=== timer_counter_flat ===
==> timer_counter_flat/metal_stack.png <==
Scale bar: 20 µm. Two of the layers only.
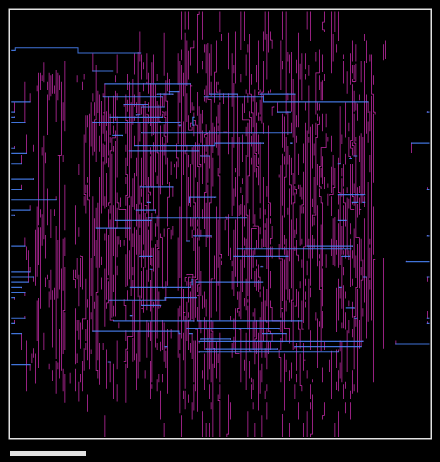

`src/rtl/timer_counter_if.sv`:
```
// rtl/timer_counter_if.sv - CPU-side register bus between the address bridge and a timer_counter instance.
interface timer_counter_if;
    logic [31:0] Addr;
    logic        WE;
    logic [31:0] Din;
    logic [31:0] Dout;
    logic        IRQ;

    modport master (
        output Addr,
        output WE,
        output Din,
        input  Dout,
        input  IRQ
    );

    modport slave (
        input  Addr,
        input  WE,
        input  Din,
        output Dout,
        output IRQ
    );
endinterface

```
`src/rtl/timer_counter.sv`:
```
// rtl/timer_counter.sv - Memory-mapped programmable down-counter timer (CTRL / PRESET / COUNT) with IRQ.
module timer_counter #(
    parameter int CTRL_BITS = 4
) (
    input  logic            clk,
    input  logic            reset,
    timer_counter_if.slave  bus
);

    typedef enum logic [1:0] {
        IDLE = 2'd0,
        LOAD = 2'd1,
        CNT  = 2'd2,
        INT  = 2'd3
    } state_t;

    localparam logic [1:0] SEL_CTRL   = 2'd0;
    localparam logic [1:0] SEL_PRESET = 2'd1;
    localparam logic [1:0] SEL_COUNT  = 2'd2;

    state_t                 state;
    logic [CTRL_BITS-1:0]   ctrl;
    logic [31:0]            preset;
    logic [31:0]            count;
    logic                   irq_flag;

    logic                   enable;
    logic [1:0]             mode;
    logic                   irq_mask;
    logic [1:0]             sel;
    logic                   addr_unused;

    assign enable      = ctrl[0];
    assign mode        = ctrl[2:1];
    assign irq_mask    = ctrl[3];
    assign sel         = bus.Addr[3:2];
    assign addr_unused = ^{bus.Addr[31:4], bus.Addr[1:0]};

    always_ff @(posedge clk) begin
        if (reset) begin
            state    <= IDLE;
            ctrl     <= '0;
            preset   <= '0;
            count    <= '0;
            irq_flag <= 1'b0;
        end else begin
            case (state)
                IDLE: begin
                    if (enable) begin
                        state    <= LOAD;
                        irq_flag <= 1'b0;
                    end
                end
                LOAD: begin
                    count <= preset;
                    state <= CNT;
                end
                CNT: begin
                    if (!enable) begin
                        state <= IDLE;
                    end else if (count > 32'd1) begin
                        count <= count - 32'd1;
                    end else begin
                        // Reaching 1 (or a zero preset) expires; COUNT saturates at 0.
                        count    <= '0;
                        irq_flag <= 1'b1;
                        state    <= INT;
                    end
                end
                INT: begin
                    if (mode == 2'b00) begin
                        ctrl[0] <= 1'b0;
                    end else begin
                        irq_flag <= 1'b0;
                    end
                    state <= IDLE;
                end
                default: state <= IDLE;
            endcase

            // Placed after the FSM so a same-edge CPU write to CTRL overrides the Enable clear.
            if (bus.WE) begin
                case (sel)
                    SEL_CTRL:   ctrl   <= bus.Din[CTRL_BITS-1:0];
                    SEL_PRESET: preset <= bus.Din;
                    default: ;
                endcase
            end
        end
    end

    always_comb begin
        bus.Dout = '0;
        case (sel)
            SEL_CTRL:   bus.Dout = {{(32-CTRL_BITS){1'b0}}, ctrl};
            SEL_PRESET: bus.Dout = preset;
            SEL_COUNT:  bus.Dout = count;
            default:    bus.Dout = '0;
        endcase
    end

    assign bus.IRQ = irq_flag & irq_mask;

endmodule

```
`src/flat_wrapper.sv`:
```
// flat-port wrapper written by rule: the top's interface ports become plain ports
module timer_counter_flat 
#(
    parameter int CTRL_BITS = 4
)
  (clk, reset, bus_Addr, bus_WE, bus_Din, bus_Dout, bus_IRQ);
  timer_counter_if bus_i ();
  input  logic clk;
  input  logic reset;
  input wire logic [$bits(bus_i.Addr)-1:0] bus_Addr;
  input wire logic [$bits(bus_i.WE)-1:0] bus_WE;
  input wire logic [$bits(bus_i.Din)-1:0] bus_Din;
  output wire logic [$bits(bus_i.Dout)-1:0] bus_Dout;
  output wire logic [$bits(bus_i.IRQ)-1:0] bus_IRQ;
  assign bus_i.Addr = bus_Addr;
  assign bus_i.WE = bus_WE;
  assign bus_i.Din = bus_Din;
  assign bus_Dout = bus_i.Dout;
  assign bus_IRQ = bus_i.IRQ;
  timer_counter #(.CTRL_BITS(CTRL_BITS)) u_core (.clk(clk), .reset(reset), .bus(bus_i));
endmodule
```
`config.mk`:
```
export PLATFORM = sky130hd
export DESIGN_NAME = timer_counter_flat
export DESIGN_NICKNAME = d
export VERILOG_FILES = /design/src/rtl/timer_counter_if.sv /design/src/rtl/timer_counter.sv /design/src/flat_wrapper.sv
export SDC_FILE = /design/constraint.sdc
export NUM_CORES = 1
export LEC_CHECK = 0
export CELL_PAD_IN_SITES_DETAIL_PLACEMENT = 1
export CELL_PAD_IN_SITES_GLOBAL_PLACEMENT = 1
export CORE_AREA = 2 2 109 111
export DETAILED_ROUTE_END_ITERATION = 12
export DIE_AREA = 0 0 111 113
export GPL_TIMING_DRIVEN = 0
export PLACE_DENSITY_LB_ADDON = 0.25
export SETUP_SLACK_MARGIN = 0.05
export SYNTH_ARGS = -nofsm -noshare
export SYNTH_HDL_FRONTEND = slang
export SYNTH_SLANG_ARGS = --single-unit
```
`constraint.sdc`:
```
create_clock -name clk -period 3.25 [get_ports clk]
set_input_delay 0.65 -clock clk [delete_from_list [all_inputs] [get_ports clk]]
set_output_delay 0.65 -clock clk [all_outputs]
set_load 0.03 [all_outputs]
```
=== pc_unit ===
==> config.mk <==
export PLATFORM = sky130hd
export DESIGN_NAME = pc_unit
export DESIGN_NICKNAME = d
export VERILOG_FILES = /design/src/rtl/mips_pkg.sv /design/src/rtl/pc_next_mux.sv /design/src/rtl/pc_unit.sv
export SDC_FILE = /design/constraint.sdc
export NUM_CORES = 1
export LEC_CHECK = 0
export CORE_ASPECT_RATIO = 1.5
export CORE_MARGIN = 2
export CORE_UTILIZATION = 45
export DETAILED_ROUTE_END_ITERATION = 8
export PLACE_DENSITY = 0.94
export SYNTH_ARGS = -nofsm -noshare
export SYNTH_HDL_FRONTEND = slang
export SYNTH_SLANG_ARGS = --single-unit
export TNS_END_PERCENT = 20
==> constraint.sdc <==
create_clock -name i_clk -period 8.6 [get_ports i_clk]
set_input_delay 0.86 -clock i_clk [delete_from_list [all_inputs] [get_ports i_clk]]
set_output_delay 0.86 -clock i_clk [all_outputs]
set_load 0.02 [all_outputs]
==> src/rtl/mips_pkg.sv <==
// Shared encodings and default vectors for the multicycle MIPS datapath.
// Imported by the PC unit and its next-PC mux.
package mips_pkg;

    localparam int unsigned DEF_WIDTH        = 32;
    localparam int unsigned DEF_ALIGN_BITS   = 2;
    localparam logic [31:0] DEF_RESET_VECTOR = 32'h0040_0000;
    localparam logic [31:0] DEF_EXC_VECTOR   = 32'h8000_0180;

    typedef enum logic [1:0] {
        PCSRC_ALU    = 2'd0,
        PCSRC_ALUOUT = 2'd1,
        PCSRC_JUMP   = 2'd2,
        PCSRC_EPC    = 2'd3
    } pc_src_t;

    typedef enum logic [1:0] {
        BOOT = 2'd0,
        RUN  = 2'd1,
        EXC  = 2'd2
    } pc_state_t;

    // A branch write only counts when the ALU compare agrees.
    function automatic logic pc_write_req(input logic write,
                                          input logic write_cond,
                                          input logic taken);
        return write | (write_cond & taken);
    endfunction

endpackage

==> src/rtl/pc_next_mux.sv <==
// Next-PC source select plus target alignment check. Purely combinational.
module pc_next_mux
    import mips_pkg::*;
#(
    parameter int unsigned WIDTH      = DEF_WIDTH,
    parameter int unsigned ALIGN_BITS = DEF_ALIGN_BITS
) (
    input  logic [1:0]       i_pc_src,
    input  logic [WIDTH-1:0] i_alu_result,
    input  logic [WIDTH-1:0] i_alu_out,
    input  logic [WIDTH-1:0] i_jump_target,
    input  logic [WIDTH-1:0] i_epc,
    output logic [WIDTH-1:0] o_next,
    output logic             o_misaligned
);

    // Mask of low bits that must be zero; all-zero when ALIGN_BITS is 0.
    localparam logic [WIDTH-1:0] ALIGN_MASK = ~({WIDTH{1'b1}} << ALIGN_BITS);

    logic [WIDTH-1:0] w_next;

    always_comb begin
        w_next = i_alu_result;
        case (pc_src_t'(i_pc_src))
            PCSRC_ALU:    w_next = i_alu_result;
            PCSRC_ALUOUT: w_next = i_alu_out;
            PCSRC_JUMP:   w_next = i_jump_target;
            PCSRC_EPC:    w_next = i_epc;
            default:      w_next = i_alu_result;
        endcase
    end

    assign o_next       = w_next;
    assign o_misaligned = |(w_next & ALIGN_MASK);

endmodule

==> src/rtl/pc_unit.sv <==
// Program counter with internal next-PC select, branch-qualified writes,
// exception entry/return and misaligned-target trapping.
module pc_unit
    import mips_pkg::*;
#(
    parameter int unsigned      WIDTH        = DEF_WIDTH,
    parameter logic [WIDTH-1:0] RESET_VECTOR = WIDTH'(DEF_RESET_VECTOR),
    parameter logic [WIDTH-1:0] EXC_VECTOR   = WIDTH'(DEF_EXC_VECTOR),
    parameter int unsigned      ALIGN_BITS   = DEF_ALIGN_BITS
) (
    input  logic             i_clk,
    input  logic             i_reset,
    input  logic             i_enable,
    input  logic             i_pc_write,
    input  logic             i_pc_write_cond,
    input  logic             i_branch_taken,
    input  logic [1:0]       i_pc_src,
    input  logic [WIDTH-1:0] i_alu_result,
    input  logic [WIDTH-1:0] i_alu_out,
    input  logic [WIDTH-1:0] i_jump_target,
    input  logic             i_exc_req,
    output logic [WIDTH-1:0] o_pc,
    output logic [WIDTH-1:0] o_epc,
    output logic [WIDTH-1:0] o_bad_addr,
    output logic             o_pc_valid,
    output logic             o_exc_ack,
    output logic             o_misaligned,
    output logic             o_in_exc,
    output logic [1:0]       o_state
);

    pc_state_t        r_state;
    logic [WIDTH-1:0] r_pc;
    logic [WIDTH-1:0] r_epc;
    logic [WIDTH-1:0] r_bad_addr;
    logic             r_exc_ack;
    logic             r_misaligned;

    pc_state_t        w_state_nxt;
    logic [WIDTH-1:0] w_pc_nxt;
    logic [WIDTH-1:0] w_epc_nxt;
    logic [WIDTH-1:0] w_bad_addr_nxt;
    logic             w_exc_ack_nxt;
    logic             w_misaligned_nxt;

    logic             w_write;
    logic [WIDTH-1:0] w_next;
    logic             w_next_bad;
    logic             w_is_eret;

    pc_next_mux #(
        .WIDTH      (WIDTH),
        .ALIGN_BITS (ALIGN_BITS)
    ) u_next_mux (
        .i_pc_src      (i_pc_src),
        .i_alu_result  (i_alu_result),
        .i_alu_out     (i_alu_out),
        .i_jump_target (i_jump_target),
        .i_epc         (r_epc),
        .o_next        (w_next),
        .o_misaligned  (w_next_bad)
    );

    assign w_write   = pc_write_req(i_pc_write, i_pc_write_cond, i_branch_taken);
    assign w_is_eret = (pc_src_t'(i_pc_src) == PCSRC_EPC);

    always_comb begin
        w_state_nxt      = r_state;
        w_pc_nxt         = r_pc;
        w_epc_nxt        = r_epc;
        w_bad_addr_nxt   = r_bad_addr;
        w_exc_ack_nxt    = 1'b0;
        w_misaligned_nxt = 1'b0;

        if (i_enable) begin
            case (r_state)
                BOOT: w_state_nxt = RUN;

                RUN: begin
                    if (i_exc_req || (w_write && w_next_bad)) begin
                        // A rejected target still records what was attempted.
                        if (!i_exc_req) begin
                            w_bad_addr_nxt   = w_next;
                            w_misaligned_nxt = 1'b1;
                        end
                        w_epc_nxt     = r_pc;
                        w_pc_nxt      = EXC_VECTOR;
                        w_exc_ack_nxt = 1'b1;
                        w_state_nxt   = EXC;
                    end else if (w_write) begin
                        w_pc_nxt = w_next;
                    end
                end

                EXC: begin
                    // No nesting: exc_req is ignored and a bad target only reports.
                    if (w_write && w_next_bad) begin
                        w_bad_addr_nxt   = w_next;
                        w_misaligned_nxt = 1'b1;
                    end else if (w_write) begin
                        w_pc_nxt = w_next;
                        if (w_is_eret) begin
                            w_state_nxt = RUN;
                        end
                    end
                end

                default: w_state_nxt = BOOT;
            endcase
        end
    end

    always_ff @(posedge i_clk or posedge i_reset) begin
        if (i_reset) begin
            r_state      <= BOOT;
            r_pc         <= RESET_VECTOR;
            r_epc        <= '0;
            r_bad_addr   <= '0;
            r_exc_ack    <= 1'b0;
            r_misaligned <= 1'b0;
        end else begin
            r_state      <= w_state_nxt;
            r_pc         <= w_pc_nxt;
            r_epc        <= w_epc_nxt;
            r_bad_addr   <= w_bad_addr_nxt;
            r_exc_ack    <= w_exc_ack_nxt;
            r_misaligned <= w_misaligned_nxt;
        end
    end

    assign o_pc         = r_pc;
    assign o_epc        = r_epc;
    assign o_bad_addr   = r_bad_addr;
    assign o_exc_ack    = r_exc_ack;
    assign o_misaligned = r_misaligned;
    assign o_pc_valid   = (r_state != BOOT);
    assign o_in_exc     = (r_state == EXC);
    assign o_state      = r_state;

endmodule

=== kw_reset_sequencer ===
### src/rtl/kw_reset_sequencer.sv
// kw_reset_sequencer
//
// Purpose:
//   Multi-domain startup reset controller. It stretches power-on reset and
//   software reset requests into a minimum-width assertion of every domain.
//   It then releases the domains one at a time, lowest index first, with a
//   fixed gap between releases. It sits upstream of the per-domain reset
//   synchronizers.
//
// Parameters:
//   DOMAINS      number of sequenced reset outputs (>=1); bit 0 is released first
//   HOLD_CYCLES  edges every output stays asserted before domain 0 is released
//   GAP_CYCLES   edges between release of domain k-1 and domain k
//
// Ports:
//   clock      in   sequencer clock
//   i_reset_n  in   asynchronous active-low reset (deassertion synchronous to clock)
//   testmode   in   scan bypass: every o_reset_n bit follows i_reset_n directly
//   i_req      in   software reset request (level, 4-phase with o_ack)
//   o_ack      out  request sequence complete (registered)
//   o_reset_n  out  sequenced active-low resets (registered unless testmode)
//   o_done     out  all domains released (registered)
//
// Request handshake (4-phase, level based):
//   The requester raises i_req and holds it. The sequencer accepts the request
//   in RUN when it samples i_req=1 with o_ack=0. It runs a full hold/release
//   sequence and raises o_ack on the final release edge, but only if i_req is
//   still high on that edge. The requester then drops i_req, and o_ack falls
//   on the first edge that samples i_req=0. A high i_req never retriggers
//   while o_ack=1.
//
//   If i_req drops while a sequence is in flight, the handshake is abandoned.
//   The sequence still completes, but no ack is raised. Changes on i_req
//   during HOLD/RELEASE never shorten or restart a sequence.
//
// Internal state:
//   state_q is the FSM state (HOLD / RELEASE / RUN). It is kept as a named
//   register so that checkers can bind to it.

module kw_reset_sequencer #(
  parameter int DOMAINS     = 3,
  parameter int HOLD_CYCLES = 16,
  parameter int GAP_CYCLES  = 4
) (
  input  logic               clock,
  input  logic               i_reset_n,
  input  logic               testmode,
  input  logic               i_req,
  output logic               o_ack,
  output logic [DOMAINS-1:0] o_reset_n,
  output logic               o_done
);

  localparam int CNT_MAX = (HOLD_CYCLES > GAP_CYCLES) ? HOLD_CYCLES : GAP_CYCLES;
  localparam int CNT_W   = $clog2(CNT_MAX + 1);
  localparam int IDX_W   = $clog2(DOMAINS + 1);

  // The counter holds the number of edges already counted in this phase.
  // The phase ends on the edge where that number would reach its target.
  localparam logic [CNT_W-1:0] HOLD_LAST = CNT_W'(HOLD_CYCLES - 1);
  localparam logic [CNT_W-1:0] GAP_LAST  = CNT_W'(GAP_CYCLES - 1);
  localparam logic [IDX_W-1:0] LAST_IDX  = IDX_W'(DOMAINS - 1);

  typedef enum logic [1:0] {
    ST_HOLD    = 2'd0,
    ST_RELEASE = 2'd1,
    ST_RUN     = 2'd2
  } state_e;

  state_e             state_q, state_d;
  logic [CNT_W-1:0]   cnt_q, cnt_d;
  logic [IDX_W-1:0]   idx_q, idx_d;
  logic               by_req_q, by_req_d;
  logic [DOMAINS-1:0] rst_q, rst_d;
  logic               done_q, done_d;
  logic               ack_q, ack_d;

  logic hold_end;
  logic gap_end;
  logic last_dom;
  logic req_accept;

  assign hold_end   = (cnt_q == HOLD_LAST);
  assign gap_end    = (cnt_q == GAP_LAST);
  assign last_dom   = (idx_q == LAST_IDX);
  // A request is honoured only once the previous ack has been withdrawn.
  assign req_accept = i_req & ~ack_q;

  // --------------------------------------------------------------------------
  // State register (all sequencer state, asynchronous active-low reset)
  // --------------------------------------------------------------------------
  always_ff @(posedge clock or negedge i_reset_n) begin
    if (!i_reset_n) begin
      state_q  <= ST_HOLD;
      cnt_q    <= '0;
      idx_q    <= '0;
      by_req_q <= 1'b0;
      rst_q    <= '0;
      done_q   <= 1'b0;
      ack_q    <= 1'b0;
    end else begin
      state_q  <= state_d;
      cnt_q    <= cnt_d;
      idx_q    <= idx_d;
      by_req_q <= by_req_d;
      rst_q    <= rst_d;
      done_q   <= done_d;
      ack_q    <= ack_d;
    end
  end

  // --------------------------------------------------------------------------
  // Next-state logic: FSM state, shared counter, domain index, by_req flag
  // --------------------------------------------------------------------------
  always_comb begin
    state_d  = state_q;
    cnt_d    = cnt_q;
    idx_d    = idx_q;
    by_req_d = by_req_q;

    case (state_q)
      ST_HOLD: begin
        if (hold_end) begin
          cnt_d = '0;
          if (DOMAINS == 1) begin
            state_d = ST_RUN;
          end else begin
            state_d = ST_RELEASE;
            idx_d   = IDX_W'(1);
          end
        end else begin
          cnt_d = cnt_q + CNT_W'(1);
        end
      end

      ST_RELEASE: begin
        if (gap_end) begin
          cnt_d = '0;
          idx_d = idx_q + IDX_W'(1);
          if (last_dom) begin
            state_d = ST_RUN;
          end
        end else begin
          cnt_d = cnt_q + CNT_W'(1);
        end
      end

      ST_RUN: begin
        if (req_accept) begin
          // The accepting edge is edge 0 of the new hold count.
          state_d  = ST_HOLD;
          cnt_d    = '0;
          idx_d    = '0;
          by_req_d = 1'b1;
        end else if (!i_req) begin
          by_req_d = 1'b0;
        end
      end

      default: begin
        state_d  = ST_HOLD;
        cnt_d    = '0;
        idx_d    = '0;
        by_req_d = 1'b0;
      end
    endcase
  end

  // --------------------------------------------------------------------------
  // Output logic: next values of the registered resets, done and ack
  // --------------------------------------------------------------------------
  always_comb begin
    rst_d  = rst_q;
    done_d = done_q;
    ack_d  = ack_q;

    case (state_q)
      ST_HOLD: begin
        if (hold_end) begin
          rst_d[0] = 1'b1;
          // With a single domain the hold edge is also the final release.
          // The ack rule of the final release therefore applies here too.
          if (DOMAINS == 1) begin
            done_d = 1'b1;
            ack_d  = by_req_q & i_req;
          end
        end
      end

      ST_RELEASE: begin
        if (gap_end) begin
          // Bits only ever rise, and only in index order.
          for (int i = 0; i < DOMAINS; i++) begin
            if (idx_q == IDX_W'(i)) begin
              rst_d[i] = 1'b1;
            end
          end
          if (last_dom) begin
            done_d = 1'b1;
            ack_d  = by_req_q & i_req;
          end
        end
      end

      ST_RUN: begin
        if (req_accept) begin
          rst_d  = '0;
          done_d = 1'b0;
        end else if (!i_req) begin
          ack_d = 1'b0;
        end
      end

      default: begin
        rst_d  = '0;
        done_d = 1'b0;
        ack_d  = 1'b0;
      end
    endcase
  end

  // Test bypass touches only the reset outputs; the sequencer keeps running.
  assign o_reset_n = testmode ? {DOMAINS{i_reset_n}} : rst_q;
  assign o_done    = done_q;
  assign o_ack     = ack_q;

endmodule

### config.mk
export PLATFORM = sky130hd
export DESIGN_NAME = kw_reset_sequencer
export DESIGN_NICKNAME = d
export VERILOG_FILES = /design/src/rtl/kw_reset_sequencer.sv
export SDC_FILE = /design/constraint.sdc
export NUM_CORES = 1
export LEC_CHECK = 0
export ABC_AREA = 1
export CORE_MARGIN = 3
export CORE_UTILIZATION = 58
export CTS_CLUSTER_DIAMETER = 30
export DETAILED_ROUTE_END_ITERATION = 6
export GPL_ROUTABILITY_DRIVEN = 1
export PLACE_DENSITY = 0.81
export SLEW_MARGIN = 20
export SYNTH_ARGS = -nofsm -noshare
export SYNTH_HDL_FRONTEND = slang
export SYNTH_SLANG_ARGS = --single-unit
### constraint.sdc
create_clock -name clock -period 3.4 [get_ports clock]
set_input_delay 0.51 -clock clock [delete_from_list [all_inputs] [get_ports clock]]
set_output_delay 0.51 -clock clock [all_outputs]
set_load 0.05 [all_outputs]
=== pipeline_stall_ctrl_flat ===
==> config.mk <==
export PLATFORM = sky130hd
export DESIGN_NAME = pipeline_stall_ctrl_flat
export DESIGN_NICKNAME = d
export VERILOG_FILES = /design/src/rtl/pipeline_stall_ctrl_if.sv /design/src/rtl/pipeline_stall_ctrl.sv /design/src/flat_wrapper.sv
export SDC_FILE = /design/constraint.sdc
export NUM_CORES = 1
export LEC_CHECK = 0
export CAP_MARGIN = 5
export CORE_MARGIN = 2
export CORE_UTILIZATION = 46
export CTS_BUF_LIST = sky130_fd_sc_hd__clkbuf_4 sky130_fd_sc_hd__clkbuf_8
export CTS_CLUSTER_DIAMETER = 40
export DETAILED_ROUTE_END_ITERATION = 7
export GPL_ROUTABILITY_DRIVEN = 0
export MAX_ROUTING_LAYER = met4
export PLACE_DENSITY_LB_ADDON = 0.05
export SKIP_CTS_REPAIR_TIMING = 1
export SYNTH_ARGS = -nofsm -noshare
export SYNTH_HDL_FRONTEND = slang
export SYNTH_SLANG_ARGS = --single-unit
export TNS_END_PERCENT = 30
==> constraint.sdc <==
create_clock -name clk -period 2.6 [get_ports clk]
set_input_delay 0.78 -clock clk [delete_from_list [all_inputs] [get_ports clk]]
set_output_delay 0.78 -clock clk [all_outputs]
set_load 0.01 [all_outputs]
==> src/rtl/pipeline_stall_ctrl_if.sv <==
// Handshake bundle between the hazard/forwarding unit and the pipeline stall controller.
// master drives the hazard indications; slave is the stall controller itself.
interface pipeline_stall_ctrl_if #(
  parameter int CW = 16
);
  logic          stall_req;
  logic          redirect;
  logic          clr_cnt;
  logic          PCWrite;
  logic          IFID_Write;
  logic          IFID_Flush;
  logic          IDEX_Flush;
  logic          stall_active;
  logic          timeout;
  logic [CW-1:0] stall_cnt;
  logic [CW-1:0] flush_cnt;

  modport master (
    output stall_req, redirect, clr_cnt,
    input  PCWrite, IFID_Write, IFID_Flush, IDEX_Flush,
    input  stall_active, timeout, stall_cnt, flush_cnt
  );

  modport slave (
    input  stall_req, redirect, clr_cnt,
    output PCWrite, IFID_Write, IFID_Flush, IDEX_Flush,
    output stall_active, timeout, stall_cnt, flush_cnt
  );
endinterface

==> src/rtl/pipeline_stall_ctrl.sv <==
// Pipeline stall/flush controller: PC and IF/ID write enables, flushes, stall watchdog
// and saturating stall/flush performance counters.
module pipeline_stall_ctrl #(
  parameter int MAX_STALL = 8,
  parameter int CW        = 16
) (
  input  logic                 clk,
  input  logic                 rst_n,
  pipeline_stall_ctrl_if.slave bus
);
  typedef enum logic [1:0] {FILL, RUN, STALLED, TIMEOUT} state_t;

  localparam logic [7:0]    TRIP    = 8'(MAX_STALL - 1);
  localparam logic [CW-1:0] CNT_MAX = '1;

  state_t        state_reg;
  logic [7:0]    run_len_reg;
  logic          stall_active_reg;
  logic          timeout_reg;
  logic [CW-1:0] stall_cnt_reg;
  logic [CW-1:0] flush_cnt_reg;

  logic pc_write;
  logic ifid_write;
  logic ifid_flush;
  logic idex_flush;
  logic stall_inc;

  // Stall beats redirect: with a stall pending the branch operands are stale.
  always_comb begin
    pc_write   = 1'b1;
    ifid_write = 1'b1;
    ifid_flush = 1'b0;
    idex_flush = 1'b1;
    stall_inc  = 1'b0;
    case (state_reg)
      FILL: begin
        pc_write   = 1'b1;
        ifid_write = 1'b1;
        ifid_flush = 1'b0;
        idex_flush = 1'b1;
      end
      RUN, STALLED: begin
        pc_write   = !bus.stall_req;
        ifid_write = !bus.stall_req;
        ifid_flush = bus.redirect && !bus.stall_req;
        idex_flush = bus.stall_req;
        stall_inc  = bus.stall_req;
      end
      TIMEOUT: begin
        pc_write   = 1'b0;
        ifid_write = 1'b0;
        ifid_flush = 1'b0;
        idex_flush = 1'b1;
      end
      default: begin
        pc_write   = 1'b1;
        ifid_write = 1'b1;
        ifid_flush = 1'b0;
        idex_flush = 1'b1;
      end
    endcase
  end

  always_ff @(posedge clk or negedge rst_n) begin
    if (!rst_n) begin
      state_reg        <= FILL;
      run_len_reg      <= 8'd0;
      stall_active_reg <= 1'b0;
      timeout_reg      <= 1'b0;
    end else begin
      case (state_reg)
        FILL: begin
          state_reg   <= RUN;
          run_len_reg <= 8'd0;
        end
        RUN: begin
          // The stall cycle taken in RUN is the first of the episode.
          if (bus.stall_req) begin
            state_reg        <= STALLED;
            stall_active_reg <= 1'b1;
            run_len_reg      <= 8'd1;
          end else begin
            run_len_reg <= 8'd0;
          end
        end
        STALLED: begin
          if (!bus.stall_req) begin
            state_reg        <= RUN;
            stall_active_reg <= 1'b0;
            run_len_reg      <= 8'd0;
          end else if (run_len_reg == TRIP) begin
            state_reg        <= TIMEOUT;
            stall_active_reg <= 1'b0;
            timeout_reg      <= 1'b1;
          end else begin
            run_len_reg <= run_len_reg + 8'd1;
          end
        end
        TIMEOUT: begin
          state_reg   <= TIMEOUT;
          timeout_reg <= 1'b1;
        end
        default: state_reg <= FILL;
      endcase
    end
  end

  always_ff @(posedge clk or negedge rst_n) begin
    if (!rst_n) begin
      stall_cnt_reg <= '0;
      flush_cnt_reg <= '0;
    end else if (bus.clr_cnt) begin
      stall_cnt_reg <= '0;
      flush_cnt_reg <= '0;
    end else begin
      if (stall_inc && stall_cnt_reg != CNT_MAX) stall_cnt_reg <= stall_cnt_reg + 1'b1;
      if (ifid_flush && flush_cnt_reg != CNT_MAX) flush_cnt_reg <= flush_cnt_reg + 1'b1;
    end
  end

  assign bus.PCWrite      = pc_write;
  assign bus.IFID_Write   = ifid_write;
  assign bus.IFID_Flush   = ifid_flush;
  assign bus.IDEX_Flush   = idex_flush;
  assign bus.stall_active = stall_active_reg;
  assign bus.timeout      = timeout_reg;
  assign bus.stall_cnt    = stall_cnt_reg;
  assign bus.flush_cnt    = flush_cnt_reg;
endmodule

==> src/flat_wrapper.sv <==
// flat-port wrapper written by rule: the top's interface ports become plain ports
module pipeline_stall_ctrl_flat 
#(
  parameter int MAX_STALL = 8,
  parameter int CW        = 16
)
  (clk, rst_n, bus_stall_req, bus_redirect, bus_clr_cnt, bus_PCWrite, bus_IFID_Write, bus_IFID_Flush, bus_IDEX_Flush, bus_stall_active, bus_timeout, bus_stall_cnt, bus_flush_cnt);
  pipeline_stall_ctrl_if #(.CW(CW)) bus_i ();
  input  logic clk;
  input  logic rst_n;
  input wire logic [$bits(bus_i.stall_req)-1:0] bus_stall_req;
  input wire logic [$bits(bus_i.redirect)-1:0] bus_redirect;
  input wire logic [$bits(bus_i.clr_cnt)-1:0] bus_clr_cnt;
  output wire logic [$bits(bus_i.PCWrite)-1:0] bus_PCWrite;
  output wire logic [$bits(bus_i.IFID_Write)-1:0] bus_IFID_Write;
  output wire logic [$bits(bus_i.IFID_Flush)-1:0] bus_IFID_Flush;
  output wire logic [$bits(bus_i.IDEX_Flush)-1:0] bus_IDEX_Flush;
  output wire logic [$bits(bus_i.stall_active)-1:0] bus_stall_active;
  output wire logic [$bits(bus_i.timeout)-1:0] bus_timeout;
  output wire logic [$bits(bus_i.stall_cnt)-1:0] bus_stall_cnt;
  output wire logic [$bits(bus_i.flush_cnt)-1:0] bus_flush_cnt;
  assign bus_i.stall_req = bus_stall_req;
  assign bus_i.redirect = bus_redirect;
  assign bus_i.clr_cnt = bus_clr_cnt;
  assign bus_PCWrite = bus_i.PCWrite;
  assign bus_IFID_Write = bus_i.IFID_Write;
  assign bus_IFID_Flush = bus_i.IFID_Flush;
  assign bus_IDEX_Flush = bus_i.IDEX_Flush;
  assign bus_stall_active = bus_i.stall_active;
  assign bus_timeout = bus_i.timeout;
  assign bus_stall_cnt = bus_i.stall_cnt;
  assign bus_flush_cnt = bus_i.flush_cnt;
  pipeline_stall_ctrl #(.MAX_STALL(MAX_STALL), .CW(CW)) u_core (.clk(clk), .rst_n(rst_n), .bus(bus_i));
endmodule
==> kw_reset_sequencer/metal_stack.png <==
Scale bar: 10 µm. Two of the layers only.
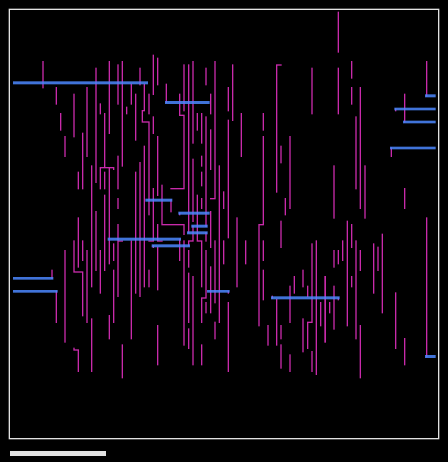
Key: met3 = blue [wire length 68.4 µm]; met2 = magenta [wire length 785 µm]

==> results.py, kw_reset_sequencer <==
# Physical implementation metrics
metrics = {
    "outcome": {
        "status": "complete, no violations",
    },
    "worst_hold_path": {
        "hold_class": "reg2reg",
        "hold_start": "rst_q[0]",
    },
    "sta": {
        "hold_viol": 0,
        "fin_ws_ns": 0.900,
        "maxSlewHeadroom": 0.669,
        "tightest_slew_ns": 0.495,
        "tns_ns": 0,
        "rsz0062_at_grt": "false",
    },
    "logic_synthesis": {
        "syn_area_um2": 867,
        "synthDistinctLibCells": 20,
        "mux_share": 0,
        "synth.most_common_cell": "nand2_1",
        "enable_flop_cells": 0,
        "xor_share": 0,
        "area_leaders": "dfrtp_1, nand2_1, ha_1",
        "synth_chip_area_um2": 867,
    },
    "clocking": {
        "clk_latency_ns": 0.28,
        "cts.htree.levels": 1,
        "clk_pin_slew_ns": 0.07,
    },
    "setup_path": {
        "cp.required_ns": 2.89,
        "path_cells": "clkdlybuf4s50_1 > nand2_1 > o21ai_0 > clkdlybuf4s50_1",
        "crit_end": "o_reset_n[0]",
        "endpoint_kind": "output port",
        "cp_data_arrival_time_ns": 1.99,
        "cp.depth": 4,
    },
    "final_layout": {
        "signal_buffers": 9,
        "num_antenna_cells": 0,
        "logic_area_um2": 422,
        "layoutNonFillerInstCount": 136,
        "flop-count": 14,
    },
    "power_and_ir_drop": {
        "clockPowerShare": 0.101,
        "combPwrFrac": 0.556,
        "maxPowerGroup": "combinational cells",
    },
    "placed_design": {
        "dp_hpwl_mm": 1.25,
        "portBuffers": 8,
        "place_congestion": 0.886,
    },
    "die": {
        "taps": 15,
        "num_rows": 13,
    },
    "routing": {
        "dr_wl_met3_um": 68,
        "via_per_inst": 5.52,
        "dr_total_vias": 751,
        "drt-total-wl_mm": 1.66,
    },
    "global_routing": {
        "track_usage": 0.201,
        "grt_pass1_vias": 696,
        "use_met3": 0.0528,
    },
}
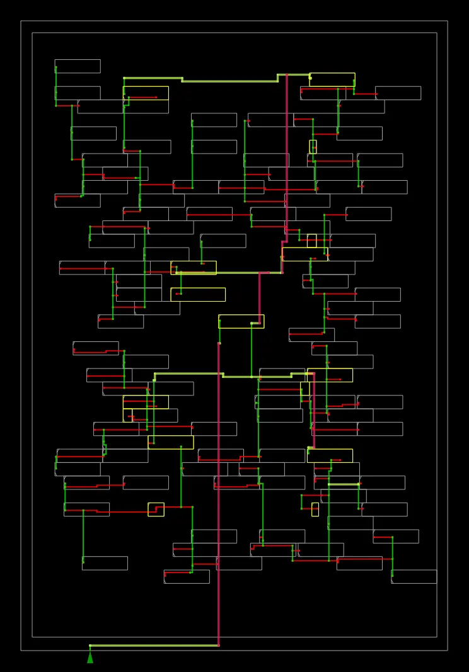
(pc_unit/final_clocks.png)
sequential cell count: 100
Clock Power: 0.391 mW
CTS sink cnt: 100
clk_skew: 0.00854 ns
CLK BUF: 11

==> results.py, pc_unit <==
# Physical implementation metrics
metrics = {
    "logic_synthesis": {
        "xor_share": 0,
        "yosysCellCount": 286,
        "synthDistinctLibCells": 31,
        "ys_sh_adder": 0.00820,
        "syn_nets": 394,
        "top_logic_kind": "multiplexers",
        "mux_share": 0.315,
        "synthArstFlopShare": 1.00,
        "top_area_cell": "dfrtp_1",
        "enable_flop_cells": 0,
        "avgSynthCellArea_um2": 16.0,
        "ff_type": "dfrtp_1",
    },
    "power_and_ir_drop": {
        "swShare": 0.360,
        "p_int_mw": 1.44,
        "ir_drop_mv": 0.182,
        "p_per_area_nw_per_um2": 321,
        "power.net_switching_mw": 0.810,
        "combPwrFrac": 0.473,
    },
    "setup_path": {
        "critical_path_class": "in2reg",
        "cp_max_fo": 33,
        "slowest_delay_ns": 0.89,
        "r2r_setup_slack_ns": 5.91,
        "r2r_start": "o_epc[1]",
        "crit_end": "o_epc[31]",
        "r2r_cells": 4,
        "timing.rr.end": "o_epc[31]",
        "setup.worst_path.start_class": "input port",
    },
    "outcome": {
        "status": "complete, no violations",
    },
    "final_layout": {
        "lay_top_cells": "clkdlybuf4s50_1, dfrtp_1, mux2_1",
        "seq_share": 0.358,
        "buf_share": 0.297,
        "fill_cells": 671,
        "multi_input_comb_cells": 152,
        "layout.nets": 594,
        "drive_above_1_share": 0.179,
    },
    "clocking": {
        "cts.path.max_buffers": 2,
        "numCtsBuffers": 9,
        "cts.htree.levels": 3,
        "cts_tree": "done",
        "clk_latency_ns": 0.34,
        "hold_buffers": 0,
        "cts_resized": 0,
    },
    "placed_design": {
        "dp_hpwl_mm": 8.86,
        "dpl_worst_slack_ns": 4.67,
        "placed_cell_area_um2": 6710,
        "portBuffers": 206,
    },
    "die": {
        "io_pins": 207,
    },
    "global_routing": {
        "use_met2": 0.395,
        "grt_start_max_net_pins": 62,
    },
    "sta": {
        "hold_viol": 0,
        "rsz0062_at_grt": "false",
        "finalSetupViolCount": 0,
        "fin_ws_ns": 5.05,
        "slew_viol_final": 0,
        "fmax_ghz": 0.282,
    },
    "routing": {
        "wl_met2_mm": 6.69,
        "wl_met1_mm": 4.58,
        "drcViolationCount": 0,
    },
    "run": {
        "warnings": 28,
    },
}
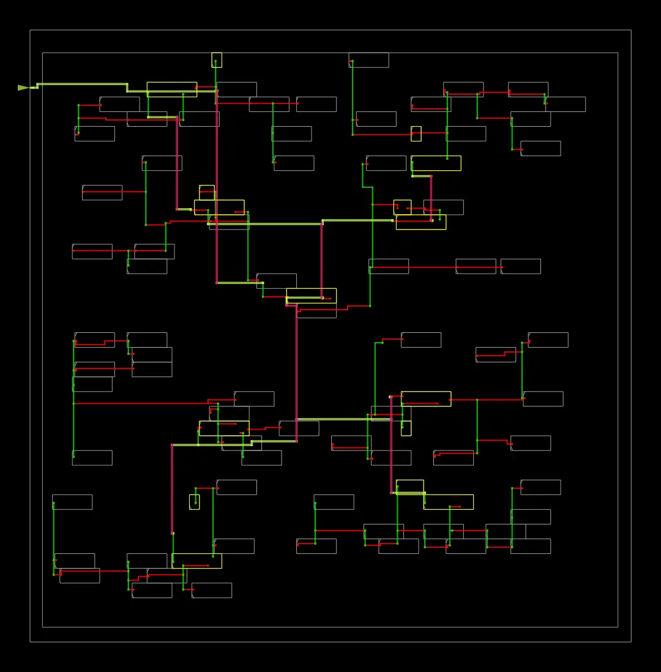
(timer_counter_flat/final_clocks.png)
clk_skew: 0.00646 ns
CTS Buf Count: 9
CLK BUF: 10
Clock Latency Late Sink: 0.35 ns

About timer_counter_flat/metal_stack.png:
Key: met3 = blue [wire length 843 µm]; met2 = magenta [wire length 7610 µm]

==> results.py, timer_counter_flat <==
# Physical implementation metrics
metrics = {
    "setup_path": {
        "endpoint_kind": "output port",
        "critical_path.top_delay_family": "buffers and inverters",
        "critPathBufInv": 4,
        "setup.worst_path.start_class": "input port",
        "r2r_cells": 8,
        "cp.depth": 6,
        "cp.required_ns": 2.60,
    },
    "sta": {
        "fin_ws_ns": 0.222,
        "tns_ns": 0,
        "hold_viol": 0,
        "slew_viol_final": 0,
        "finalSetupViolCount": 0,
        "period_minus_slack_ns": 3.03,
    },
    "logic_synthesis": {
        "synth_top_area_share": 0.363,
        "ys_ff": 71,
        "avgSynthCellArea_um2": 7.51,
        "yosysCellCount": 522,
        "ys_seq_frac": 0.363,
        "syn_nets": 591,
        "synth.most_common_cell": "nand2_1",
        "ff_type": "dfxtp_1",
        "aoi_share": 0.263,
        "netlist_instances": 522,
        "simple_gate_share": 0.268,
        "ys_sh_adder": 0.00638,
        "synth_chip_area_um2": 3920,
    },
    "routing": {
        "wl_met1_mm": 6.86,
        "dr.first_iter.drc_count": 279,
        "routedWlPerCell_um": 21.0,
        "ant_nets": 0,
        "wl_met2_mm": 7.61,
        "drt-pass1-iter-count": 5,
        "dr_wl_met3_um": 842,
    },
    "placed_design": {
        "dpl_worst_slack_ns": -0.928,
        "portBuffers": 68,
        "dp_hpwl_mm": 11.3,
        "place_congestion": 0.896,
    },
    "final_layout": {
        "area_growth_pct": 26.6,
        "num_antenna_cells": 0,
        "layout.nets": 672,
        "finalCoreUtilization": 0.440,
        "multi_input_comb_cells": 399,
        "ff_latch_area_um2": 1420,
        "fill_cells": 1428,
        "reg_top3": "u_core.count: 32 flops, u_core.preset: 32 flops, u_core.ctrl: 4 flops",
        "signal_buffers": 114,
        "final_common_cell": "nand2_1",
        "inverters": 8,
        "buf_share": 0.159,
    },
    "power_and_ir_drop": {
        "clockPowerShare": 0.442,
        "p_leak_nw": 1.96,
        "p_per_area_nw_per_um2": 423,
        "p_int_mw": 1.53,
        "combPwrFrac": 0.126,
        "ir_drop_mv": 0.215,
    },
    "clocking": {
        "cts_sinks": 71,
        "cts-root-buf": "clkbuf_16",
    },
    "die": {
        "die_area_um2": 12500,
        "die_h_um": 113,
        "taps": 143,
    },
    "worst_hold_path": {
        "whs_path_depth": 2,
        "hold_start": "u_core.preset[31]",
    },
    "global_routing": {
        "grt_start_max_net_pins": 13,
        "grtUsageMet1": 0.333,
        "antenna_found_initial": 0,
        "overflow": 0,
        "use_met3": 0.0434,
    },
    "run": {
        "warnings": 57,
        "drv_cap": 0,
    },
    "outcome": {
        "status": "complete, no violations",
    },
}
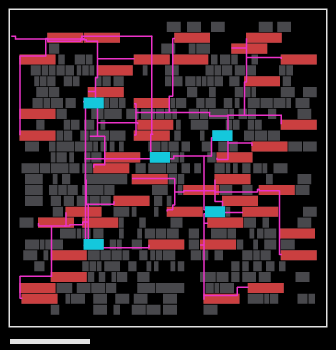
(pipeline_stall_ctrl_flat/clock_map.png)
Scale bar: 20 µm.
Key: cells driving clock nets = cyan [count 5]; flip-flops = red [count 44]; clock wires = magenta [length 591 µm]
Position of the flops: widely spread.

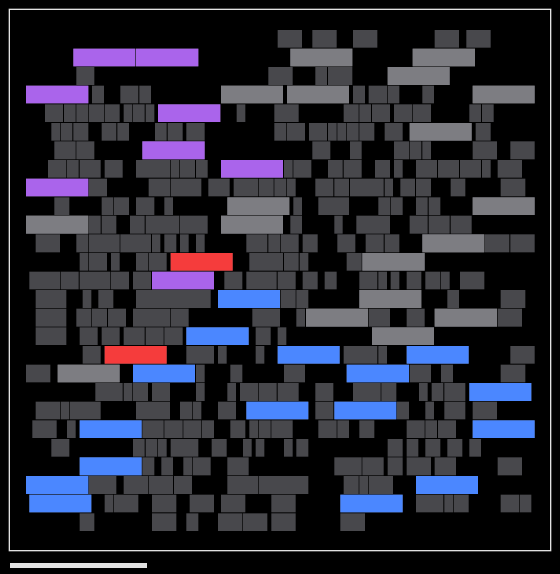
(pipeline_stall_ctrl_flat/registers.png)
Scale bar: 20 µm. Other sequential cells in the stronger gray, the rest of the logic in the fainter gray.
Key: `u_core.run_len_reg` = purple [flops 8]; `u_core.state_reg` = red [flops 2]; `u_core.bus.flush_cnt` = blue [flops 16]
Another 18 sequential cells are not colored.
Final Util: 0.611
FF+latch area: 1100 µm²

==> results.py, pipeline_stall_ctrl_flat <==
# Physical implementation metrics
metrics = {
    "global_routing": {
        "grtUsageMet1": 0.299,
        "antenna_found_initial": 0,
    },
    "clocking": {
        "cts-root-buf": "clkbuf_8",
        "cts_tree": "done",
        "cts.htree.levels": 2,
        "cts.path.max_buffers": 2,
    },
    "power_and_ir_drop": {
        "pg_clk_mw": 0.579,
        "power.net_switching_mw": 0.271,
        "seqPwrFrac": 0.524,
    },
    "die": {
        "io_pins": 43,
        "taps": 72,
        "num_rows": 27,
        "die_w_um": 79.0,
        "core_area_um2": 5470,
    },
    "logic_synthesis": {
        "enable_flop_cells": 0,
        "simple_gate_share": 0.268,
        "area_leaders": "dfrtp_1, mux2_2, o31ai_1",
        "yosysCellCount": 280,
        "synth_top_area_share": 0.425,
        "syn_nets": 292,
        "synthDistinctLibCells": 50,
        "avgSynthCellArea_um2": 9.25,
        "mux_share": 0.0425,
    },
    "outcome": {
        "status": "complete, no violations",
    },
    "setup_path": {
        "cp.required_ns": 1.82,
        "r2r_setup_slack_ns": 0.21,
        "cp_data_arrival_time_ns": 1.81,
        "crit_end": "bus_IFID_Flush",
        "slowest_stage": "clkdlybuf4s50_1",
        "endpoint_kind": "output port",
        "r2r_start": "u_core.state_reg[0]",
        "critPathBufInv": 3,
        "timing.rr.end": "u_core.bus.flush_cnt[5]",
        "slowest_delay_ns": 0.45,
        "critical_path.top_delay_family": "buffers and inverters",
        "r2r_cells": 7,
    },
    "final_layout": {
        "inverters": 12,
        "flop-count": 44,
        "largest_class": "multi-input combinational cells",
        "clock_buffers": 7,
        "clkCellAreaFrac": 0.0378,
        "num_antenna_cells": 0,
        "area_growth_pct": 29.2,
        "logic_area_um2": 1400,
    },
    "sta": {
        "slew_viol_final": 0,
        "tns_ns": 0,
        "fin_crit_sh": 0.997,
        "fin_ws_ns": 0.00877,
    },
    "routing": {
        "drt-total-wl_mm": 6.22,
        "wl_met1_mm": 2.86,
        "drt-pass1-iter-count": 4,
        "dr_wl_met3_um": 314,
        "ant_nets": 0,
        "dr.first_iter.drc_count": 134,
        "routedWlPerCell_um": 15.1,
    },
    "run": {
        "drv_cap": 0,
    },
    "worst_hold_path": {
        "whs_path_depth": 1,
        "hold-path-endpoint": "u_core.run_len_reg[7]",
    },
}

=== cory_merge8_flat ===
==> cory_merge8_flat/clock_map.png <==
Scale bar: 20 µm.
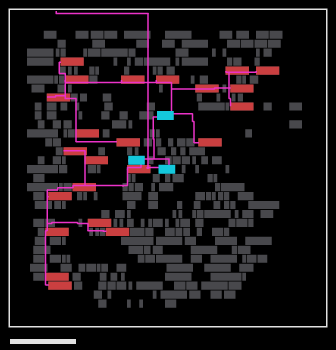

<file path="config.mk">
export PLATFORM = sky130hd
export DESIGN_NAME = cory_merge8_flat
export DESIGN_NICKNAME = d
export VERILOG_FILES = /design/src/rtl/cory_merge8_if.sv /design/src/rtl/cory_merge8.sv /design/src/flat_wrapper.sv
export SDC_FILE = /design/constraint.sdc
export NUM_CORES = 1
export LEC_CHECK = 0
export ABC_CLOCK_PERIOD_IN_PS = 12300
export CAP_MARGIN = 20
export CORE_MARGIN = 5
export CORE_UTILIZATION = 40
export CTS_CLUSTER_SIZE = 28
export DETAILED_ROUTE_END_ITERATION = 10
export DONT_BUFFER_PORTS = 1
export PLACE_DENSITY_LB_ADDON = 0.2
export SYNTH_ARGS = -nofsm -noshare
export SYNTH_HDL_FRONTEND = slang
export SYNTH_SLANG_ARGS = --single-unit
</file>
<file path="constraint.sdc">
create_clock -name clk -period 12.3 [get_ports clk]
set_clock_uncertainty 0.15 [all_clocks]
set_input_delay 2.46 -clock clk [delete_from_list [all_inputs] [get_ports clk]]
set_output_delay 2.46 -clock clk [all_outputs]
set_load 0.01 [all_outputs]
</file>
<file path="src/rtl/cory_merge8_if.sv">
// Eight upstream valid/ready streams plus one downstream stream
// for the round-robin merge.
interface cory_merge8_if #(
    parameter int N = 16
);
    logic         i_a0_v, i_a1_v, i_a2_v, i_a3_v;
    logic         i_a4_v, i_a5_v, i_a6_v, i_a7_v;
    logic [N-1:0] i_a0_d, i_a1_d, i_a2_d, i_a3_d;
    logic [N-1:0] i_a4_d, i_a5_d, i_a6_d, i_a7_d;
    logic         o_a0_r, o_a1_r, o_a2_r, o_a3_r;
    logic         o_a4_r, o_a5_r, o_a6_r, o_a7_r;
    logic         o_z_v;
    logic [N-1:0] o_z_d;
    logic [2:0]   o_z_s;
    logic         i_z_r;

    modport slave (
        input  i_a0_v, i_a1_v, i_a2_v, i_a3_v,
        input  i_a4_v, i_a5_v, i_a6_v, i_a7_v,
        input  i_a0_d, i_a1_d, i_a2_d, i_a3_d,
        input  i_a4_d, i_a5_d, i_a6_d, i_a7_d,
        output o_a0_r, o_a1_r, o_a2_r, o_a3_r,
        output o_a4_r, o_a5_r, o_a6_r, o_a7_r,
        output o_z_v, o_z_d, o_z_s,
        input  i_z_r
    );

    modport master (
        output i_a0_v, i_a1_v, i_a2_v, i_a3_v,
        output i_a4_v, i_a5_v, i_a6_v, i_a7_v,
        output i_a0_d, i_a1_d, i_a2_d, i_a3_d,
        output i_a4_d, i_a5_d, i_a6_d, i_a7_d,
        input  o_a0_r, o_a1_r, o_a2_r, o_a3_r,
        input  o_a4_r, o_a5_r, o_a6_r, o_a7_r,
        input  o_z_v, o_z_d, o_z_s,
        output i_z_r
    );
endinterface

</file>
<file path="src/rtl/cory_merge8.sv">
// Eight-to-one stream merge with a registered, source-tagged output
// and rotating (or fixed) priority arbitration.
module cory_merge8 #(
    parameter int N  = 16,
    parameter bit RR = 1'b1
) (
    input  logic           clk,
    input  logic           reset,
    cory_merge8_if.slave   bus
);
    logic [7:0]   req;
    logic [N-1:0] din [8];
    logic [7:0]   rdy;
    logic         load;
    logic         found;
    logic [2:0]   g;

    logic         z_v_q, z_v_d;
    logic [N-1:0] z_d_q, z_d_d;
    logic [2:0]   z_s_q, z_s_d;
    logic [2:0]   ptr_q, ptr_d;

    assign req = {bus.i_a7_v, bus.i_a6_v, bus.i_a5_v, bus.i_a4_v,
                  bus.i_a3_v, bus.i_a2_v, bus.i_a1_v, bus.i_a0_v};

    assign din[0] = bus.i_a0_d;
    assign din[1] = bus.i_a1_d;
    assign din[2] = bus.i_a2_d;
    assign din[3] = bus.i_a3_d;
    assign din[4] = bus.i_a4_d;
    assign din[5] = bus.i_a5_d;
    assign din[6] = bus.i_a6_d;
    assign din[7] = bus.i_a7_d;

    assign load = !z_v_q | bus.i_z_r;

    // First requester at or after ptr, wrapping modulo 8.
    always_comb begin
        found = 1'b0;
        g     = ptr_q;
        for (int i = 0; i < 8; i++) begin
            if (!found && req[ptr_q + 3'(i)]) begin
                found = 1'b1;
                g     = ptr_q + 3'(i);
            end
        end
    end

    assign rdy = (load && found && !reset) ? (8'd1 << g) : 8'd0;

    assign bus.o_a0_r = rdy[0];
    assign bus.o_a1_r = rdy[1];
    assign bus.o_a2_r = rdy[2];
    assign bus.o_a3_r = rdy[3];
    assign bus.o_a4_r = rdy[4];
    assign bus.o_a5_r = rdy[5];
    assign bus.o_a6_r = rdy[6];
    assign bus.o_a7_r = rdy[7];

    always_comb begin
        z_v_d = z_v_q;
        z_d_d = z_d_q;
        z_s_d = z_s_q;
        ptr_d = ptr_q;
        if (load) begin
            if (found) begin
                z_v_d = 1'b1;
                z_d_d = din[g];
                z_s_d = g;
                ptr_d = RR ? g + 3'd1 : 3'd0;
            end else begin
                z_v_d = 1'b0;
            end
        end
    end

    always_ff @(posedge clk) begin
        if (reset) begin
            z_v_q <= 1'b0;
            z_d_q <= '0;
            z_s_q <= 3'd0;
            ptr_q <= 3'd0;
        end else begin
            z_v_q <= z_v_d;
            z_d_q <= z_d_d;
            z_s_q <= z_s_d;
            ptr_q <= ptr_d;
        end
    end

    assign bus.o_z_v = z_v_q;
    assign bus.o_z_d = z_d_q;
    assign bus.o_z_s = z_s_q;
endmodule

</file>
<file path="src/flat_wrapper.sv">
// flat-port wrapper written by rule: the top's interface ports become plain ports
module cory_merge8_flat 
#(
    parameter int N  = 16,
    parameter bit RR = 1'b1
)
  (clk, reset, bus_i_a0_v, bus_i_a1_v, bus_i_a2_v, bus_i_a3_v, bus_i_a4_v, bus_i_a5_v, bus_i_a6_v, bus_i_a7_v, bus_i_a0_d, bus_i_a1_d, bus_i_a2_d, bus_i_a3_d, bus_i_a4_d, bus_i_a5_d, bus_i_a6_d, bus_i_a7_d, bus_o_a0_r, bus_o_a1_r, bus_o_a2_r, bus_o_a3_r, bus_o_a4_r, bus_o_a5_r, bus_o_a6_r, bus_o_a7_r, bus_o_z_v, bus_o_z_d, bus_o_z_s, bus_i_z_r);
  cory_merge8_if #(.N(N)) bus_i ();
  input  logic clk;
  input  logic reset;
  input wire logic [$bits(bus_i.i_a0_v)-1:0] bus_i_a0_v;
  input wire logic [$bits(bus_i.i_a1_v)-1:0] bus_i_a1_v;
  input wire logic [$bits(bus_i.i_a2_v)-1:0] bus_i_a2_v;
  input wire logic [$bits(bus_i.i_a3_v)-1:0] bus_i_a3_v;
  input wire logic [$bits(bus_i.i_a4_v)-1:0] bus_i_a4_v;
  input wire logic [$bits(bus_i.i_a5_v)-1:0] bus_i_a5_v;
  input wire logic [$bits(bus_i.i_a6_v)-1:0] bus_i_a6_v;
  input wire logic [$bits(bus_i.i_a7_v)-1:0] bus_i_a7_v;
  input wire logic [$bits(bus_i.i_a0_d)-1:0] bus_i_a0_d;
  input wire logic [$bits(bus_i.i_a1_d)-1:0] bus_i_a1_d;
  input wire logic [$bits(bus_i.i_a2_d)-1:0] bus_i_a2_d;
  input wire logic [$bits(bus_i.i_a3_d)-1:0] bus_i_a3_d;
  input wire logic [$bits(bus_i.i_a4_d)-1:0] bus_i_a4_d;
  input wire logic [$bits(bus_i.i_a5_d)-1:0] bus_i_a5_d;
  input wire logic [$bits(bus_i.i_a6_d)-1:0] bus_i_a6_d;
  input wire logic [$bits(bus_i.i_a7_d)-1:0] bus_i_a7_d;
  output wire logic [$bits(bus_i.o_a0_r)-1:0] bus_o_a0_r;
  output wire logic [$bits(bus_i.o_a1_r)-1:0] bus_o_a1_r;
  output wire logic [$bits(bus_i.o_a2_r)-1:0] bus_o_a2_r;
  output wire logic [$bits(bus_i.o_a3_r)-1:0] bus_o_a3_r;
  output wire logic [$bits(bus_i.o_a4_r)-1:0] bus_o_a4_r;
  output wire logic [$bits(bus_i.o_a5_r)-1:0] bus_o_a5_r;
  output wire logic [$bits(bus_i.o_a6_r)-1:0] bus_o_a6_r;
  output wire logic [$bits(bus_i.o_a7_r)-1:0] bus_o_a7_r;
  output wire logic [$bits(bus_i.o_z_v)-1:0] bus_o_z_v;
  output wire logic [$bits(bus_i.o_z_d)-1:0] bus_o_z_d;
  output wire logic [$bits(bus_i.o_z_s)-1:0] bus_o_z_s;
  input wire logic [$bits(bus_i.i_z_r)-1:0] bus_i_z_r;
  assign bus_i.i_a0_v = bus_i_a0_v;
  assign bus_i.i_a1_v = bus_i_a1_v;
  assign bus_i.i_a2_v = bus_i_a2_v;
  assign bus_i.i_a3_v = bus_i_a3_v;
  assign bus_i.i_a4_v = bus_i_a4_v;
  assign bus_i.i_a5_v = bus_i_a5_v;
  assign bus_i.i_a6_v = bus_i_a6_v;
  assign bus_i.i_a7_v = bus_i_a7_v;
  assign bus_i.i_a0_d = bus_i_a0_d;
  assign bus_i.i_a1_d = bus_i_a1_d;
  assign bus_i.i_a2_d = bus_i_a2_d;
  assign bus_i.i_a3_d = bus_i_a3_d;
  assign bus_i.i_a4_d = bus_i_a4_d;
  assign bus_i.i_a5_d = bus_i_a5_d;
  assign bus_i.i_a6_d = bus_i_a6_d;
  assign bus_i.i_a7_d = bus_i_a7_d;
  assign bus_o_a0_r = bus_i.o_a0_r;
  assign bus_o_a1_r = bus_i.o_a1_r;
  assign bus_o_a2_r = bus_i.o_a2_r;
  assign bus_o_a3_r = bus_i.o_a3_r;
  assign bus_o_a4_r = bus_i.o_a4_r;
  assign bus_o_a5_r = bus_i.o_a5_r;
  assign bus_o_a6_r = bus_i.o_a6_r;
  assign bus_o_a7_r = bus_i.o_a7_r;
  assign bus_o_z_v = bus_i.o_z_v;
  assign bus_o_z_d = bus_i.o_z_d;
  assign bus_o_z_s = bus_i.o_z_s;
  assign bus_i.i_z_r = bus_i_z_r;
  cory_merge8 #(.N(N), .RR(RR)) u_core (.clk(clk), .reset(reset), .bus(bus_i));
endmodule
</file>
=== tile_grid_renderer_flat ===
### config.mk
export PLATFORM = sky130hd
export DESIGN_NAME = tile_grid_renderer_flat
export DESIGN_NICKNAME = d
export VERILOG_FILES = /design/src/rtl/tile_grid_renderer_if.sv /design/src/rtl/tile_grid_renderer.sv /design/src/flat_wrapper.sv
export SDC_FILE = /design/constraint.sdc
export NUM_CORES = 1
export LEC_CHECK = 0
export CORE_MARGIN = 5
export CORE_UTILIZATION = 45
export DETAILED_ROUTE_END_ITERATION = 10
export GPL_TIMING_DRIVEN = 1
export PLACE_DENSITY = 0.78
export SLEW_MARGIN = 20
export SYNTH_ARGS = -nofsm -noshare
export SYNTH_HDL_FRONTEND = slang
export SYNTH_SLANG_ARGS = --single-unit
### constraint.sdc
create_clock -name pixel_clk -period 2.7 [get_ports pixel_clk]
set_clock_uncertainty 0.2 [all_clocks]
set_input_delay 0.54 -clock pixel_clk [delete_from_list [all_inputs] [get_ports pixel_clk]]
set_output_delay 0.54 -clock pixel_clk [all_outputs]
set_load 0.05 [all_outputs]
### src/rtl/tile_grid_renderer_if.sv
// Board-store and tile-ROM bus of the tile grid renderer.
// The renderer drives registered addresses; memories return data one cycle later.
interface tile_grid_renderer_if #(
    parameter int GRID_W    = 16,
    parameter int GRID_H    = 16,
    parameter int STATE_W   = 4,
    parameter int TILE_LOG2 = 5
);
    logic [$clog2(GRID_W*GRID_H)-1:0] cell_addr_o;
    logic [STATE_W-1:0]               cell_state_i;
    logic [4+2*TILE_LOG2-1:0]         tile_addr_o;
    logic [11:0]                      tile_word_i;

    modport master (
        output cell_addr_o,
        input  cell_state_i,
        output tile_addr_o,
        input  tile_word_i
    );

    modport slave (
        input  cell_addr_o,
        output cell_state_i,
        input  tile_addr_o,
        output tile_word_i
    );
endinterface

### src/rtl/tile_grid_renderer.sv
// Three-register pixel pipeline: VGA coordinate -> board cell -> tile bitmap -> RGB with cursor overlay.
// Optional build macro CURSOR_BLINK_EN adds a frame counter that blinks the cursor.
module tile_grid_renderer #(
    parameter int   H_ACTIVE     = 800,
    parameter int   V_ACTIVE     = 600,
    parameter int   TILE_LOG2    = 5,
    parameter int   GRID_W       = 16,
    parameter int   GRID_H       = 16,
    parameter int   ORIGIN_H     = 144,
    parameter int   ORIGIN_V     = 44,
    parameter int   STATE_W      = 4,
    parameter int   BORDER       = 2,
    parameter logic [11:0] CURSOR_RGB = 12'hF00,
    parameter int   BLINK_FRAMES = 30
) (
    input  logic                      pixel_clk,
    input  logic                      rst_n,
    input  logic [10:0]               h_coord,
    input  logic [9:0]                v_coord,
    input  logic [$clog2(GRID_W)-1:0] cursor_x_i,
    input  logic [$clog2(GRID_H)-1:0] cursor_y_i,
    input  logic [11:0]               bg_rgb_i,
    tile_grid_renderer_if.master      mem,
    output logic [3:0]                red,
    output logic [3:0]                green,
    output logic [3:0]                blue,
    output logic                      frame_end_o
);
    localparam int TILE   = 1 << TILE_LOG2;
    localparam int CX_W   = $clog2(GRID_W);
    localparam int CY_W   = $clog2(GRID_H);
    localparam int ADDR_W = $clog2(GRID_W*GRID_H);
    localparam int TA_W   = 4 + 2*TILE_LOG2;

    // Cursor position, latched once per frame
    logic [CX_W-1:0] cur_x_reg;
    logic [CY_W-1:0] cur_y_reg;
    logic            cursor_visible;

    // S0: coordinate decode
    logic [11:0]          h_off, v_off;
    logic [CX_W-1:0]      cx;
    logic [CY_W-1:0]      cy;
    logic [TILE_LOG2-1:0] px_next, py_next;
    logic                 active_next, in_grid_next, border_next, hit_next, frame_end_next;
    logic [ADDR_W-1:0]    cell_addr_next;

    // Offsets wrap to large values below the origin, so one unsigned compare rejects both sides
    assign h_off   = {1'b0, h_coord} - 12'(ORIGIN_H);
    assign v_off   = {2'b0, v_coord} - 12'(ORIGIN_V);
    assign cx      = h_off[TILE_LOG2 +: CX_W];
    assign cy      = v_off[TILE_LOG2 +: CY_W];
    assign px_next = h_off[TILE_LOG2-1:0];
    assign py_next = v_off[TILE_LOG2-1:0];

    always_comb begin
        active_next    = (h_coord < 11'(H_ACTIVE)) && (v_coord < 10'(V_ACTIVE));
        in_grid_next   = active_next
                       && (h_off < 12'(GRID_W << TILE_LOG2))
                       && (v_off < 12'(GRID_H << TILE_LOG2));
        border_next    = (int'(px_next) < BORDER) || (int'(px_next) >= TILE - BORDER)
                      || (int'(py_next) < BORDER) || (int'(py_next) >= TILE - BORDER);
        hit_next       = in_grid_next && border_next
                       && (cx == cur_x_reg) && (cy == cur_y_reg)
                       && (int'(cur_x_reg) < GRID_W) && (int'(cur_y_reg) < GRID_H);
        frame_end_next = (h_coord == 11'(H_ACTIVE-1)) && (v_coord == 10'(V_ACTIVE-1));
        cell_addr_next = '0;
        if (in_grid_next) begin
            cell_addr_next = ADDR_W'(cy) * ADDR_W'(GRID_W) + ADDR_W'(cx);
        end
    end

    logic                 p1_active_reg, p1_in_grid_reg, p1_hit_reg;
    logic [TILE_LOG2-1:0] p1_px_reg, p1_py_reg;
    logic [11:0]          p1_bg_reg;

    always_ff @(posedge pixel_clk) begin
        if (!rst_n) begin
            p1_active_reg   <= 1'b0;
            p1_in_grid_reg  <= 1'b0;
            p1_hit_reg      <= 1'b0;
            p1_px_reg       <= '0;
            p1_py_reg       <= '0;
            p1_bg_reg       <= '0;
            mem.cell_addr_o <= '0;
            frame_end_o     <= 1'b0;
        end else begin
            p1_active_reg   <= active_next;
            p1_in_grid_reg  <= in_grid_next;
            p1_hit_reg      <= hit_next;
            p1_px_reg       <= px_next;
            p1_py_reg       <= py_next;
            p1_bg_reg       <= bg_rgb_i;
            mem.cell_addr_o <= cell_addr_next;
            frame_end_o     <= frame_end_next;
        end
    end

    // S1: cell state -> tile bitmap index (all hidden variants share one bitmap)
    function automatic logic [3:0] tile_index(input logic [STATE_W-1:0] state);
        if (int'(state) <= 11) begin
            return 4'(state);
        end
        return 4'd12;
    endfunction

    logic [TA_W-1:0] tile_addr_next;
    logic            p2_active_reg, p2_in_grid_reg, p2_hit_reg;
    logic [11:0]     p2_bg_reg;

    always_comb begin
        tile_addr_next = '0;
        if (p1_in_grid_reg) begin
            tile_addr_next = {tile_index(mem.cell_state_i), p1_py_reg, p1_px_reg};
        end
    end

    always_ff @(posedge pixel_clk) begin
        if (!rst_n) begin
            p2_active_reg   <= 1'b0;
            p2_in_grid_reg  <= 1'b0;
            p2_hit_reg      <= 1'b0;
            p2_bg_reg       <= '0;
            mem.tile_addr_o <= '0;
        end else begin
            p2_active_reg   <= p1_active_reg;
            p2_in_grid_reg  <= p1_in_grid_reg;
            p2_hit_reg      <= p1_hit_reg;
            p2_bg_reg       <= p1_bg_reg;
            mem.tile_addr_o <= tile_addr_next;
        end
    end

    // S3: colour selection
    logic [11:0] rgb_next, rgb_reg;

    always_comb begin
        rgb_next = mem.tile_word_i;
        if (!p2_active_reg) begin
            rgb_next = '0;
        end else if (!p2_in_grid_reg) begin
            rgb_next = p2_bg_reg;
        end else if (p2_hit_reg && cursor_visible) begin
            rgb_next = CURSOR_RGB;
        end
    end

    always_ff @(posedge pixel_clk) begin
        if (!rst_n) begin
            rgb_reg <= '0;
        end else begin
            rgb_reg <= rgb_next;
        end
    end

    assign red   = rgb_reg[3:0];
    assign green = rgb_reg[7:4];
    assign blue  = rgb_reg[11:8];

    // Cursor moves only at frame boundaries so a frame never shows two positions
    always_ff @(posedge pixel_clk) begin
        if (!rst_n) begin
            cur_x_reg <= '0;
            cur_y_reg <= '0;
        end else if (frame_end_o) begin
            cur_x_reg <= cursor_x_i;
            cur_y_reg <= cursor_y_i;
        end
    end

`ifdef CURSOR_BLINK_EN
    localparam int BW = $clog2(BLINK_FRAMES + 1);
    logic [BW-1:0] blink_cnt_reg;
    logic          cursor_visible_reg;

    always_ff @(posedge pixel_clk) begin
        if (!rst_n) begin
            blink_cnt_reg      <= '0;
            cursor_visible_reg <= 1'b1;
        end else if (frame_end_o) begin
            if (blink_cnt_reg == BW'(BLINK_FRAMES - 1)) begin
                blink_cnt_reg      <= '0;
                cursor_visible_reg <= ~cursor_visible_reg;
            end else begin
                blink_cnt_reg <= blink_cnt_reg + 1'b1;
            end
        end
    end

    assign cursor_visible = cursor_visible_reg;
`else
    assign cursor_visible = 1'b1;
`endif

endmodule

### src/flat_wrapper.sv
// flat-port wrapper written by rule: the top's interface ports become plain ports
module tile_grid_renderer_flat 
#(
    parameter int   H_ACTIVE     = 800,
    parameter int   V_ACTIVE     = 600,
    parameter int   TILE_LOG2    = 5,
    parameter int   GRID_W       = 16,
    parameter int   GRID_H       = 16,
    parameter int   ORIGIN_H     = 144,
    parameter int   ORIGIN_V     = 44,
    parameter int   STATE_W      = 4,
    parameter int   BORDER       = 2,
    parameter logic [11:0] CURSOR_RGB = 12'hF00,
    parameter int   BLINK_FRAMES = 30
)
  (pixel_clk, rst_n, h_coord, v_coord, cursor_x_i, cursor_y_i, bg_rgb_i, red, green, blue, frame_end_o, mem_cell_addr_o, mem_cell_state_i, mem_tile_addr_o, mem_tile_word_i);
  tile_grid_renderer_if #(.GRID_W(GRID_W), .GRID_H(GRID_H), .STATE_W(STATE_W), .TILE_LOG2(TILE_LOG2)) mem_i ();
  input  logic pixel_clk;
  input  logic rst_n;
  input  logic [10:0] h_coord;
  input  logic [9:0] v_coord;
  input  logic [$clog2(GRID_W)-1:0] cursor_x_i;
  input  logic [$clog2(GRID_H)-1:0] cursor_y_i;
  input  logic [11:0] bg_rgb_i;
  output logic [3:0] red;
  output logic [3:0] green;
  output logic [3:0] blue;
  output logic frame_end_o;
  output wire logic [$bits(mem_i.cell_addr_o)-1:0] mem_cell_addr_o;
  input wire logic [$bits(mem_i.cell_state_i)-1:0] mem_cell_state_i;
  output wire logic [$bits(mem_i.tile_addr_o)-1:0] mem_tile_addr_o;
  input wire logic [$bits(mem_i.tile_word_i)-1:0] mem_tile_word_i;
  assign mem_cell_addr_o = mem_i.cell_addr_o;
  assign mem_i.cell_state_i = mem_cell_state_i;
  assign mem_tile_addr_o = mem_i.tile_addr_o;
  assign mem_i.tile_word_i = mem_tile_word_i;
  tile_grid_renderer #(.H_ACTIVE(H_ACTIVE), .V_ACTIVE(V_ACTIVE), .TILE_LOG2(TILE_LOG2), .GRID_W(GRID_W), .GRID_H(GRID_H), .ORIGIN_H(ORIGIN_H), .ORIGIN_V(ORIGIN_V), .STATE_W(STATE_W), .BORDER(BORDER), .CURSOR_RGB(CURSOR_RGB), .BLINK_FRAMES(BLINK_FRAMES)) u_core (.pixel_clk(pixel_clk), .rst_n(rst_n), .h_coord(h_coord), .v_coord(v_coord), .cursor_x_i(cursor_x_i), .cursor_y_i(cursor_y_i), .bg_rgb_i(bg_rgb_i), .mem(mem_i), .red(red), .green(green), .blue(blue), .frame_end_o(frame_end_o));
endmodule
=== supply_ramp_ctrl ===
[src/rtl/supply_ramp_ctrl.sv]
// Supply ramp sequencer: steps a regulator DAC up from zero, supervises the measured
// supply against captured thresholds and latches sticky fault flags.
module supply_ramp_ctrl #(
   parameter int W        = 8,
   parameter int STEP     = 1,
   parameter int STEP_DIV = 4,
   parameter int DEB      = 3,
   parameter int TIMEOUT  = 1000
) (
   input  logic         clk,
   input  logic         rst,
   input  logic         start,
   input  logic         clear,
   input  logic [W-1:0] vdd_code,
   input  logic [W-1:0] vref_code,
   input  logic [W-1:0] vmax_code,
   input  logic [W-1:0] vbrk_code,
   output logic [W-1:0] dac_code,
   output logic         ramp_done,
   output logic         warn,
   output logic         err,
   output logic         tmo,
   output logic         cfg_bad,
   output logic         fatal,
   output logic [2:0]   state
);

   // state    | meaning
   // IDLE     | DAC at zero, waiting for start
   // RAMP     | stepping DAC up until vdd reaches vref
   // REGULATE | holding setpoint, topping up while vdd is below vref
   // FAULT    | DAC forced to zero, waiting for clear
   // SHUTDOWN | breakdown seen, absorbing until reset
   typedef enum logic [2:0] {
      S_IDLE = 3'd0, S_RAMP = 3'd1, S_REG = 3'd2, S_FAULT = 3'd3, S_SHUT = 3'd4
   } state_t;

   typedef enum logic [1:0] {C_NOM, C_WARN, C_ERR, C_BRK} cls_t;

   localparam int SW = (STEP_DIV > 1) ? $clog2(STEP_DIV) : 1;
   localparam int TW = $clog2(TIMEOUT + 1);
   localparam int DW = $clog2(DEB + 1);

   state_t         state_q, state_d;
   logic [W-1:0]   dac_q, dac_d;
   logic [W-1:0]   vref_q, vref_d, vmax_q, vmax_d, vbrk_q, vbrk_d;
   logic [SW-1:0]  step_cnt_q, step_cnt_d;
   logic [TW-1:0]  tmo_cnt_q, tmo_cnt_d;
   logic [DW-1:0]  deb_cnt_q, deb_cnt_d;
   logic           warn_q, warn_d, err_q, err_d, tmo_q, tmo_d;
   logic           cfg_bad_q, cfg_bad_d, fatal_q, fatal_d;

   cls_t           cls;
   logic           active, cfg_ok, step_due, err_trip, tmo_trip, brk_trip;
   logic [W:0]     dac_sum;
   logic [W-1:0]   dac_inc;

   always_ff @(posedge clk) begin
      if (rst) begin
         state_q    <= S_IDLE;
         dac_q      <= '0;
         vref_q     <= '0;
         vmax_q     <= '0;
         vbrk_q     <= '0;
         step_cnt_q <= '0;
         tmo_cnt_q  <= '0;
         deb_cnt_q  <= '0;
         warn_q     <= 1'b0;
         err_q      <= 1'b0;
         tmo_q      <= 1'b0;
         cfg_bad_q  <= 1'b0;
         fatal_q    <= 1'b0;
      end else begin
         state_q    <= state_d;
         dac_q      <= dac_d;
         vref_q     <= vref_d;
         vmax_q     <= vmax_d;
         vbrk_q     <= vbrk_d;
         step_cnt_q <= step_cnt_d;
         tmo_cnt_q  <= tmo_cnt_d;
         deb_cnt_q  <= deb_cnt_d;
         warn_q     <= warn_d;
         err_q      <= err_d;
         tmo_q      <= tmo_d;
         cfg_bad_q  <= cfg_bad_d;
         fatal_q    <= fatal_d;
      end
   end

   always_comb begin
      if (vdd_code > vbrk_q)       cls = C_BRK;
      else if (vdd_code >= vmax_q) cls = C_ERR;
      else if (vdd_code >= vref_q) cls = C_WARN;
      else                         cls = C_NOM;
   end

   assign active   = (state_q == S_RAMP) || (state_q == S_REG);
   assign cfg_ok   = (vref_code < vmax_code) && (vmax_code <= vbrk_code);
   assign step_due = active && (step_cnt_q == '0);
   assign err_trip = active && (cls == C_ERR) && (deb_cnt_q == DW'(DEB - 1));
   assign tmo_trip = (state_q == S_RAMP) && (tmo_cnt_q == '0);
   assign brk_trip = (active || (state_q == S_FAULT)) && (cls == C_BRK);

   always_comb begin
      state_d = state_q;
      case (state_q)
         S_IDLE:  if (start) state_d = cfg_ok ? S_RAMP : S_FAULT;
         S_RAMP: begin
            if (brk_trip)           state_d = S_SHUT;
            else if (err_trip)      state_d = S_FAULT;
            else if (tmo_trip)      state_d = S_FAULT;
            else if (cls != C_NOM)  state_d = S_REG;
         end
         S_REG: begin
            if (brk_trip)           state_d = S_SHUT;
            else if (err_trip)      state_d = S_FAULT;
         end
         S_FAULT: begin
            if (brk_trip)           state_d = S_SHUT;
            else if (clear)         state_d = S_IDLE;
         end
         S_SHUT:                    state_d = S_SHUT;
         default:                   state_d = S_IDLE;
      endcase
   end

   // Step timer and timeout timer are down-counters reloaded on the accepted start.
   always_comb begin
      vref_d     = vref_q;
      vmax_d     = vmax_q;
      vbrk_d     = vbrk_q;
      step_cnt_d = step_cnt_q;
      tmo_cnt_d  = tmo_cnt_q;
      if (state_q == S_IDLE) begin
         step_cnt_d = SW'(STEP_DIV - 1);
         tmo_cnt_d  = TW'(TIMEOUT - 1);
         if (start) begin
            vref_d = vref_code;
            vmax_d = vmax_code;
            vbrk_d = vbrk_code;
         end
      end else if (active) begin
         step_cnt_d = step_due ? SW'(STEP_DIV - 1) : step_cnt_q - SW'(1);
         if ((state_q == S_RAMP) && !tmo_trip) tmo_cnt_d = tmo_cnt_q - TW'(1);
      end
      deb_cnt_d = (active && (cls == C_ERR)) ? deb_cnt_q + DW'(1) : '0;
      warn_d    = active && (cls == C_WARN);

      dac_sum = {1'b0, dac_q} + (W+1)'(STEP);
      dac_inc = dac_sum[W] ? '1 : dac_sum[W-1:0];
      if ((state_d == S_RAMP) || (state_d == S_REG))
         dac_d = (step_due && (cls == C_NOM)) ? dac_inc : dac_q;
      else
         dac_d = '0;

      err_d     = err_q;
      tmo_d     = tmo_q;
      cfg_bad_d = cfg_bad_q;
      fatal_d   = fatal_q;
      if ((state_q == S_FAULT) && (state_d == S_IDLE)) begin
         err_d     = 1'b0;
         tmo_d     = 1'b0;
         cfg_bad_d = 1'b0;
      end
      if ((state_q == S_IDLE) && (state_d == S_FAULT)) cfg_bad_d = 1'b1;
      if (active && (state_d == S_FAULT)) begin
         if (err_trip) err_d = 1'b1;
         else          tmo_d = 1'b1;
      end
      if ((state_q != S_SHUT) && (state_d == S_SHUT)) fatal_d = 1'b1;
   end

   always_comb begin
      state     = state_q;
      dac_code  = dac_q;
      ramp_done = (state_q == S_REG);
      warn      = warn_q;
      err       = err_q;
      tmo       = tmo_q;
      cfg_bad   = cfg_bad_q;
      fatal     = fatal_q;
   end

endmodule
[config.mk]
export PLATFORM = sky130hd
export DESIGN_NAME = supply_ramp_ctrl
export DESIGN_NICKNAME = d
export VERILOG_FILES = /design/src/rtl/supply_ramp_ctrl.sv
export SDC_FILE = /design/constraint.sdc
export NUM_CORES = 1
export LEC_CHECK = 0
export CAP_MARGIN = 20
export CORE_UTILIZATION = 40
export CTS_CLUSTER_DIAMETER = 50
export DETAILED_ROUTE_END_ITERATION = 10
export GPL_ROUTABILITY_DRIVEN = 0
export PLACE_DENSITY_LB_ADDON = 0.15
export RECOVER_POWER = 100
export SYNTH_ARGS = -nofsm -noshare
export SYNTH_HDL_FRONTEND = slang
export SYNTH_SLANG_ARGS = --single-unit
[constraint.sdc]
create_clock -name clk -period 3.3 [get_ports clk]
set_input_delay 0.66 -clock clk [delete_from_list [all_inputs] [get_ports clk]]
set_output_delay 0.66 -clock clk [all_outputs]
set_load 0.02 [all_outputs]
==> supply_ramp_ctrl/final_clocks.png <==
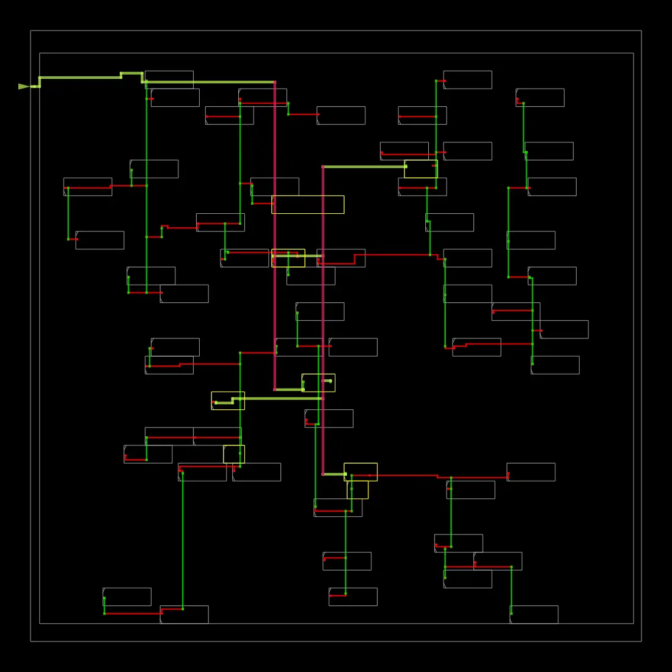
sequential cell count: 54
CLK BUF: 5
clk_skew: 0.00922 ns
CTS sink cnt: 54
Clock Latency Late Sink: 0.32 ns

==> results.py, supply_ramp_ctrl <==
# Physical implementation metrics
metrics = {
    "sta": {
        "hold_viol": 0,
        "holdWs_ns": 0.418,
        "maxSlewHeadroom": 0.308,
        "finalSetupViolCount": 0,
        "fin_crit_sh": 0.972,
        "tightest_slew_ns": 1.04,
    },
    "logic_synthesis": {
        "simple_gate_share": 0.225,
        "ys_warn_count": 0,
        "xor_share": 0.0312,
        "ys_sh_adder": 0.162,
        "top_area_cell": "dfxtp_1",
        "synthArstFlopShare": 0,
        "yosysCellCount": 406,
    },
    "final_layout": {
        "area_growth_pct": 24.1,
        "finalCoreUtilization": 0.523,
        "num_antenna_cells": 0,
        "final_common_cell": "nand2_1",
        "largest_class": "multi-input combinational cells",
        "layout.nets": 544,
        "multi_input_comb_cells": 292,
        "buf_share": 0.152,
        "clkCellAreaFrac": 0.0282,
        "logic_area_um2": 2000,
        "layoutNonFillerInstCount": 568,
    },
    "setup_path": {
        "path_cells": "clkdlybuf4s50_1 > inv_2 > ha_1 > nand2b_4 > a2111o_1 > a31o_4 > nor2_4 > a311oi_2 > o41ai_4 > xnor2_2 > nor4_1",
        "critical_path.top_delay_family": "AND-OR/OR-AND gates",
        "slowest_stage": "o41ai_4",
        "critPathLaunch": "vdd_code[0]",
        "cp_max_fo": 8,
        "r2r_setup_slack_ns": 0.65,
        "r2r_start": "vmax_q[0]",
        "slowest_delay_ns": 0.49,
        "setup.worst_path.start_class": "input port",
        "cp.depth": 11,
    },
    "power_and_ir_drop": {
        "ir_drop_mv": 0.313,
        "p_leak_nw": 1.71,
        "powerSeq_mw": 0.931,
        "clockPowerShare": 0.183,
        "maxPowerGroup": "combinational cells",
        "p_int_mw": 1.53,
        "combPwrFrac": 0.454,
        "p_per_area_nw_per_um2": 621,
        "p_total_mw": 2.56,
    },
    "die": {
        "die_w_um": 93.2,
        "taps": 102,
        "core_area_um2": 7890,
    },
    "routing": {
        "drcViolationCount": 0,
        "dr_total_vias": 2959,
        "ant_nets": 0,
        "via_per_inst": 5.21,
        "top_layer_used": "met4",
        "dr_wl_met3_um": 289,
    },
    "global_routing": {
        "antenna_found_initial": 0,
        "use_met3": 0.0285,
    },
    "clocking": {
        "cts.path.max_buffers": 2,
        "cts.htree.levels": 2,
        "clk_pin_slew_ns": 0.10,
        "cts_resized": 0,
        "cts_tree": "done",
    },
    "placed_design": {
        "placed_cell_area_um2": 3980,
        "dp_cells": 558,
        "dp_hpwl_mm": 6.04,
        "portBuffers": 52,
    },
    "outcome": {
        "status": "complete, no violations",
    },
    "run": {
        "warnings": 26,
        "drv_cap": 0,
    },
    "worst_hold_path": {
        "hold_class": "reg2reg",
        "hold-path-endpoint": "deb_cnt_q[0]",
    },
}
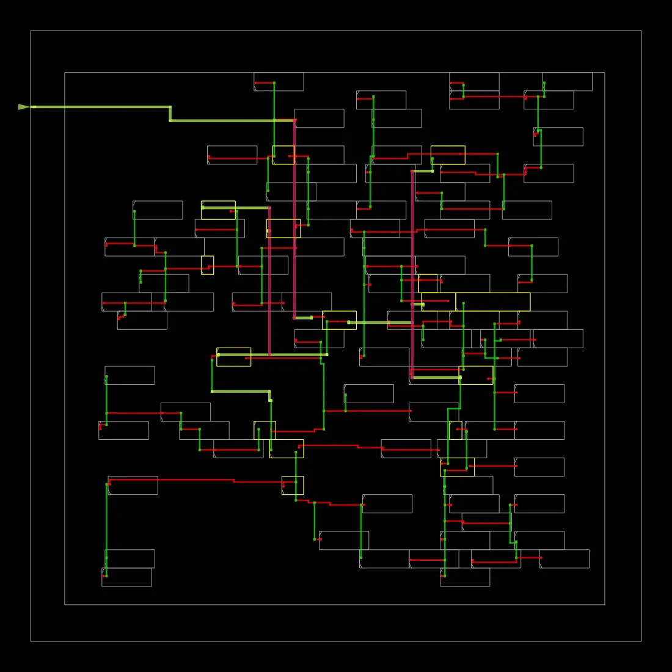
(tile_grid_renderer_flat/final_clocks.png)
Clock Latency Late Sink: 0.34 ns
Clock Power: 0.886 mW
CTS sink cnt: 83
CTS Buf Count: 9
CLK BUF: 9

==> results.py, tile_grid_renderer_flat <==
# Physical implementation metrics
metrics = {
    "power_and_ir_drop": {
        "seqPwrFrac": 0.529,
        "p_comb_mw": 0.235,
        "p_leak_nw": 1.65,
        "power.net_switching_mw": 0.551,
        "powerSeq_mw": 1.26,
        "p_int_mw": 1.83,
        "clockPowerShare": 0.372,
    },
    "global_routing": {
        "grt_pass1_wl_mm": 10.6,
        "grt_pass1_vias": 2232,
        "overflow": 0,
        "use_met3": 0.0450,
    },
    "placed_design": {
        "dpl_worst_slack_ns": -0.0595,
        "dp_cells": 455,
    },
    "final_layout": {
        "seq_share": 0.395,
        "logic_area_um2": 1170,
        "flop-count": 83,
        "regMostFlops": "u_core.mem.tile_addr_o",
        "layout.nets": 452,
        "ff_latch_area_um2": 1660,
        "final_area_um2": 4210,
    },
    "logic_synthesis": {
        "ys_warn_count": 0,
        "synthDistinctLibCells": 38,
        "top_area_cell": "dfxtp_1",
        "mux_share": 0.0274,
        "xor_share": 0.0437,
        "yosysCellCount": 282,
        "simple_gate_share": 0.240,
        "syn_nets": 345,
        "synth_top_area_share": 0.569,
    },
    "routing": {
        "drt-total-wl_mm": 6.54,
        "drt-pass1-iter-count": 4,
        "drcViolationCount": 0,
        "dr.first_iter.drc_count": 74,
    },
    "worst_hold_path": {
        "hold_class": "reg2reg",
        "whs_path_depth": 1,
    },
    "sta": {
        "fin_ws_ns": 0.295,
        "maxSlewHeadroom": 0.644,
        "rsz0062_at_grt": "false",
    },
    "outcome": {
        "status": "complete, no violations",
    },
    "setup_path": {
        "slowest_stage": "clkdlybuf4s50_1",
        "critPathBufInv": 2,
        "cp.required_ns": 2.73,
        "cp_max_fo": 5,
        "crit_end": "u_core.mem.cell_addr_o[6]",
        "critical_path_class": "in2reg",
        "cp_data_arrival_time_ns": 2.44,
        "r2r_start": "u_core.p2_in_grid_reg",
    },
    "die": {
        "num_rows": 29,
        "die_w_um": 90.5,
    },
    "clocking": {
        "cts_setup_buffers": 0,
    },
}
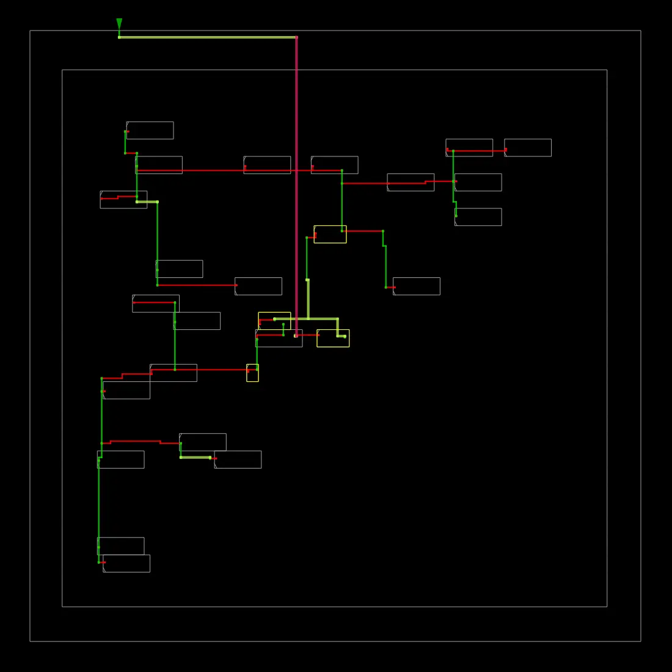
(cory_merge8_flat/final_clocks.png)
Clock Power: 0.0490 mW
CLK BUF: 3
sequential cell count: 23

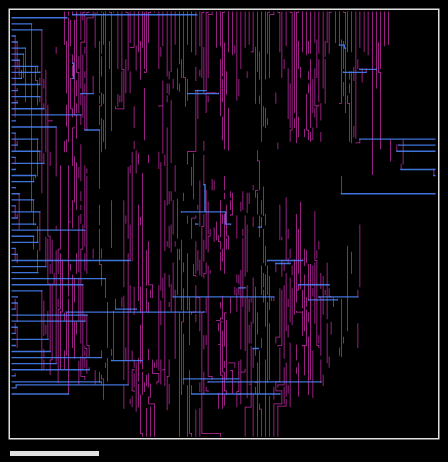
(cory_merge8_flat/metal_stack.png)
Scale bar: 20 µm. Two of the layers only.
Key: met3 = blue [wire length 720 µm]; met2 = magenta [wire length 4680 µm]

Notes on cory_merge8_flat/clock_map.png above:
Key: cells driving clock nets = cyan [count 3]; clock wires = magenta [length 365 µm]; flip-flops = red [count 23]
There are 4 routed clock nets.
Clk pwr share: 0.044
Clock Latency Late Sink: 0.27 ns

==> results.py, cory_merge8_flat <==
# Physical implementation metrics
metrics = {
    "outcome": {
        "status": "complete, no violations",
    },
    "sta": {
        "tightest_slew_ns": 0.910,
        "maxSlewHeadroom": 0.390,
    },
    "logic_synthesis": {
        "synth_top_area_share": 0.160,
        "enable_flop_cells": 0,
        "ys_top_cells_by_count": "nand2_1, dfxtp_1, mux4_2",
        "avgSynthCellArea_um2": 9.29,
        "yosysCellCount": 318,
        "netlist_instances": 318,
        "aoi_share": 0.183,
        "area_leaders": "mux4_2, dfxtp_1, nand2_1",
    },
    "final_layout": {
        "layout.nets": 447,
        "multi_input_comb_cells": 265,
        "final_area_um2": 3030,
    },
    "die": {
        "num_rows": 31,
        "io_pins": 167,
        "fp_util": 0.409,
    },
    "clocking": {
        "numCtsBuffers": 3,
        "hold_buffers": 0,
    },
    "setup_path": {
        "critical_path_class": "in2out",
        "r2r_start": "u_core.ptr_q[0]",
        "path_cells": "mux4_2 > mux2i_4 > mux2_1 > mux2i_1 > a222oi_1 > o21a_1 > nor2_1 > ha_1 > nor3b_1",
    },
    "global_routing": {
        "overflow": 0,
        "use_met3": 0.0469,
        "grt_start_max_net_pins": 50,
    },
    "power_and_ir_drop": {
        "seqPwrFrac": 0.141,
        "power.net_switching_mw": 0.557,
        "p_per_area_nw_per_um2": 368,
        "combPwrFrac": 0.815,
    },
    "placed_design": {
        "place_congestion": 0.910,
        "portBuffers": 0,
    },
    "routing": {
        "dr.first_iter.drc_count": 136,
        "dr_total_vias": 2585,
    },
}

=== macro_credit_tx3_flat ===
==> macro_credit_tx3_flat/metal_stack.png <==
Scale bar: 20 µm. Two of the layers only.
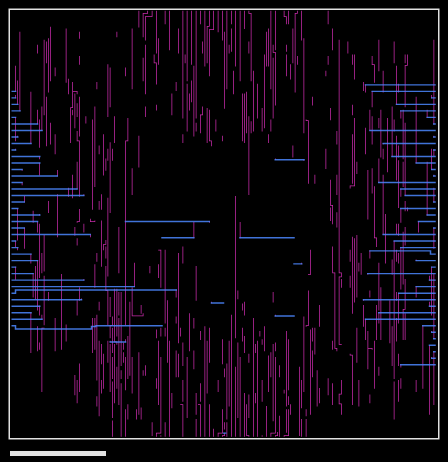

**src/rtl/macro_credit_tx3_if.sv**
```systemverilog
// Handshake, payload and credit-status bundle between the producer side and
// the credit gate; the gate takes the slave modport.
interface macro_credit_tx3_if #(
  parameter int DATA_WIDTH = 64
);
  logic                  i_valid;
  logic                  i_ready;
  logic [DATA_WIDTH-1:0] i_data;
  logic                  o_valid;
  logic [DATA_WIDTH-1:0] o_data;
  logic                  credit_return;
  logic                  credit_reinit;
  logic [2:0]            credit_count;
  logic                  credit_empty;
  logic                  err_overflow;
  logic                  busy;

  modport master (
    output i_valid, i_data, credit_return, credit_reinit,
    input  i_ready, o_valid, o_data, credit_count, credit_empty, err_overflow, busy
  );

  modport slave (
    input  i_valid, i_data, credit_return, credit_reinit,
    output i_ready, o_valid, o_data, credit_count, credit_empty, err_overflow, busy
  );
endinterface

```
**src/rtl/macro_credit_tx3.sv**
```systemverilog
// Transmit-side credit gate: spends one credit per accepted beat, regains one
// per receiver return, and supports a drain/re-initialise sequence.
module macro_credit_tx3 #(
  parameter int CREDIT_INIT = 7,
  parameter int DATA_WIDTH  = 64
) (
  input  logic                 clk,
  input  logic                 reset,
  macro_credit_tx3_if.slave    bus
);
  localparam logic [2:0] CREDIT_MAX = 3'(CREDIT_INIT);

  typedef enum logic [1:0] {
    ST_INIT  = 2'd0,
    ST_RUN   = 2'd1,
    ST_DRAIN = 2'd2
  } state_t;

  state_t                state_q;
  logic [2:0]            count_q, count_d;
  logic                  err_q, err_d;
  logic                  o_valid_q;
  logic [DATA_WIDTH-1:0] o_data_q;
  logic                  ready;
  logic                  fire;
  logic                  drain_done;

  // Readiness depends on registered state only, so a return is usable next cycle.
  assign ready      = (state_q == ST_RUN) && (count_q != 3'd0);
  assign fire       = bus.i_valid && ready;
  assign drain_done = (state_q == ST_DRAIN) && (count_q == CREDIT_MAX);

  always_comb begin
    count_d = count_q;
    err_d   = err_q;
    if (state_q != ST_INIT) begin
      if (fire && !bus.credit_return) begin
        count_d = count_q - 3'd1;
      end else if (!fire && bus.credit_return) begin
        if (count_q < CREDIT_MAX) begin
          count_d = count_q + 3'd1;
        end else begin
          err_d = 1'b1;
        end
      end
    end
    // Leaving drain starts the link with a clean error history.
    if (drain_done) begin
      err_d = 1'b0;
    end
  end

  always_ff @(posedge clk or posedge reset) begin
    if (reset) begin
      state_q   <= ST_INIT;
      count_q   <= CREDIT_MAX;
      err_q     <= 1'b0;
      o_valid_q <= 1'b0;
      o_data_q  <= '0;
    end else begin
      count_q   <= count_d;
      err_q     <= err_d;
      o_valid_q <= fire;
      if (fire) begin
        o_data_q <= bus.i_data;
      end
      case (state_q)
        ST_INIT: state_q <= ST_RUN;
        ST_RUN: begin
          if (bus.credit_reinit) begin
            state_q <= ST_DRAIN;
          end
        end
        ST_DRAIN: begin
          if (drain_done) begin
            state_q <= ST_RUN;
          end
        end
        default: state_q <= ST_INIT;
      endcase
    end
  end

  assign bus.i_ready      = ready;
  assign bus.o_valid      = o_valid_q;
  assign bus.o_data       = o_data_q;
  assign bus.credit_count = count_q;
  assign bus.credit_empty = (count_q == 3'd0);
  assign bus.err_overflow = err_q;
  assign bus.busy         = (state_q != ST_RUN);
endmodule

```
**src/flat_wrapper.sv**
```systemverilog
// flat-port wrapper written by rule: the top's interface ports become plain ports
module macro_credit_tx3_flat 
#(
  parameter int CREDIT_INIT = 7,
  parameter int DATA_WIDTH  = 64
)
  (clk, reset, bus_i_valid, bus_i_data, bus_credit_return, bus_credit_reinit, bus_i_ready, bus_o_valid, bus_o_data, bus_credit_count, bus_credit_empty, bus_err_overflow, bus_busy);
  macro_credit_tx3_if #(.DATA_WIDTH(DATA_WIDTH)) bus_i ();
  input  logic clk;
  input  logic reset;
  input wire logic [$bits(bus_i.i_valid)-1:0] bus_i_valid;
  input wire logic [$bits(bus_i.i_data)-1:0] bus_i_data;
  input wire logic [$bits(bus_i.credit_return)-1:0] bus_credit_return;
  input wire logic [$bits(bus_i.credit_reinit)-1:0] bus_credit_reinit;
  output wire logic [$bits(bus_i.i_ready)-1:0] bus_i_ready;
  output wire logic [$bits(bus_i.o_valid)-1:0] bus_o_valid;
  output wire logic [$bits(bus_i.o_data)-1:0] bus_o_data;
  output wire logic [$bits(bus_i.credit_count)-1:0] bus_credit_count;
  output wire logic [$bits(bus_i.credit_empty)-1:0] bus_credit_empty;
  output wire logic [$bits(bus_i.err_overflow)-1:0] bus_err_overflow;
  output wire logic [$bits(bus_i.busy)-1:0] bus_busy;
  assign bus_i.i_valid = bus_i_valid;
  assign bus_i.i_data = bus_i_data;
  assign bus_i.credit_return = bus_credit_return;
  assign bus_i.credit_reinit = bus_credit_reinit;
  assign bus_i_ready = bus_i.i_ready;
  assign bus_o_valid = bus_i.o_valid;
  assign bus_o_data = bus_i.o_data;
  assign bus_credit_count = bus_i.credit_count;
  assign bus_credit_empty = bus_i.credit_empty;
  assign bus_err_overflow = bus_i.err_overflow;
  assign bus_busy = bus_i.busy;
  macro_credit_tx3 #(.CREDIT_INIT(CREDIT_INIT), .DATA_WIDTH(DATA_WIDTH)) u_core (.clk(clk), .reset(reset), .bus(bus_i));
endmodule
```
**config.mk**
```make
export PLATFORM = sky130hd
export DESIGN_NAME = macro_credit_tx3_flat
export DESIGN_NICKNAME = d
export VERILOG_FILES = /design/src/rtl/macro_credit_tx3_if.sv /design/src/rtl/macro_credit_tx3.sv /design/src/flat_wrapper.sv
export SDC_FILE = /design/constraint.sdc
export NUM_CORES = 1
export LEC_CHECK = 0
export ABC_CLOCK_PERIOD_IN_PS = 2600
export CAP_MARGIN = 10
export CORE_MARGIN = 2
export CORE_UTILIZATION = 41
export DETAILED_ROUTE_END_ITERATION = 8
export PLACE_DENSITY = 0.89
export SYNTH_ARGS = -nofsm -noshare
export SYNTH_HDL_FRONTEND = slang
export SYNTH_SLANG_ARGS = --single-unit
```
**constraint.sdc**
```tcl
create_clock -name clk -period 2.6 [get_ports clk]
set_input_delay 0.26 -clock clk [delete_from_list [all_inputs] [get_ports clk]]
set_output_delay 0.26 -clock clk [all_outputs]
set_load 0.02 [all_outputs]
```
=== disp_arbiter ===
[config.mk]
export PLATFORM = sky130hd
export DESIGN_NAME = disp_arbiter
export DESIGN_NICKNAME = d
export VERILOG_FILES = /design/src/rtl/disp_arbiter.sv
export SDC_FILE = /design/constraint.sdc
export NUM_CORES = 1
export LEC_CHECK = 0
export ABC_AREA = 0
export CORE_MARGIN = 1
export CORE_UTILIZATION = 25
export CTS_BUF_LIST = sky130_fd_sc_hd__clkbuf_2 sky130_fd_sc_hd__clkbuf_4 sky130_fd_sc_hd__clkbuf_8
export CTS_CLUSTER_DIAMETER = 120
export DETAILED_ROUTE_END_ITERATION = 12
export PLACE_DENSITY_LB_ADDON = 0.12
export SLEW_MARGIN = 25
export SYNTH_ARGS = -nofsm -noshare
export SYNTH_HDL_FRONTEND = slang
export SYNTH_SLANG_ARGS = --single-unit
[constraint.sdc]
create_clock -name clk -period 2.95 [get_ports clk]
set_clock_uncertainty 0.1 [all_clocks]
set_input_delay 0.59 -clock clk [delete_from_list [all_inputs] [get_ports clk]]
set_output_delay 0.59 -clock clk [all_outputs]
set_load 0.1 [all_outputs]
[src/rtl/disp_arbiter.sv]
// Round-robin arbiter that shares one 4-digit seven-segment driver between N clients.
// Owners keep the display for a minimum hold time and owner changes are separated by a blanking gap.
module disp_arbiter #(
    parameter int N            = 4,
    parameter int IDXW         = 2,
    parameter int HOLD_CYCLES  = 50000000,
    parameter int BLANK_CYCLES = 1000000
) (
    input  logic              clk,
    input  logic              rst,
    input  logic [N-1:0]      req,
    input  logic [16*N-1:0]   hexs_in,
    input  logic [4*N-1:0]    points_in,
    input  logic [4*N-1:0]    les_in,
    output logic [N-1:0]      gnt,
    output logic [IDXW-1:0]   owner,
    output logic              busy,
    output logic [15:0]       hexs,
    output logic [3:0]        points,
    output logic [3:0]        les
);

    localparam int HW = (HOLD_CYCLES > 1) ? $clog2(HOLD_CYCLES) : 1;
    localparam int BW = (BLANK_CYCLES > 1) ? $clog2(BLANK_CYCLES) : 1;
    localparam logic [HW-1:0] HOLD_INIT  = HW'(HOLD_CYCLES - 1);
    localparam logic [BW-1:0] BLANK_INIT = BW'(BLANK_CYCLES - 1);

    typedef enum logic [1:0] {
        IDLE  = 2'd0,
        SHOW  = 2'd1,
        BLANK = 2'd2
    } state_t;

    state_t            state_q, state_d;
    logic [N-1:0]      gnt_q, gnt_d;
    logic [IDXW-1:0]   owner_q, owner_d;
    logic [IDXW-1:0]   rr_q, rr_d;
    logic [HW-1:0]     hold_q, hold_d;
    logic [BW-1:0]     blank_q, blank_d;
    logic              busy_q, busy_d;
    logic [15:0]       hexs_q, hexs_d;
    logic [3:0]        points_q, points_d;
    logic [3:0]        les_q, les_d;

    logic [15:0]       hex_slices   [N];
    logic [3:0]        point_slices [N];
    logic [3:0]        le_slices    [N];

    logic [N-1:0]      upper_mask;
    logic [N-1:0]      upper_req;
    logic [IDXW-1:0]   pick;
    logic              pick_valid;
    logic              owner_req;
    logic              other_req;
    logic [IDXW-1:0]   rr_next;

    always_comb begin
        for (int i = 0; i < N; i++) begin
            hex_slices[i]   = hexs_in[16*i +: 16];
            point_slices[i] = points_in[4*i +: 4];
            le_slices[i]    = les_in[4*i +: 4];
        end
    end

    // Requests at or above the pointer win first; otherwise wrap to the lowest request overall.
    always_comb begin
        upper_mask = ~((N'(1) << rr_q) - N'(1));
        upper_req  = req & upper_mask;
        pick       = '0;
        pick_valid = |req;
        if (|upper_req) begin
            for (int i = N - 1; i >= 0; i--) begin
                if (upper_req[i]) pick = IDXW'(i);
            end
        end else begin
            for (int i = N - 1; i >= 0; i--) begin
                if (req[i]) pick = IDXW'(i);
            end
        end
    end

    assign owner_req = |(req & gnt_q);
    assign other_req = |(req & ~gnt_q);
    assign rr_next   = (owner_q == IDXW'(N - 1)) ? '0 : owner_q + 1'b1;

    always_comb begin
        state_d  = state_q;
        gnt_d    = gnt_q;
        owner_d  = owner_q;
        rr_d     = rr_q;
        hold_d   = hold_q;
        blank_d  = blank_q;
        hexs_d   = hexs_q;
        points_d = points_q;
        les_d    = les_q;

        case (state_q)
            IDLE: begin
                gnt_d = '0;
                les_d = 4'hF;
                if (pick_valid) begin
                    gnt_d   = N'(1) << pick;
                    owner_d = pick;
                    hold_d  = HOLD_INIT;
                    state_d = SHOW;
                end
            end
            SHOW: begin
                hexs_d   = hex_slices[owner_q];
                points_d = point_slices[owner_q];
                les_d    = le_slices[owner_q];
                if (hold_q != '0) hold_d = hold_q - 1'b1;
                // A release by the owner wins over hold expiry; both lead to the same blank gap.
                if (!owner_req || ((hold_q == '0) && other_req)) begin
                    gnt_d   = '0;
                    les_d   = 4'hF;
                    blank_d = BLANK_INIT;
                    rr_d    = rr_next;
                    state_d = BLANK;
                end
            end
            BLANK: begin
                gnt_d = '0;
                les_d = 4'hF;
                if (blank_q == '0) state_d = IDLE;
                else               blank_d = blank_q - 1'b1;
            end
            default: begin
                gnt_d   = '0;
                les_d   = 4'hF;
                state_d = IDLE;
            end
        endcase

        busy_d = (state_d != IDLE);
    end

    always_ff @(posedge clk) begin
        if (!rst) begin
            state_q  <= IDLE;
            gnt_q    <= '0;
            owner_q  <= '0;
            rr_q     <= '0;
            hold_q   <= '0;
            blank_q  <= '0;
            busy_q   <= 1'b0;
            hexs_q   <= 16'h0;
            points_q <= 4'h0;
            les_q    <= 4'hF;
        end else begin
            state_q  <= state_d;
            gnt_q    <= gnt_d;
            owner_q  <= owner_d;
            rr_q     <= rr_d;
            hold_q   <= hold_d;
            blank_q  <= blank_d;
            busy_q   <= busy_d;
            hexs_q   <= hexs_d;
            points_q <= points_d;
            les_q    <= les_d;
        end
    end

    assign gnt    = gnt_q;
    assign owner  = owner_q;
    assign busy   = busy_q;
    assign hexs   = hexs_q;
    assign points = points_q;
    assign les    = les_q;

endmodule

==> macro_credit_tx3_flat/cell_classes.png <==
Fill, decap, tap and diode cells in gray.
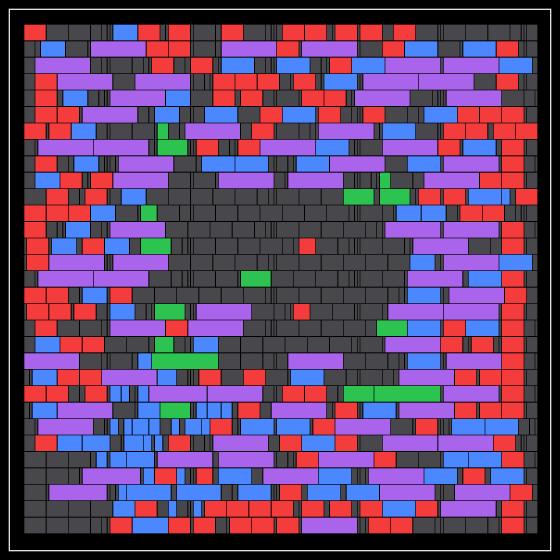
Key: flip-flops = purple [cells 71]; all other logic = blue [cells 97]; clock drivers and dummy loads = green [cells 15]; other buffers and delay cells = red [cells 143]

About macro_credit_tx3_flat/metal_stack.png:
Key: met3 = blue [wire length 565 µm]; met2 = magenta [wire length 3020 µm]

==> results.py, macro_credit_tx3_flat <==
# Physical implementation metrics
metrics = {
    "outcome": {
        "status": "complete, no violations",
    },
    "logic_synthesis": {
        "enable_flop_cells": 0,
        "syn_nets": 247,
        "top_logic_kind": "multiplexers",
        "aoi_share": 0.0109,
        "synth_chip_area_um2": 2990,
        "xor_share": 0.00586,
        "syn_area_um2": 2990,
        "yosysCellCount": 175,
        "ys_seq_frac": 0.595,
        "synthDistinctLibCells": 26,
        "ys_ff": 71,
    },
    "global_routing": {
        "grt_pass1_vias": 2040,
        "use_met2": 0.253,
        "grtUsageMet1": 0.206,
        "grt_start_max_net_pins": 66,
        "track_usage": 0.160,
    },
    "setup_path": {
        "cp_data_arrival_time_ns": 2.39,
        "critPathBufInv": 1,
        "endpoint_kind": "register",
        "timing.rr.end": "u_core.bus.o_data[35]",
    },
    "clocking": {
        "numCtsBuffers": 9,
        "cts-root-buf": "clkbuf_8",
        "clk_pin_slew_ns": 0.08,
        "cts.htree.levels": 3,
    },
    "final_layout": {
        "largest_class": "registers",
        "final_common_cell": "clkdlybuf4s50_1",
        "layoutNonFillerInstCount": 425,
        "layout.nets": 394,
        "seq_share": 0.383,
        "area_growth_pct": 55.2,
        "ff_latch_area_um2": 1780,
        "signal_buffers": 143,
        "logic_area_um2": 1080,
        "fill_cells": 525,
    },
    "sta": {
        "fin_skew_ns": 0.0117,
        "fin_ws_ns": 0.421,
        "holdWs_ns": 0.303,
        "finalSetupViolCount": 0,
        "period_minus_slack_ns": 2.18,
    },
    "power_and_ir_drop": {
        "swShare": 0.347,
        "power.net_switching_mw": 2.18,
        "clockPowerShare": 0.148,
        "ir_drop_mv": 0.725,
        "p_leak_nw": 2.10,
        "maxPowerGroup": "combinational cells",
        "seqPwrFrac": 0.326,
    },
    "routing": {
        "routedWlPerCell_um": 15.1,
        "dr_wl_met3_um": 565,
    },
    "placed_design": {
        "dp_hpwl_mm": 4.62,
    },
    "run": {
        "drv_cap": 0,
    },
    "die": {
        "core_area_um2": 7180,
    },
}
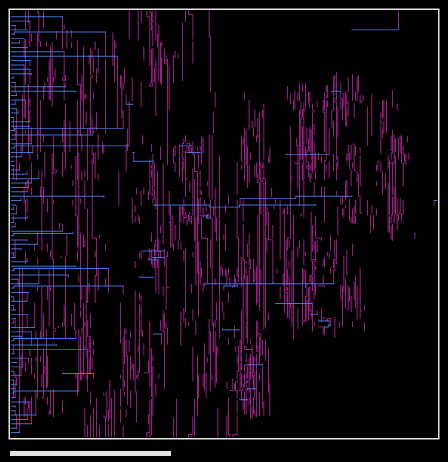
(disp_arbiter/metal_stack.png)
Scale bar: 50 µm. Two of the layers only.
Key: met2 = magenta [wire length 5940 µm]; met3 = blue [wire length 975 µm]

==> results.py, disp_arbiter <==
# Physical implementation metrics
metrics = {
    "routing": {
        "drt-total-wl_mm": 12.6,
    },
    "global_routing": {
        "overflow": 0,
    },
    "logic_synthesis": {
        "xor_share": 0.0551,
        "top_logic_kind": "simple AND/OR/NAND/NOR gates",
    },
    "outcome": {
        "status": "complete, no violations",
    },
    "sta": {
        "slew_viol_final": 0,
        "tightest_slew_ns": 0.631,
    },
    "setup_path": {
        "r2r_setup_slack_ns": 0.44,
        "setup.worst_path.start_class": "register",
        "timing.rr.end": "blank_q[9]",
        "critical_path.top_delay_family": "simple AND/OR/NAND/NOR gates",
        "cp.required_ns": 3.11,
    },
    "power_and_ir_drop": {
        "seqPwrFrac": 0.361,
        "power.net_switching_mw": 1.65,
        "swShare": 0.407,
    },
    "final_layout": {
        "clock_buffers": 11,
        "signal_buffers": 152,
        "ff_latch_area_um2": 1630,
    },
    "placed_design": {
        "placed_cell_area_um2": 5860,
        "place_congestion": 0.768,
    },
    "clocking": {
        "cts_sinks": 81,
        "hold_buffers": 0,
    },
    "die": {
        "fp_util": 0.258,
    },
}

==> layout pictures side by side <==
Where the registers sit.
shot_01.png
Scale bar: 20 µm. Other sequential cells in the stronger gray, the rest of the logic in the fainter gray.
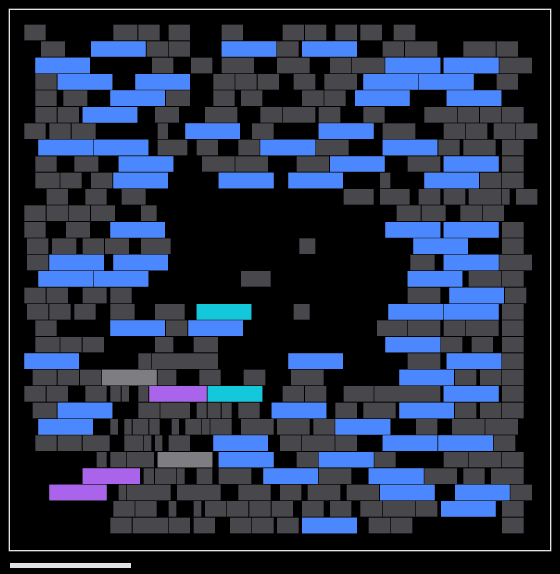
shot_02.png
Scale bar: 50 µm. Other sequential cells in the stronger gray, the rest of the logic in the fainter gray.
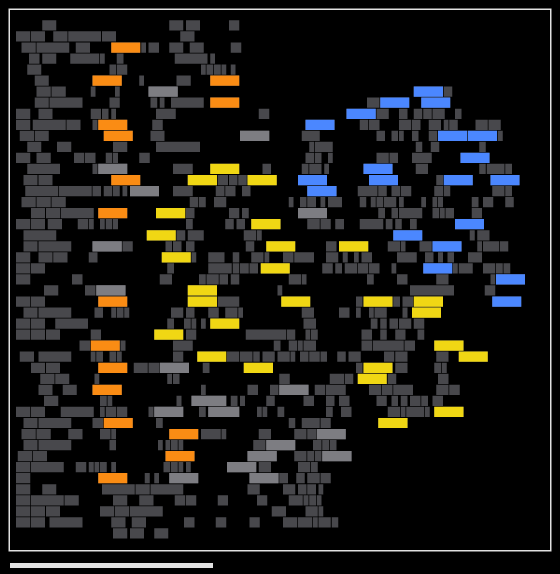
shot_01.png: macro_credit_tx3_flat
shot_02.png: disp_arbiter
- most cells: shot_02.png

Key to shot_02.png:
Key: `blank_q` = blue [flops 20]; `hexs` = orange [flops 16]; `hold_q` = yellow [flops 26]
Another 19 sequential cells are not colored.


=== fp_add_arbiter ===
--- src/rtl/fp_add_arbiter.sv ---
// fp_add_arbiter: round-robin front end that shares one pipelined FP32 adder
// among NUM_REQ requesters. Every issued operation carries a {valid, id} tag
// down a shadow pipeline so the adder result is steered back to its issuer.
// All state updates on the falling edge of clk_n, matching the adder.
// Optional build macro FP_ARB_PERF_EN adds saturating issue/stall counters.
module fp_add_arbiter #(
  parameter int NUM_REQ     = 4,
  parameter int ADD_LATENCY = 6,
  parameter int ID_W        = 2
) (
  input  logic                    clk_n,
  input  logic                    rst_n,
  input  logic                    flush,
  input  logic [NUM_REQ-1:0]      req_valid,
  input  logic [NUM_REQ-1:0]      req_sub,
  input  logic [NUM_REQ*32-1:0]   req_a,
  input  logic [NUM_REQ*32-1:0]   req_b,
  output logic [NUM_REQ-1:0]      req_ready,
  output logic [31:0]             add_a,
  output logic [31:0]             add_b,
  input  logic [31:0]             add_result,
  output logic [NUM_REQ-1:0]      rsp_valid,
  output logic [ID_W-1:0]         rsp_id,
  output logic [31:0]             rsp_data,
  output logic [3:0]              inflight
`ifdef FP_ARB_PERF_EN
  ,
  output logic [31:0]             perf_issue_cnt,
  output logic [31:0]             perf_stall_cnt
`endif
);

  // One tag stage per adder stage plus the stage that lines up with the
  // registered response.
  localparam int TAG_DEPTH = ADD_LATENCY + 1;

  logic [ID_W-1:0]      rr_ptr;
  logic [ID_W-1:0]      scan_idx;
  logic [ID_W-1:0]      win_id;
  logic                 req_any;
  logic                 grant;
  logic [31:0]          a_arr [NUM_REQ];
  logic [31:0]          b_arr [NUM_REQ];
  logic [TAG_DEPTH-1:0] tag_valid;
  logic [ID_W-1:0]      tag_id [TAG_DEPTH];
  logic [NUM_REQ-1:0]   rsp_onehot;
  logic                 tag_exit;

  for (genvar g = 0; g < NUM_REQ; g++) begin : g_unpack
    assign a_arr[g] = req_a[32*g +: 32];
    assign b_arr[g] = req_b[32*g +: 32];
  end

  // Round-robin search starting one past the last winner; flush masks the grant.
  always_comb begin
    req_any   = 1'b0;
    win_id    = '0;
    scan_idx  = '0;
    req_ready = '0;
    for (int k = 1; k <= NUM_REQ; k++) begin
      scan_idx = ID_W'((int'(rr_ptr) + k) % NUM_REQ);
      if (!req_any && req_valid[scan_idx]) begin
        req_any = 1'b1;
        win_id  = scan_idx;
      end
    end
    if (req_any && !flush) begin
      req_ready[win_id] = 1'b1;
    end
  end

  assign grant    = req_any & ~flush;
  assign tag_exit = tag_valid[TAG_DEPTH-1];

  // Register winning operands (B sign flipped for subtract) and move the pointer.
  always_ff @(negedge clk_n or negedge rst_n) begin
    if (!rst_n) begin
      add_a  <= '0;
      add_b  <= '0;
      rr_ptr <= ID_W'(NUM_REQ - 1);
    end else if (grant) begin
      add_a  <= a_arr[win_id];
      add_b  <= {b_arr[win_id][31] ^ req_sub[win_id], b_arr[win_id][30:0]};
      rr_ptr <= win_id;
    end
  end

  // Shadow tag pipeline; shifts every edge, flush drops every valid bit.
  always_ff @(negedge clk_n or negedge rst_n) begin
    if (!rst_n) begin
      tag_valid <= '0;
      for (int s = 0; s < TAG_DEPTH; s++) begin
        tag_id[s] <= '0;
      end
    end else begin
      if (flush) begin
        tag_valid <= '0;
      end else begin
        tag_valid <= {tag_valid[TAG_DEPTH-2:0], grant};
      end
      tag_id[0] <= win_id;
      for (int s = 1; s < TAG_DEPTH; s++) begin
        tag_id[s] <= tag_id[s-1];
      end
    end
  end

  // Decode the exiting tag id into a per-requester strobe.
  always_comb begin
    rsp_onehot = '0;
    rsp_onehot[tag_id[TAG_DEPTH-1]] = 1'b1;
  end

  // Capture the adder result for the tag leaving the pipeline.
  always_ff @(negedge clk_n or negedge rst_n) begin
    if (!rst_n) begin
      rsp_valid <= '0;
      rsp_id    <= '0;
      rsp_data  <= '0;
    end else if (!flush && tag_exit) begin
      rsp_valid <= rsp_onehot;
      rsp_id    <= tag_id[TAG_DEPTH-1];
      rsp_data  <= add_result;
    end else begin
      rsp_valid <= '0;
    end
  end

  // Running count of valid tags: +1 per grant, -1 per response.
  always_ff @(negedge clk_n or negedge rst_n) begin
    if (!rst_n) begin
      inflight <= '0;
    end else if (flush) begin
      inflight <= '0;
    end else begin
      inflight <= inflight + {3'b000, grant} - {3'b000, tag_exit};
    end
  end

`ifdef FP_ARB_PERF_EN
  // Saturating issue and stall counters; only reset clears them.
  always_ff @(negedge clk_n or negedge rst_n) begin
    if (!rst_n) begin
      perf_issue_cnt <= '0;
      perf_stall_cnt <= '0;
    end else begin
      if (grant && (perf_issue_cnt != 32'hFFFF_FFFF)) begin
        perf_issue_cnt <= perf_issue_cnt + 32'd1;
      end
      if ((|req_valid) && !grant && (perf_stall_cnt != 32'hFFFF_FFFF)) begin
        perf_stall_cnt <= perf_stall_cnt + 32'd1;
      end
    end
  end
`endif

endmodule

--- config.mk ---
export PLATFORM = sky130hd
export DESIGN_NAME = fp_add_arbiter
export DESIGN_NICKNAME = d
export VERILOG_FILES = /design/src/rtl/fp_add_arbiter.sv
export SDC_FILE = /design/constraint.sdc
export NUM_CORES = 1
export LEC_CHECK = 0
export CAP_MARGIN = 0
export CORE_AREA = 5 5 158 160
export CTS_BUF_LIST = sky130_fd_sc_hd__clkbuf_16
export DETAILED_ROUTE_END_ITERATION = 7
export DIE_AREA = 0 0 163 165
export HOLD_SLACK_MARGIN = 0.03
export PLACE_DENSITY = 0.7
export SYNTH_ARGS = -nofsm -noshare
export SYNTH_HDL_FRONTEND = slang
export SYNTH_SLANG_ARGS = --single-unit
export TNS_END_PERCENT = 20
--- constraint.sdc ---
create_clock -name clk_n -period 2.44 [get_ports clk_n]
set_input_delay 0.488 -clock clk_n [delete_from_list [all_inputs] [get_ports clk_n]]
set_output_delay 0.488 -clock clk_n [all_outputs]
set_load 0.02 [all_outputs]
=== mac_sched ===
--- src/rtl/mac_sched.sv ---
// Round-robin scheduler feeding one shared three-beat MAC datapath from two requesters.
// Optional macro MAC_SCHED_CHECK_EN enables missing/unexpected-result checking on rsp_err.
module mac_sched #(
  parameter int W = 32
) (
  input  logic           clk,
  input  logic           rst,
  input  logic [1:0]     req_valid,
  input  logic [2*W-1:0] req_a,
  input  logic [2*W-1:0] req_b,
  input  logic [2*W-1:0] req_c,
  output logic [1:0]     req_ready,
  output logic           validi,
  output logic [W-1:0]   data_in,
  input  logic           valido,
  input  logic [W-1:0]   data_out,
  output logic           rsp_valid,
  output logic           rsp_id,
  output logic [W-1:0]   rsp_data,
  output logic           rsp_err
);

  typedef enum logic [2:0] {IDLE, BEAT_A, BEAT_B, BEAT_C, WAIT} state_t;

  state_t         state, state_nxt;
  logic           last_grant;
  logic [W-1:0]   op_a, op_b, op_c;
  logic           op_id;
  logic           arb_open;
  logic           grant;
  logic           winner;
  logic [W-1:0]   wait_data;

  // Arbitration is only open in IDLE/WAIT; WAIT's single idle beat keeps validi runs at three.
  always_comb begin
    state_nxt = state;
    validi    = 1'b0;
    data_in   = '0;
    req_ready = 2'b00;
    arb_open  = 1'b0;
    winner    = (req_valid == 2'b11) ? ~last_grant : req_valid[1];
    case (state)
      IDLE:   arb_open = 1'b1;
      BEAT_A: begin validi = 1'b1; data_in = op_a; state_nxt = BEAT_B; end
      BEAT_B: begin validi = 1'b1; data_in = op_b; state_nxt = BEAT_C; end
      BEAT_C: begin validi = 1'b1; data_in = op_c; state_nxt = WAIT;   end
      WAIT:   begin arb_open = 1'b1; state_nxt = IDLE; end
      default: state_nxt = IDLE;
    endcase
    grant = arb_open && (req_valid != 2'b00) && !rst;
    if (grant) begin
      state_nxt = BEAT_A;
      req_ready = winner ? 2'b10 : 2'b01;
    end
  end

  always_ff @(posedge clk) begin
    if (rst) begin
      state      <= IDLE;
      last_grant <= 1'b1;
      op_a       <= '0;
      op_b       <= '0;
      op_c       <= '0;
      op_id      <= 1'b0;
      rsp_valid  <= 1'b0;
      rsp_id     <= 1'b0;
      rsp_data   <= '0;
    end else begin
      state     <= state_nxt;
      rsp_valid <= (state == WAIT);
      if (grant) begin
        last_grant <= winner;
        op_id      <= winner;
        op_a       <= winner ? req_a[W +: W] : req_a[0 +: W];
        op_b       <= winner ? req_b[W +: W] : req_b[0 +: W];
        op_c       <= winner ? req_c[W +: W] : req_c[0 +: W];
      end
      if (state == WAIT) begin
        rsp_id   <= op_id;
        rsp_data <= wait_data;
      end
    end
  end

`ifdef MAC_SCHED_CHECK_EN
  logic stray_seen;

  assign wait_data = valido ? data_out : '0;

  // A result outside WAIT is flagged on the next response issued.
  always_ff @(posedge clk) begin
    if (rst) begin
      stray_seen <= 1'b0;
      rsp_err    <= 1'b0;
    end else if (state == WAIT) begin
      rsp_err    <= !valido || stray_seen;
      stray_seen <= 1'b0;
    end else if (valido) begin
      stray_seen <= 1'b1;
    end
  end
`else
  logic unused_valido;

  assign wait_data     = data_out;
  assign rsp_err       = 1'b0;
  assign unused_valido = valido;
`endif

endmodule

--- config.mk ---
export PLATFORM = sky130hd
export DESIGN_NAME = mac_sched
export DESIGN_NICKNAME = d
export VERILOG_FILES = /design/src/rtl/mac_sched.sv
export SDC_FILE = /design/constraint.sdc
export NUM_CORES = 1
export LEC_CHECK = 0
export ABC_CLOCK_PERIOD_IN_PS = 2100
export CORE_ASPECT_RATIO = 1.75
export CORE_UTILIZATION = 30
export DETAILED_ROUTE_END_ITERATION = 10
export PLACE_DENSITY = 0.63
export SLEW_MARGIN = 20
export SYNTH_ARGS = -nofsm -noshare
export SYNTH_HDL_FRONTEND = slang
export SYNTH_SLANG_ARGS = --single-unit
--- constraint.sdc ---
create_clock -name clk -period 2.1 [get_ports clk]
set_input_delay 0.21 -clock clk [delete_from_list [all_inputs] [get_ports clk]]
set_output_delay 0.21 -clock clk [all_outputs]
set_load 0.02 [all_outputs]

==> gallery <==
Where the registers sit.
(a)
Scale bar: 20 µm. Other sequential cells in the stronger gray, the rest of the logic in the fainter gray.
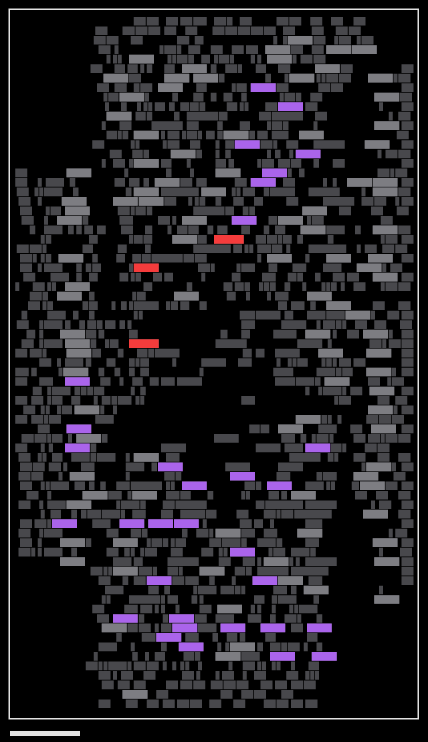
(b)
Scale bar: 50 µm. Other sequential cells in the stronger gray, the rest of the logic in the fainter gray.
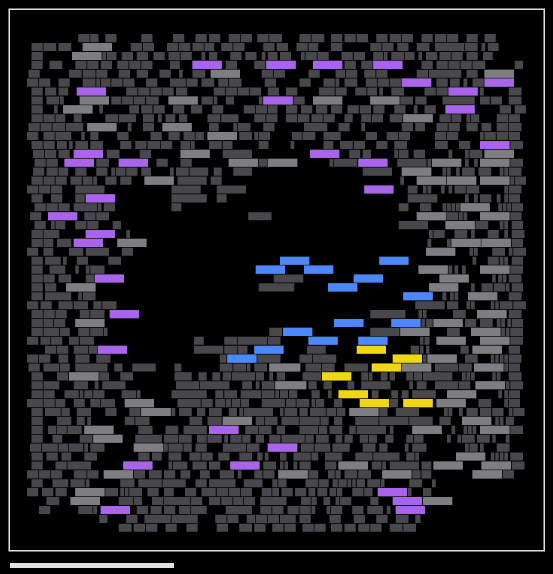
(a) -> mac_sched
(b) -> fp_add_arbiter

Key to (a):
Key: `state` = red [flops 3]; `op_c` = purple [flops 32]
Another 100 sequential cells are not colored.

==> mac_sched/metal_stack.png <==
Scale bar: 20 µm. Two of the layers only.
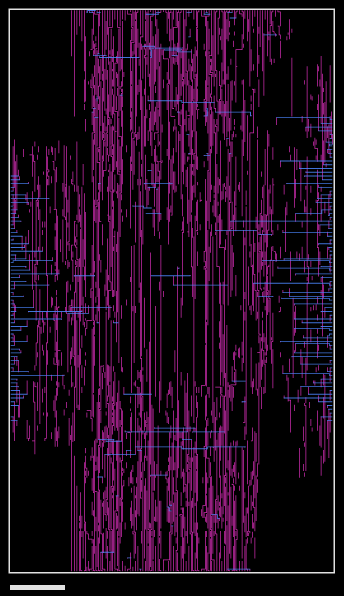
Key: met2 = magenta [wire length 14800 µm]; met3 = blue [wire length 1330 µm]

==> results.py, mac_sched <==
# Physical implementation metrics
metrics = {
    "clocking": {
        "clk_pin_slew_ns": 0.06,
        "cts.path.max_buffers": 2,
        "cts-root-buf": "clkbuf_16",
    },
    "final_layout": {
        "buf_share": 0.303,
        "num_antenna_cells": 6,
        "final_common_cell": "clkdlybuf4s50_1",
        "inverters": 0,
        "area_growth_pct": 58.3,
    },
    "setup_path": {
        "critPathLaunch": "state[1]",
        "crit_top_cell": "buf_4",
        "slowest_stage": "dfxtp_4",
        "setup.worst_path.start_class": "register",
    },
    "sta": {
        "fmax_ghz": 0.483,
        "period_minus_slack_ns": 2.07,
    },
    "global_routing": {
        "busiest_layer": "met2",
    },
    "run": {
        "warnings": 32,
    },
    "power_and_ir_drop": {
        "powerSeq_mw": 2.93,
        "clockPowerShare": 0.411,
        "p_total_mw": 8.49,
        "combPwrFrac": 0.244,
    },
    "logic_synthesis": {
        "synth_top_area_share": 0.390,
        "ff_type": "dfxtp_1",
        "ys_top_cells_by_count": "nand2_1, dfxtp_1, a21oi_1",
        "ys_sh_adder": 0,
    },
    "die": {
        "die_area_um2": 23800,
    },
    "outcome": {
        "status": "complete, no violations",
    },
    "placed_design": {
        "dpl_worst_slack_ns": 0.0142,
    },
}
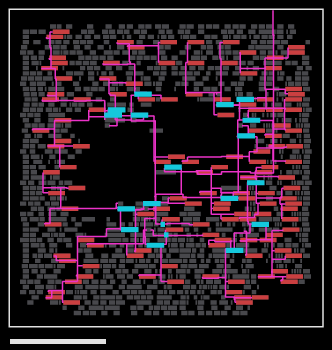
(fp_add_arbiter/clock_map.png)
Scale bar: 50 µm.
Key: flip-flops = red [count 129]; clock wires = magenta [length 2000 µm]; cells driving clock nets = cyan [count 19]
Position of the flops: widely spread. There are 20 routed clock nets.

==> results.py, fp_add_arbiter <==
# Physical implementation metrics
metrics = {
    "logic_synthesis": {
        "top_area_cell": "dfrtn_1",
        "yosysCellCount": 645,
        "top_logic_kind": "AND-OR/OR-AND gates",
        "aoi_share": 0.154,
        "synth_top_area_share": 0.462,
        "synthArstFlopShare": 1.00,
        "area_leaders": "dfrtn_1, mux2i_1, nand2_1",
    },
    "final_layout": {
        "num_antenna_cells": 1,
        "fill_cells": 1997,
        "ff_latch_area_um2": 3230,
        "multi_input_comb_cells": 449,
        "clkCellAreaFrac": 0.0459,
        "layoutNonFillerInstCount": 1458,
        "signal_buffers": 510,
        "layout.nets": 1429,
    },
    "power_and_ir_drop": {
        "combPwrFrac": 0.440,
        "p_int_mw": 6.69,
        "p_comb_mw": 4.42,
        "power.net_switching_mw": 3.33,
        "powerSeq_mw": 2.95,
        "maxPowerGroup": "combinational cells",
    },
    "die": {
        "fp_util": 0.295,
        "die_w_um": 163,
        "taps": 319,
    },
    "outcome": {
        "status": "finished, violations left",
        "violations": "setup timing",
    },
    "routing": {
        "via_per_inst": 4.76,
        "routedWlPerCell_um": 19.1,
        "drt-pass1-iter-count": 4,
    },
    "worst_hold_path": {
        "hold_start": "tag_id[11]",
    },
    "setup_path": {
        "crit_end": "req_ready[2]",
        "setup.worst_path.start_class": "register",
        "cp.required_ns": 1.95,
        "critPathBufInv": 2,
        "critical_path.top_delay_family": "flip-flops",
        "path_cells": "nand2b_4 > o22ai_4 > or2_4 > buf_6 > nor3_4 > buf_6",
    },
    "global_routing": {
        "grt_pass1_vias": 7319,
        "grt_pass1_wl_mm": 41.0,
    },
    "sta": {
        "fin_ws_ns": -1.11,
        "tns_ns": -72.63,
        "rsz0062_at_grt": "true",
        "finalSetupViolCount": 180,
        "maxSlewHeadroom": 0.722,
    },
    "placed_design": {
        "dp_cells": 1388,
        "place_congestion": 0.812,
    },
    "clocking": {
        "hold_buffers": 0,
        "clk_pin_slew_ns": 0.04,
    },
}


## Gallery

Cell classes on the final placement.
Fill, decap, tap and diode cells in gray.
panel A
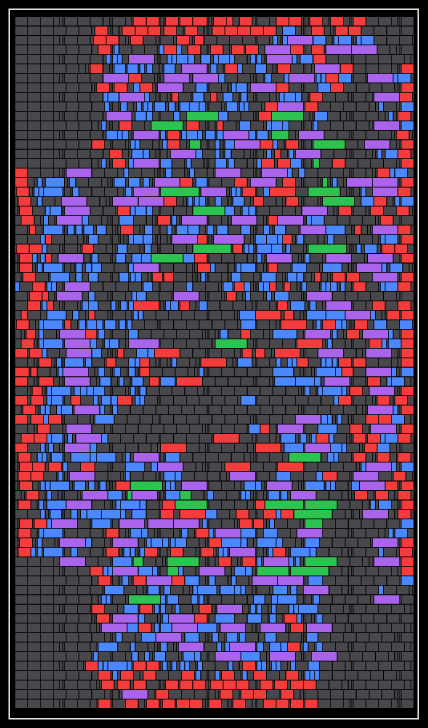
panel B
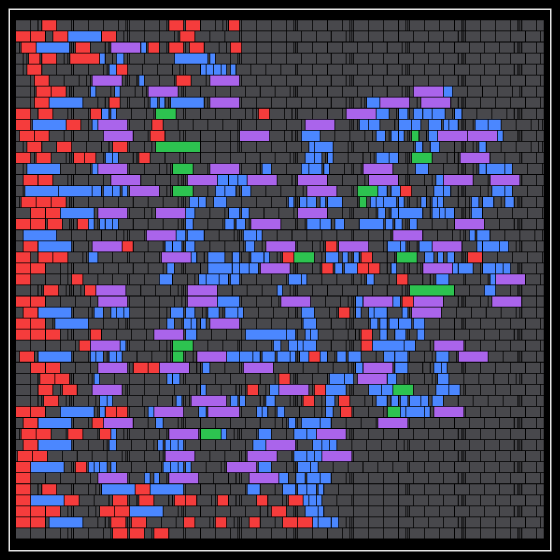
panel C
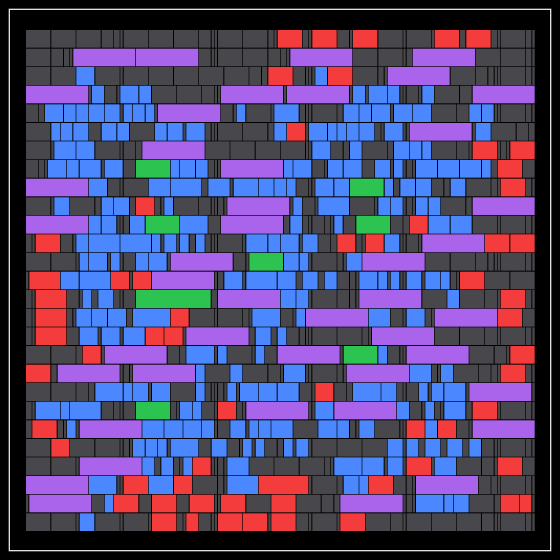
panel D
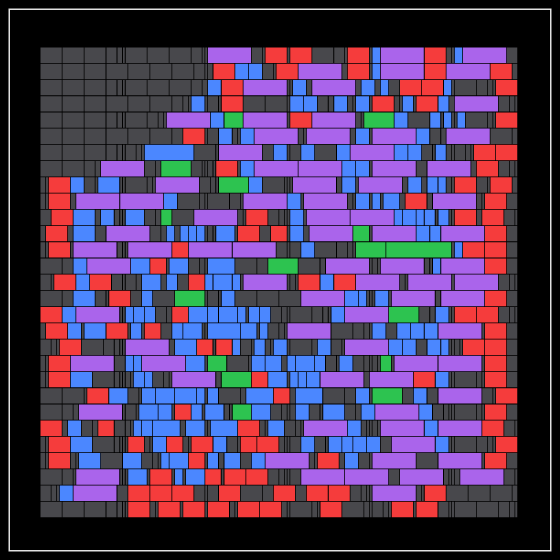
panel E
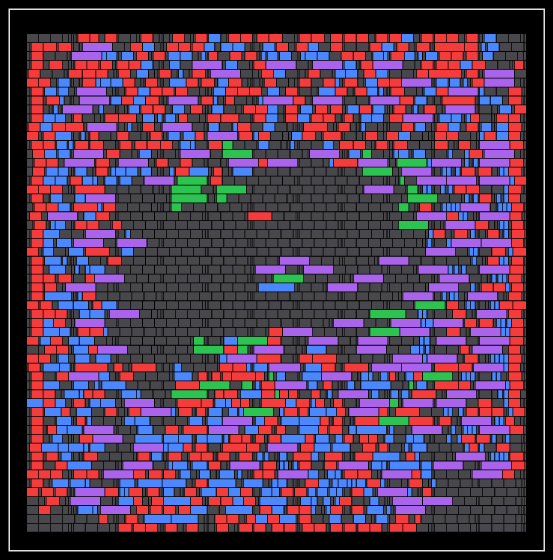
panel F
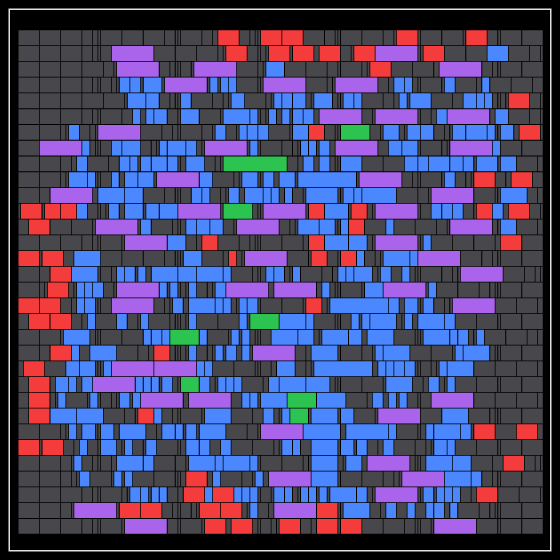
- fewest sequential cells: panel C
- lowest utilization: panel B
disp_arbiter: panel B
pipeline_stall_ctrl_flat: panel C
mac_sched: panel A
fp_add_arbiter: panel E
tile_grid_renderer_flat: panel D
supply_ramp_ctrl: panel F

Key to panel B:
Key: flip-flops = purple [cells 81]; clock drivers and dummy loads = green [cells 16]; all other logic = blue [cells 350]; other buffers and delay cells = red [cells 152]


## Gallery

Cell classes on the final placement.
Fill, decap, tap and diode cells in gray.
image #1
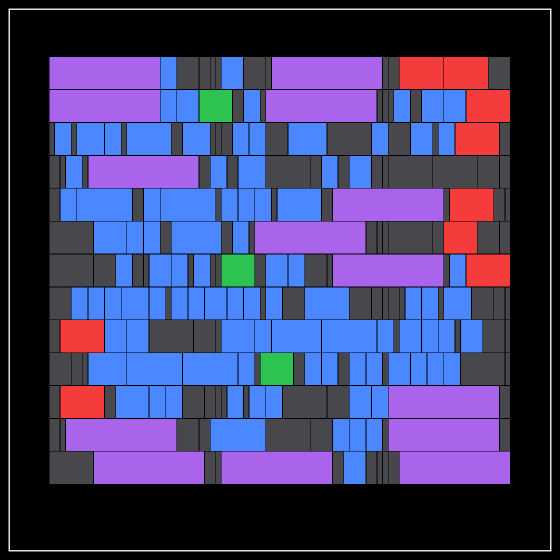
image #2
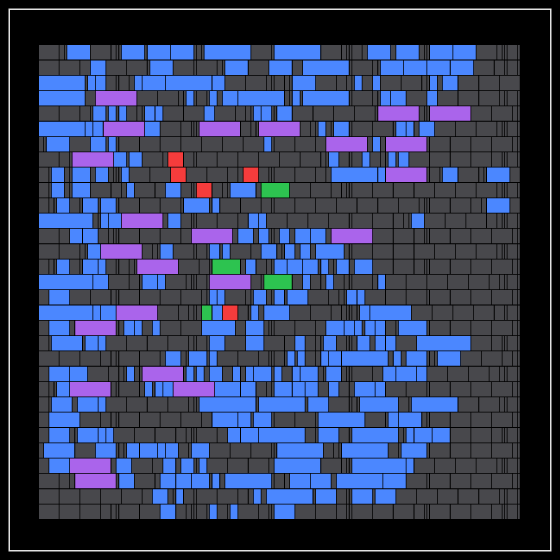
image #3
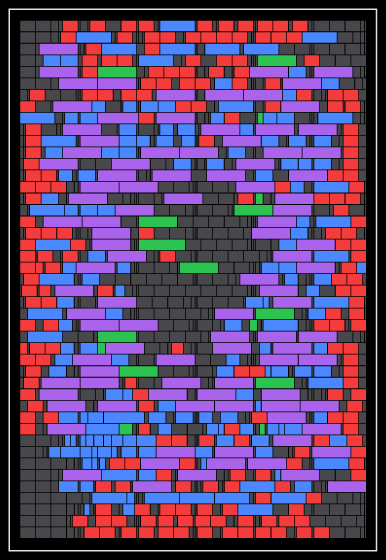
image #4
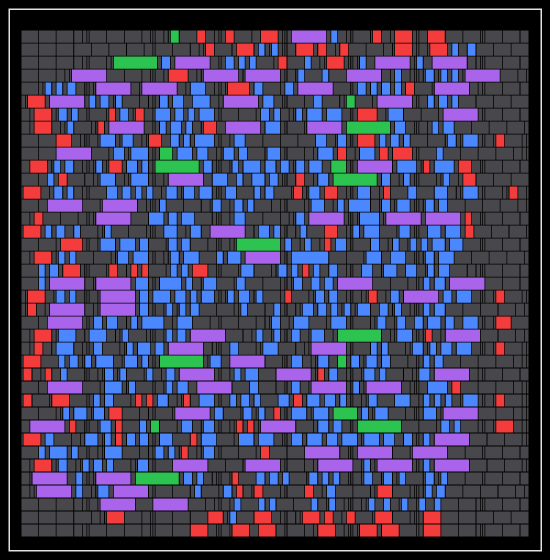
- most cells: image #4
- fewest cells: image #1
For kw_reset_sequencer, see image #1.
For cory_merge8_flat, see image #2.
For timer_counter_flat, see image #4.
For pc_unit, see image #3.

Power and IR drop assume default switching activity.
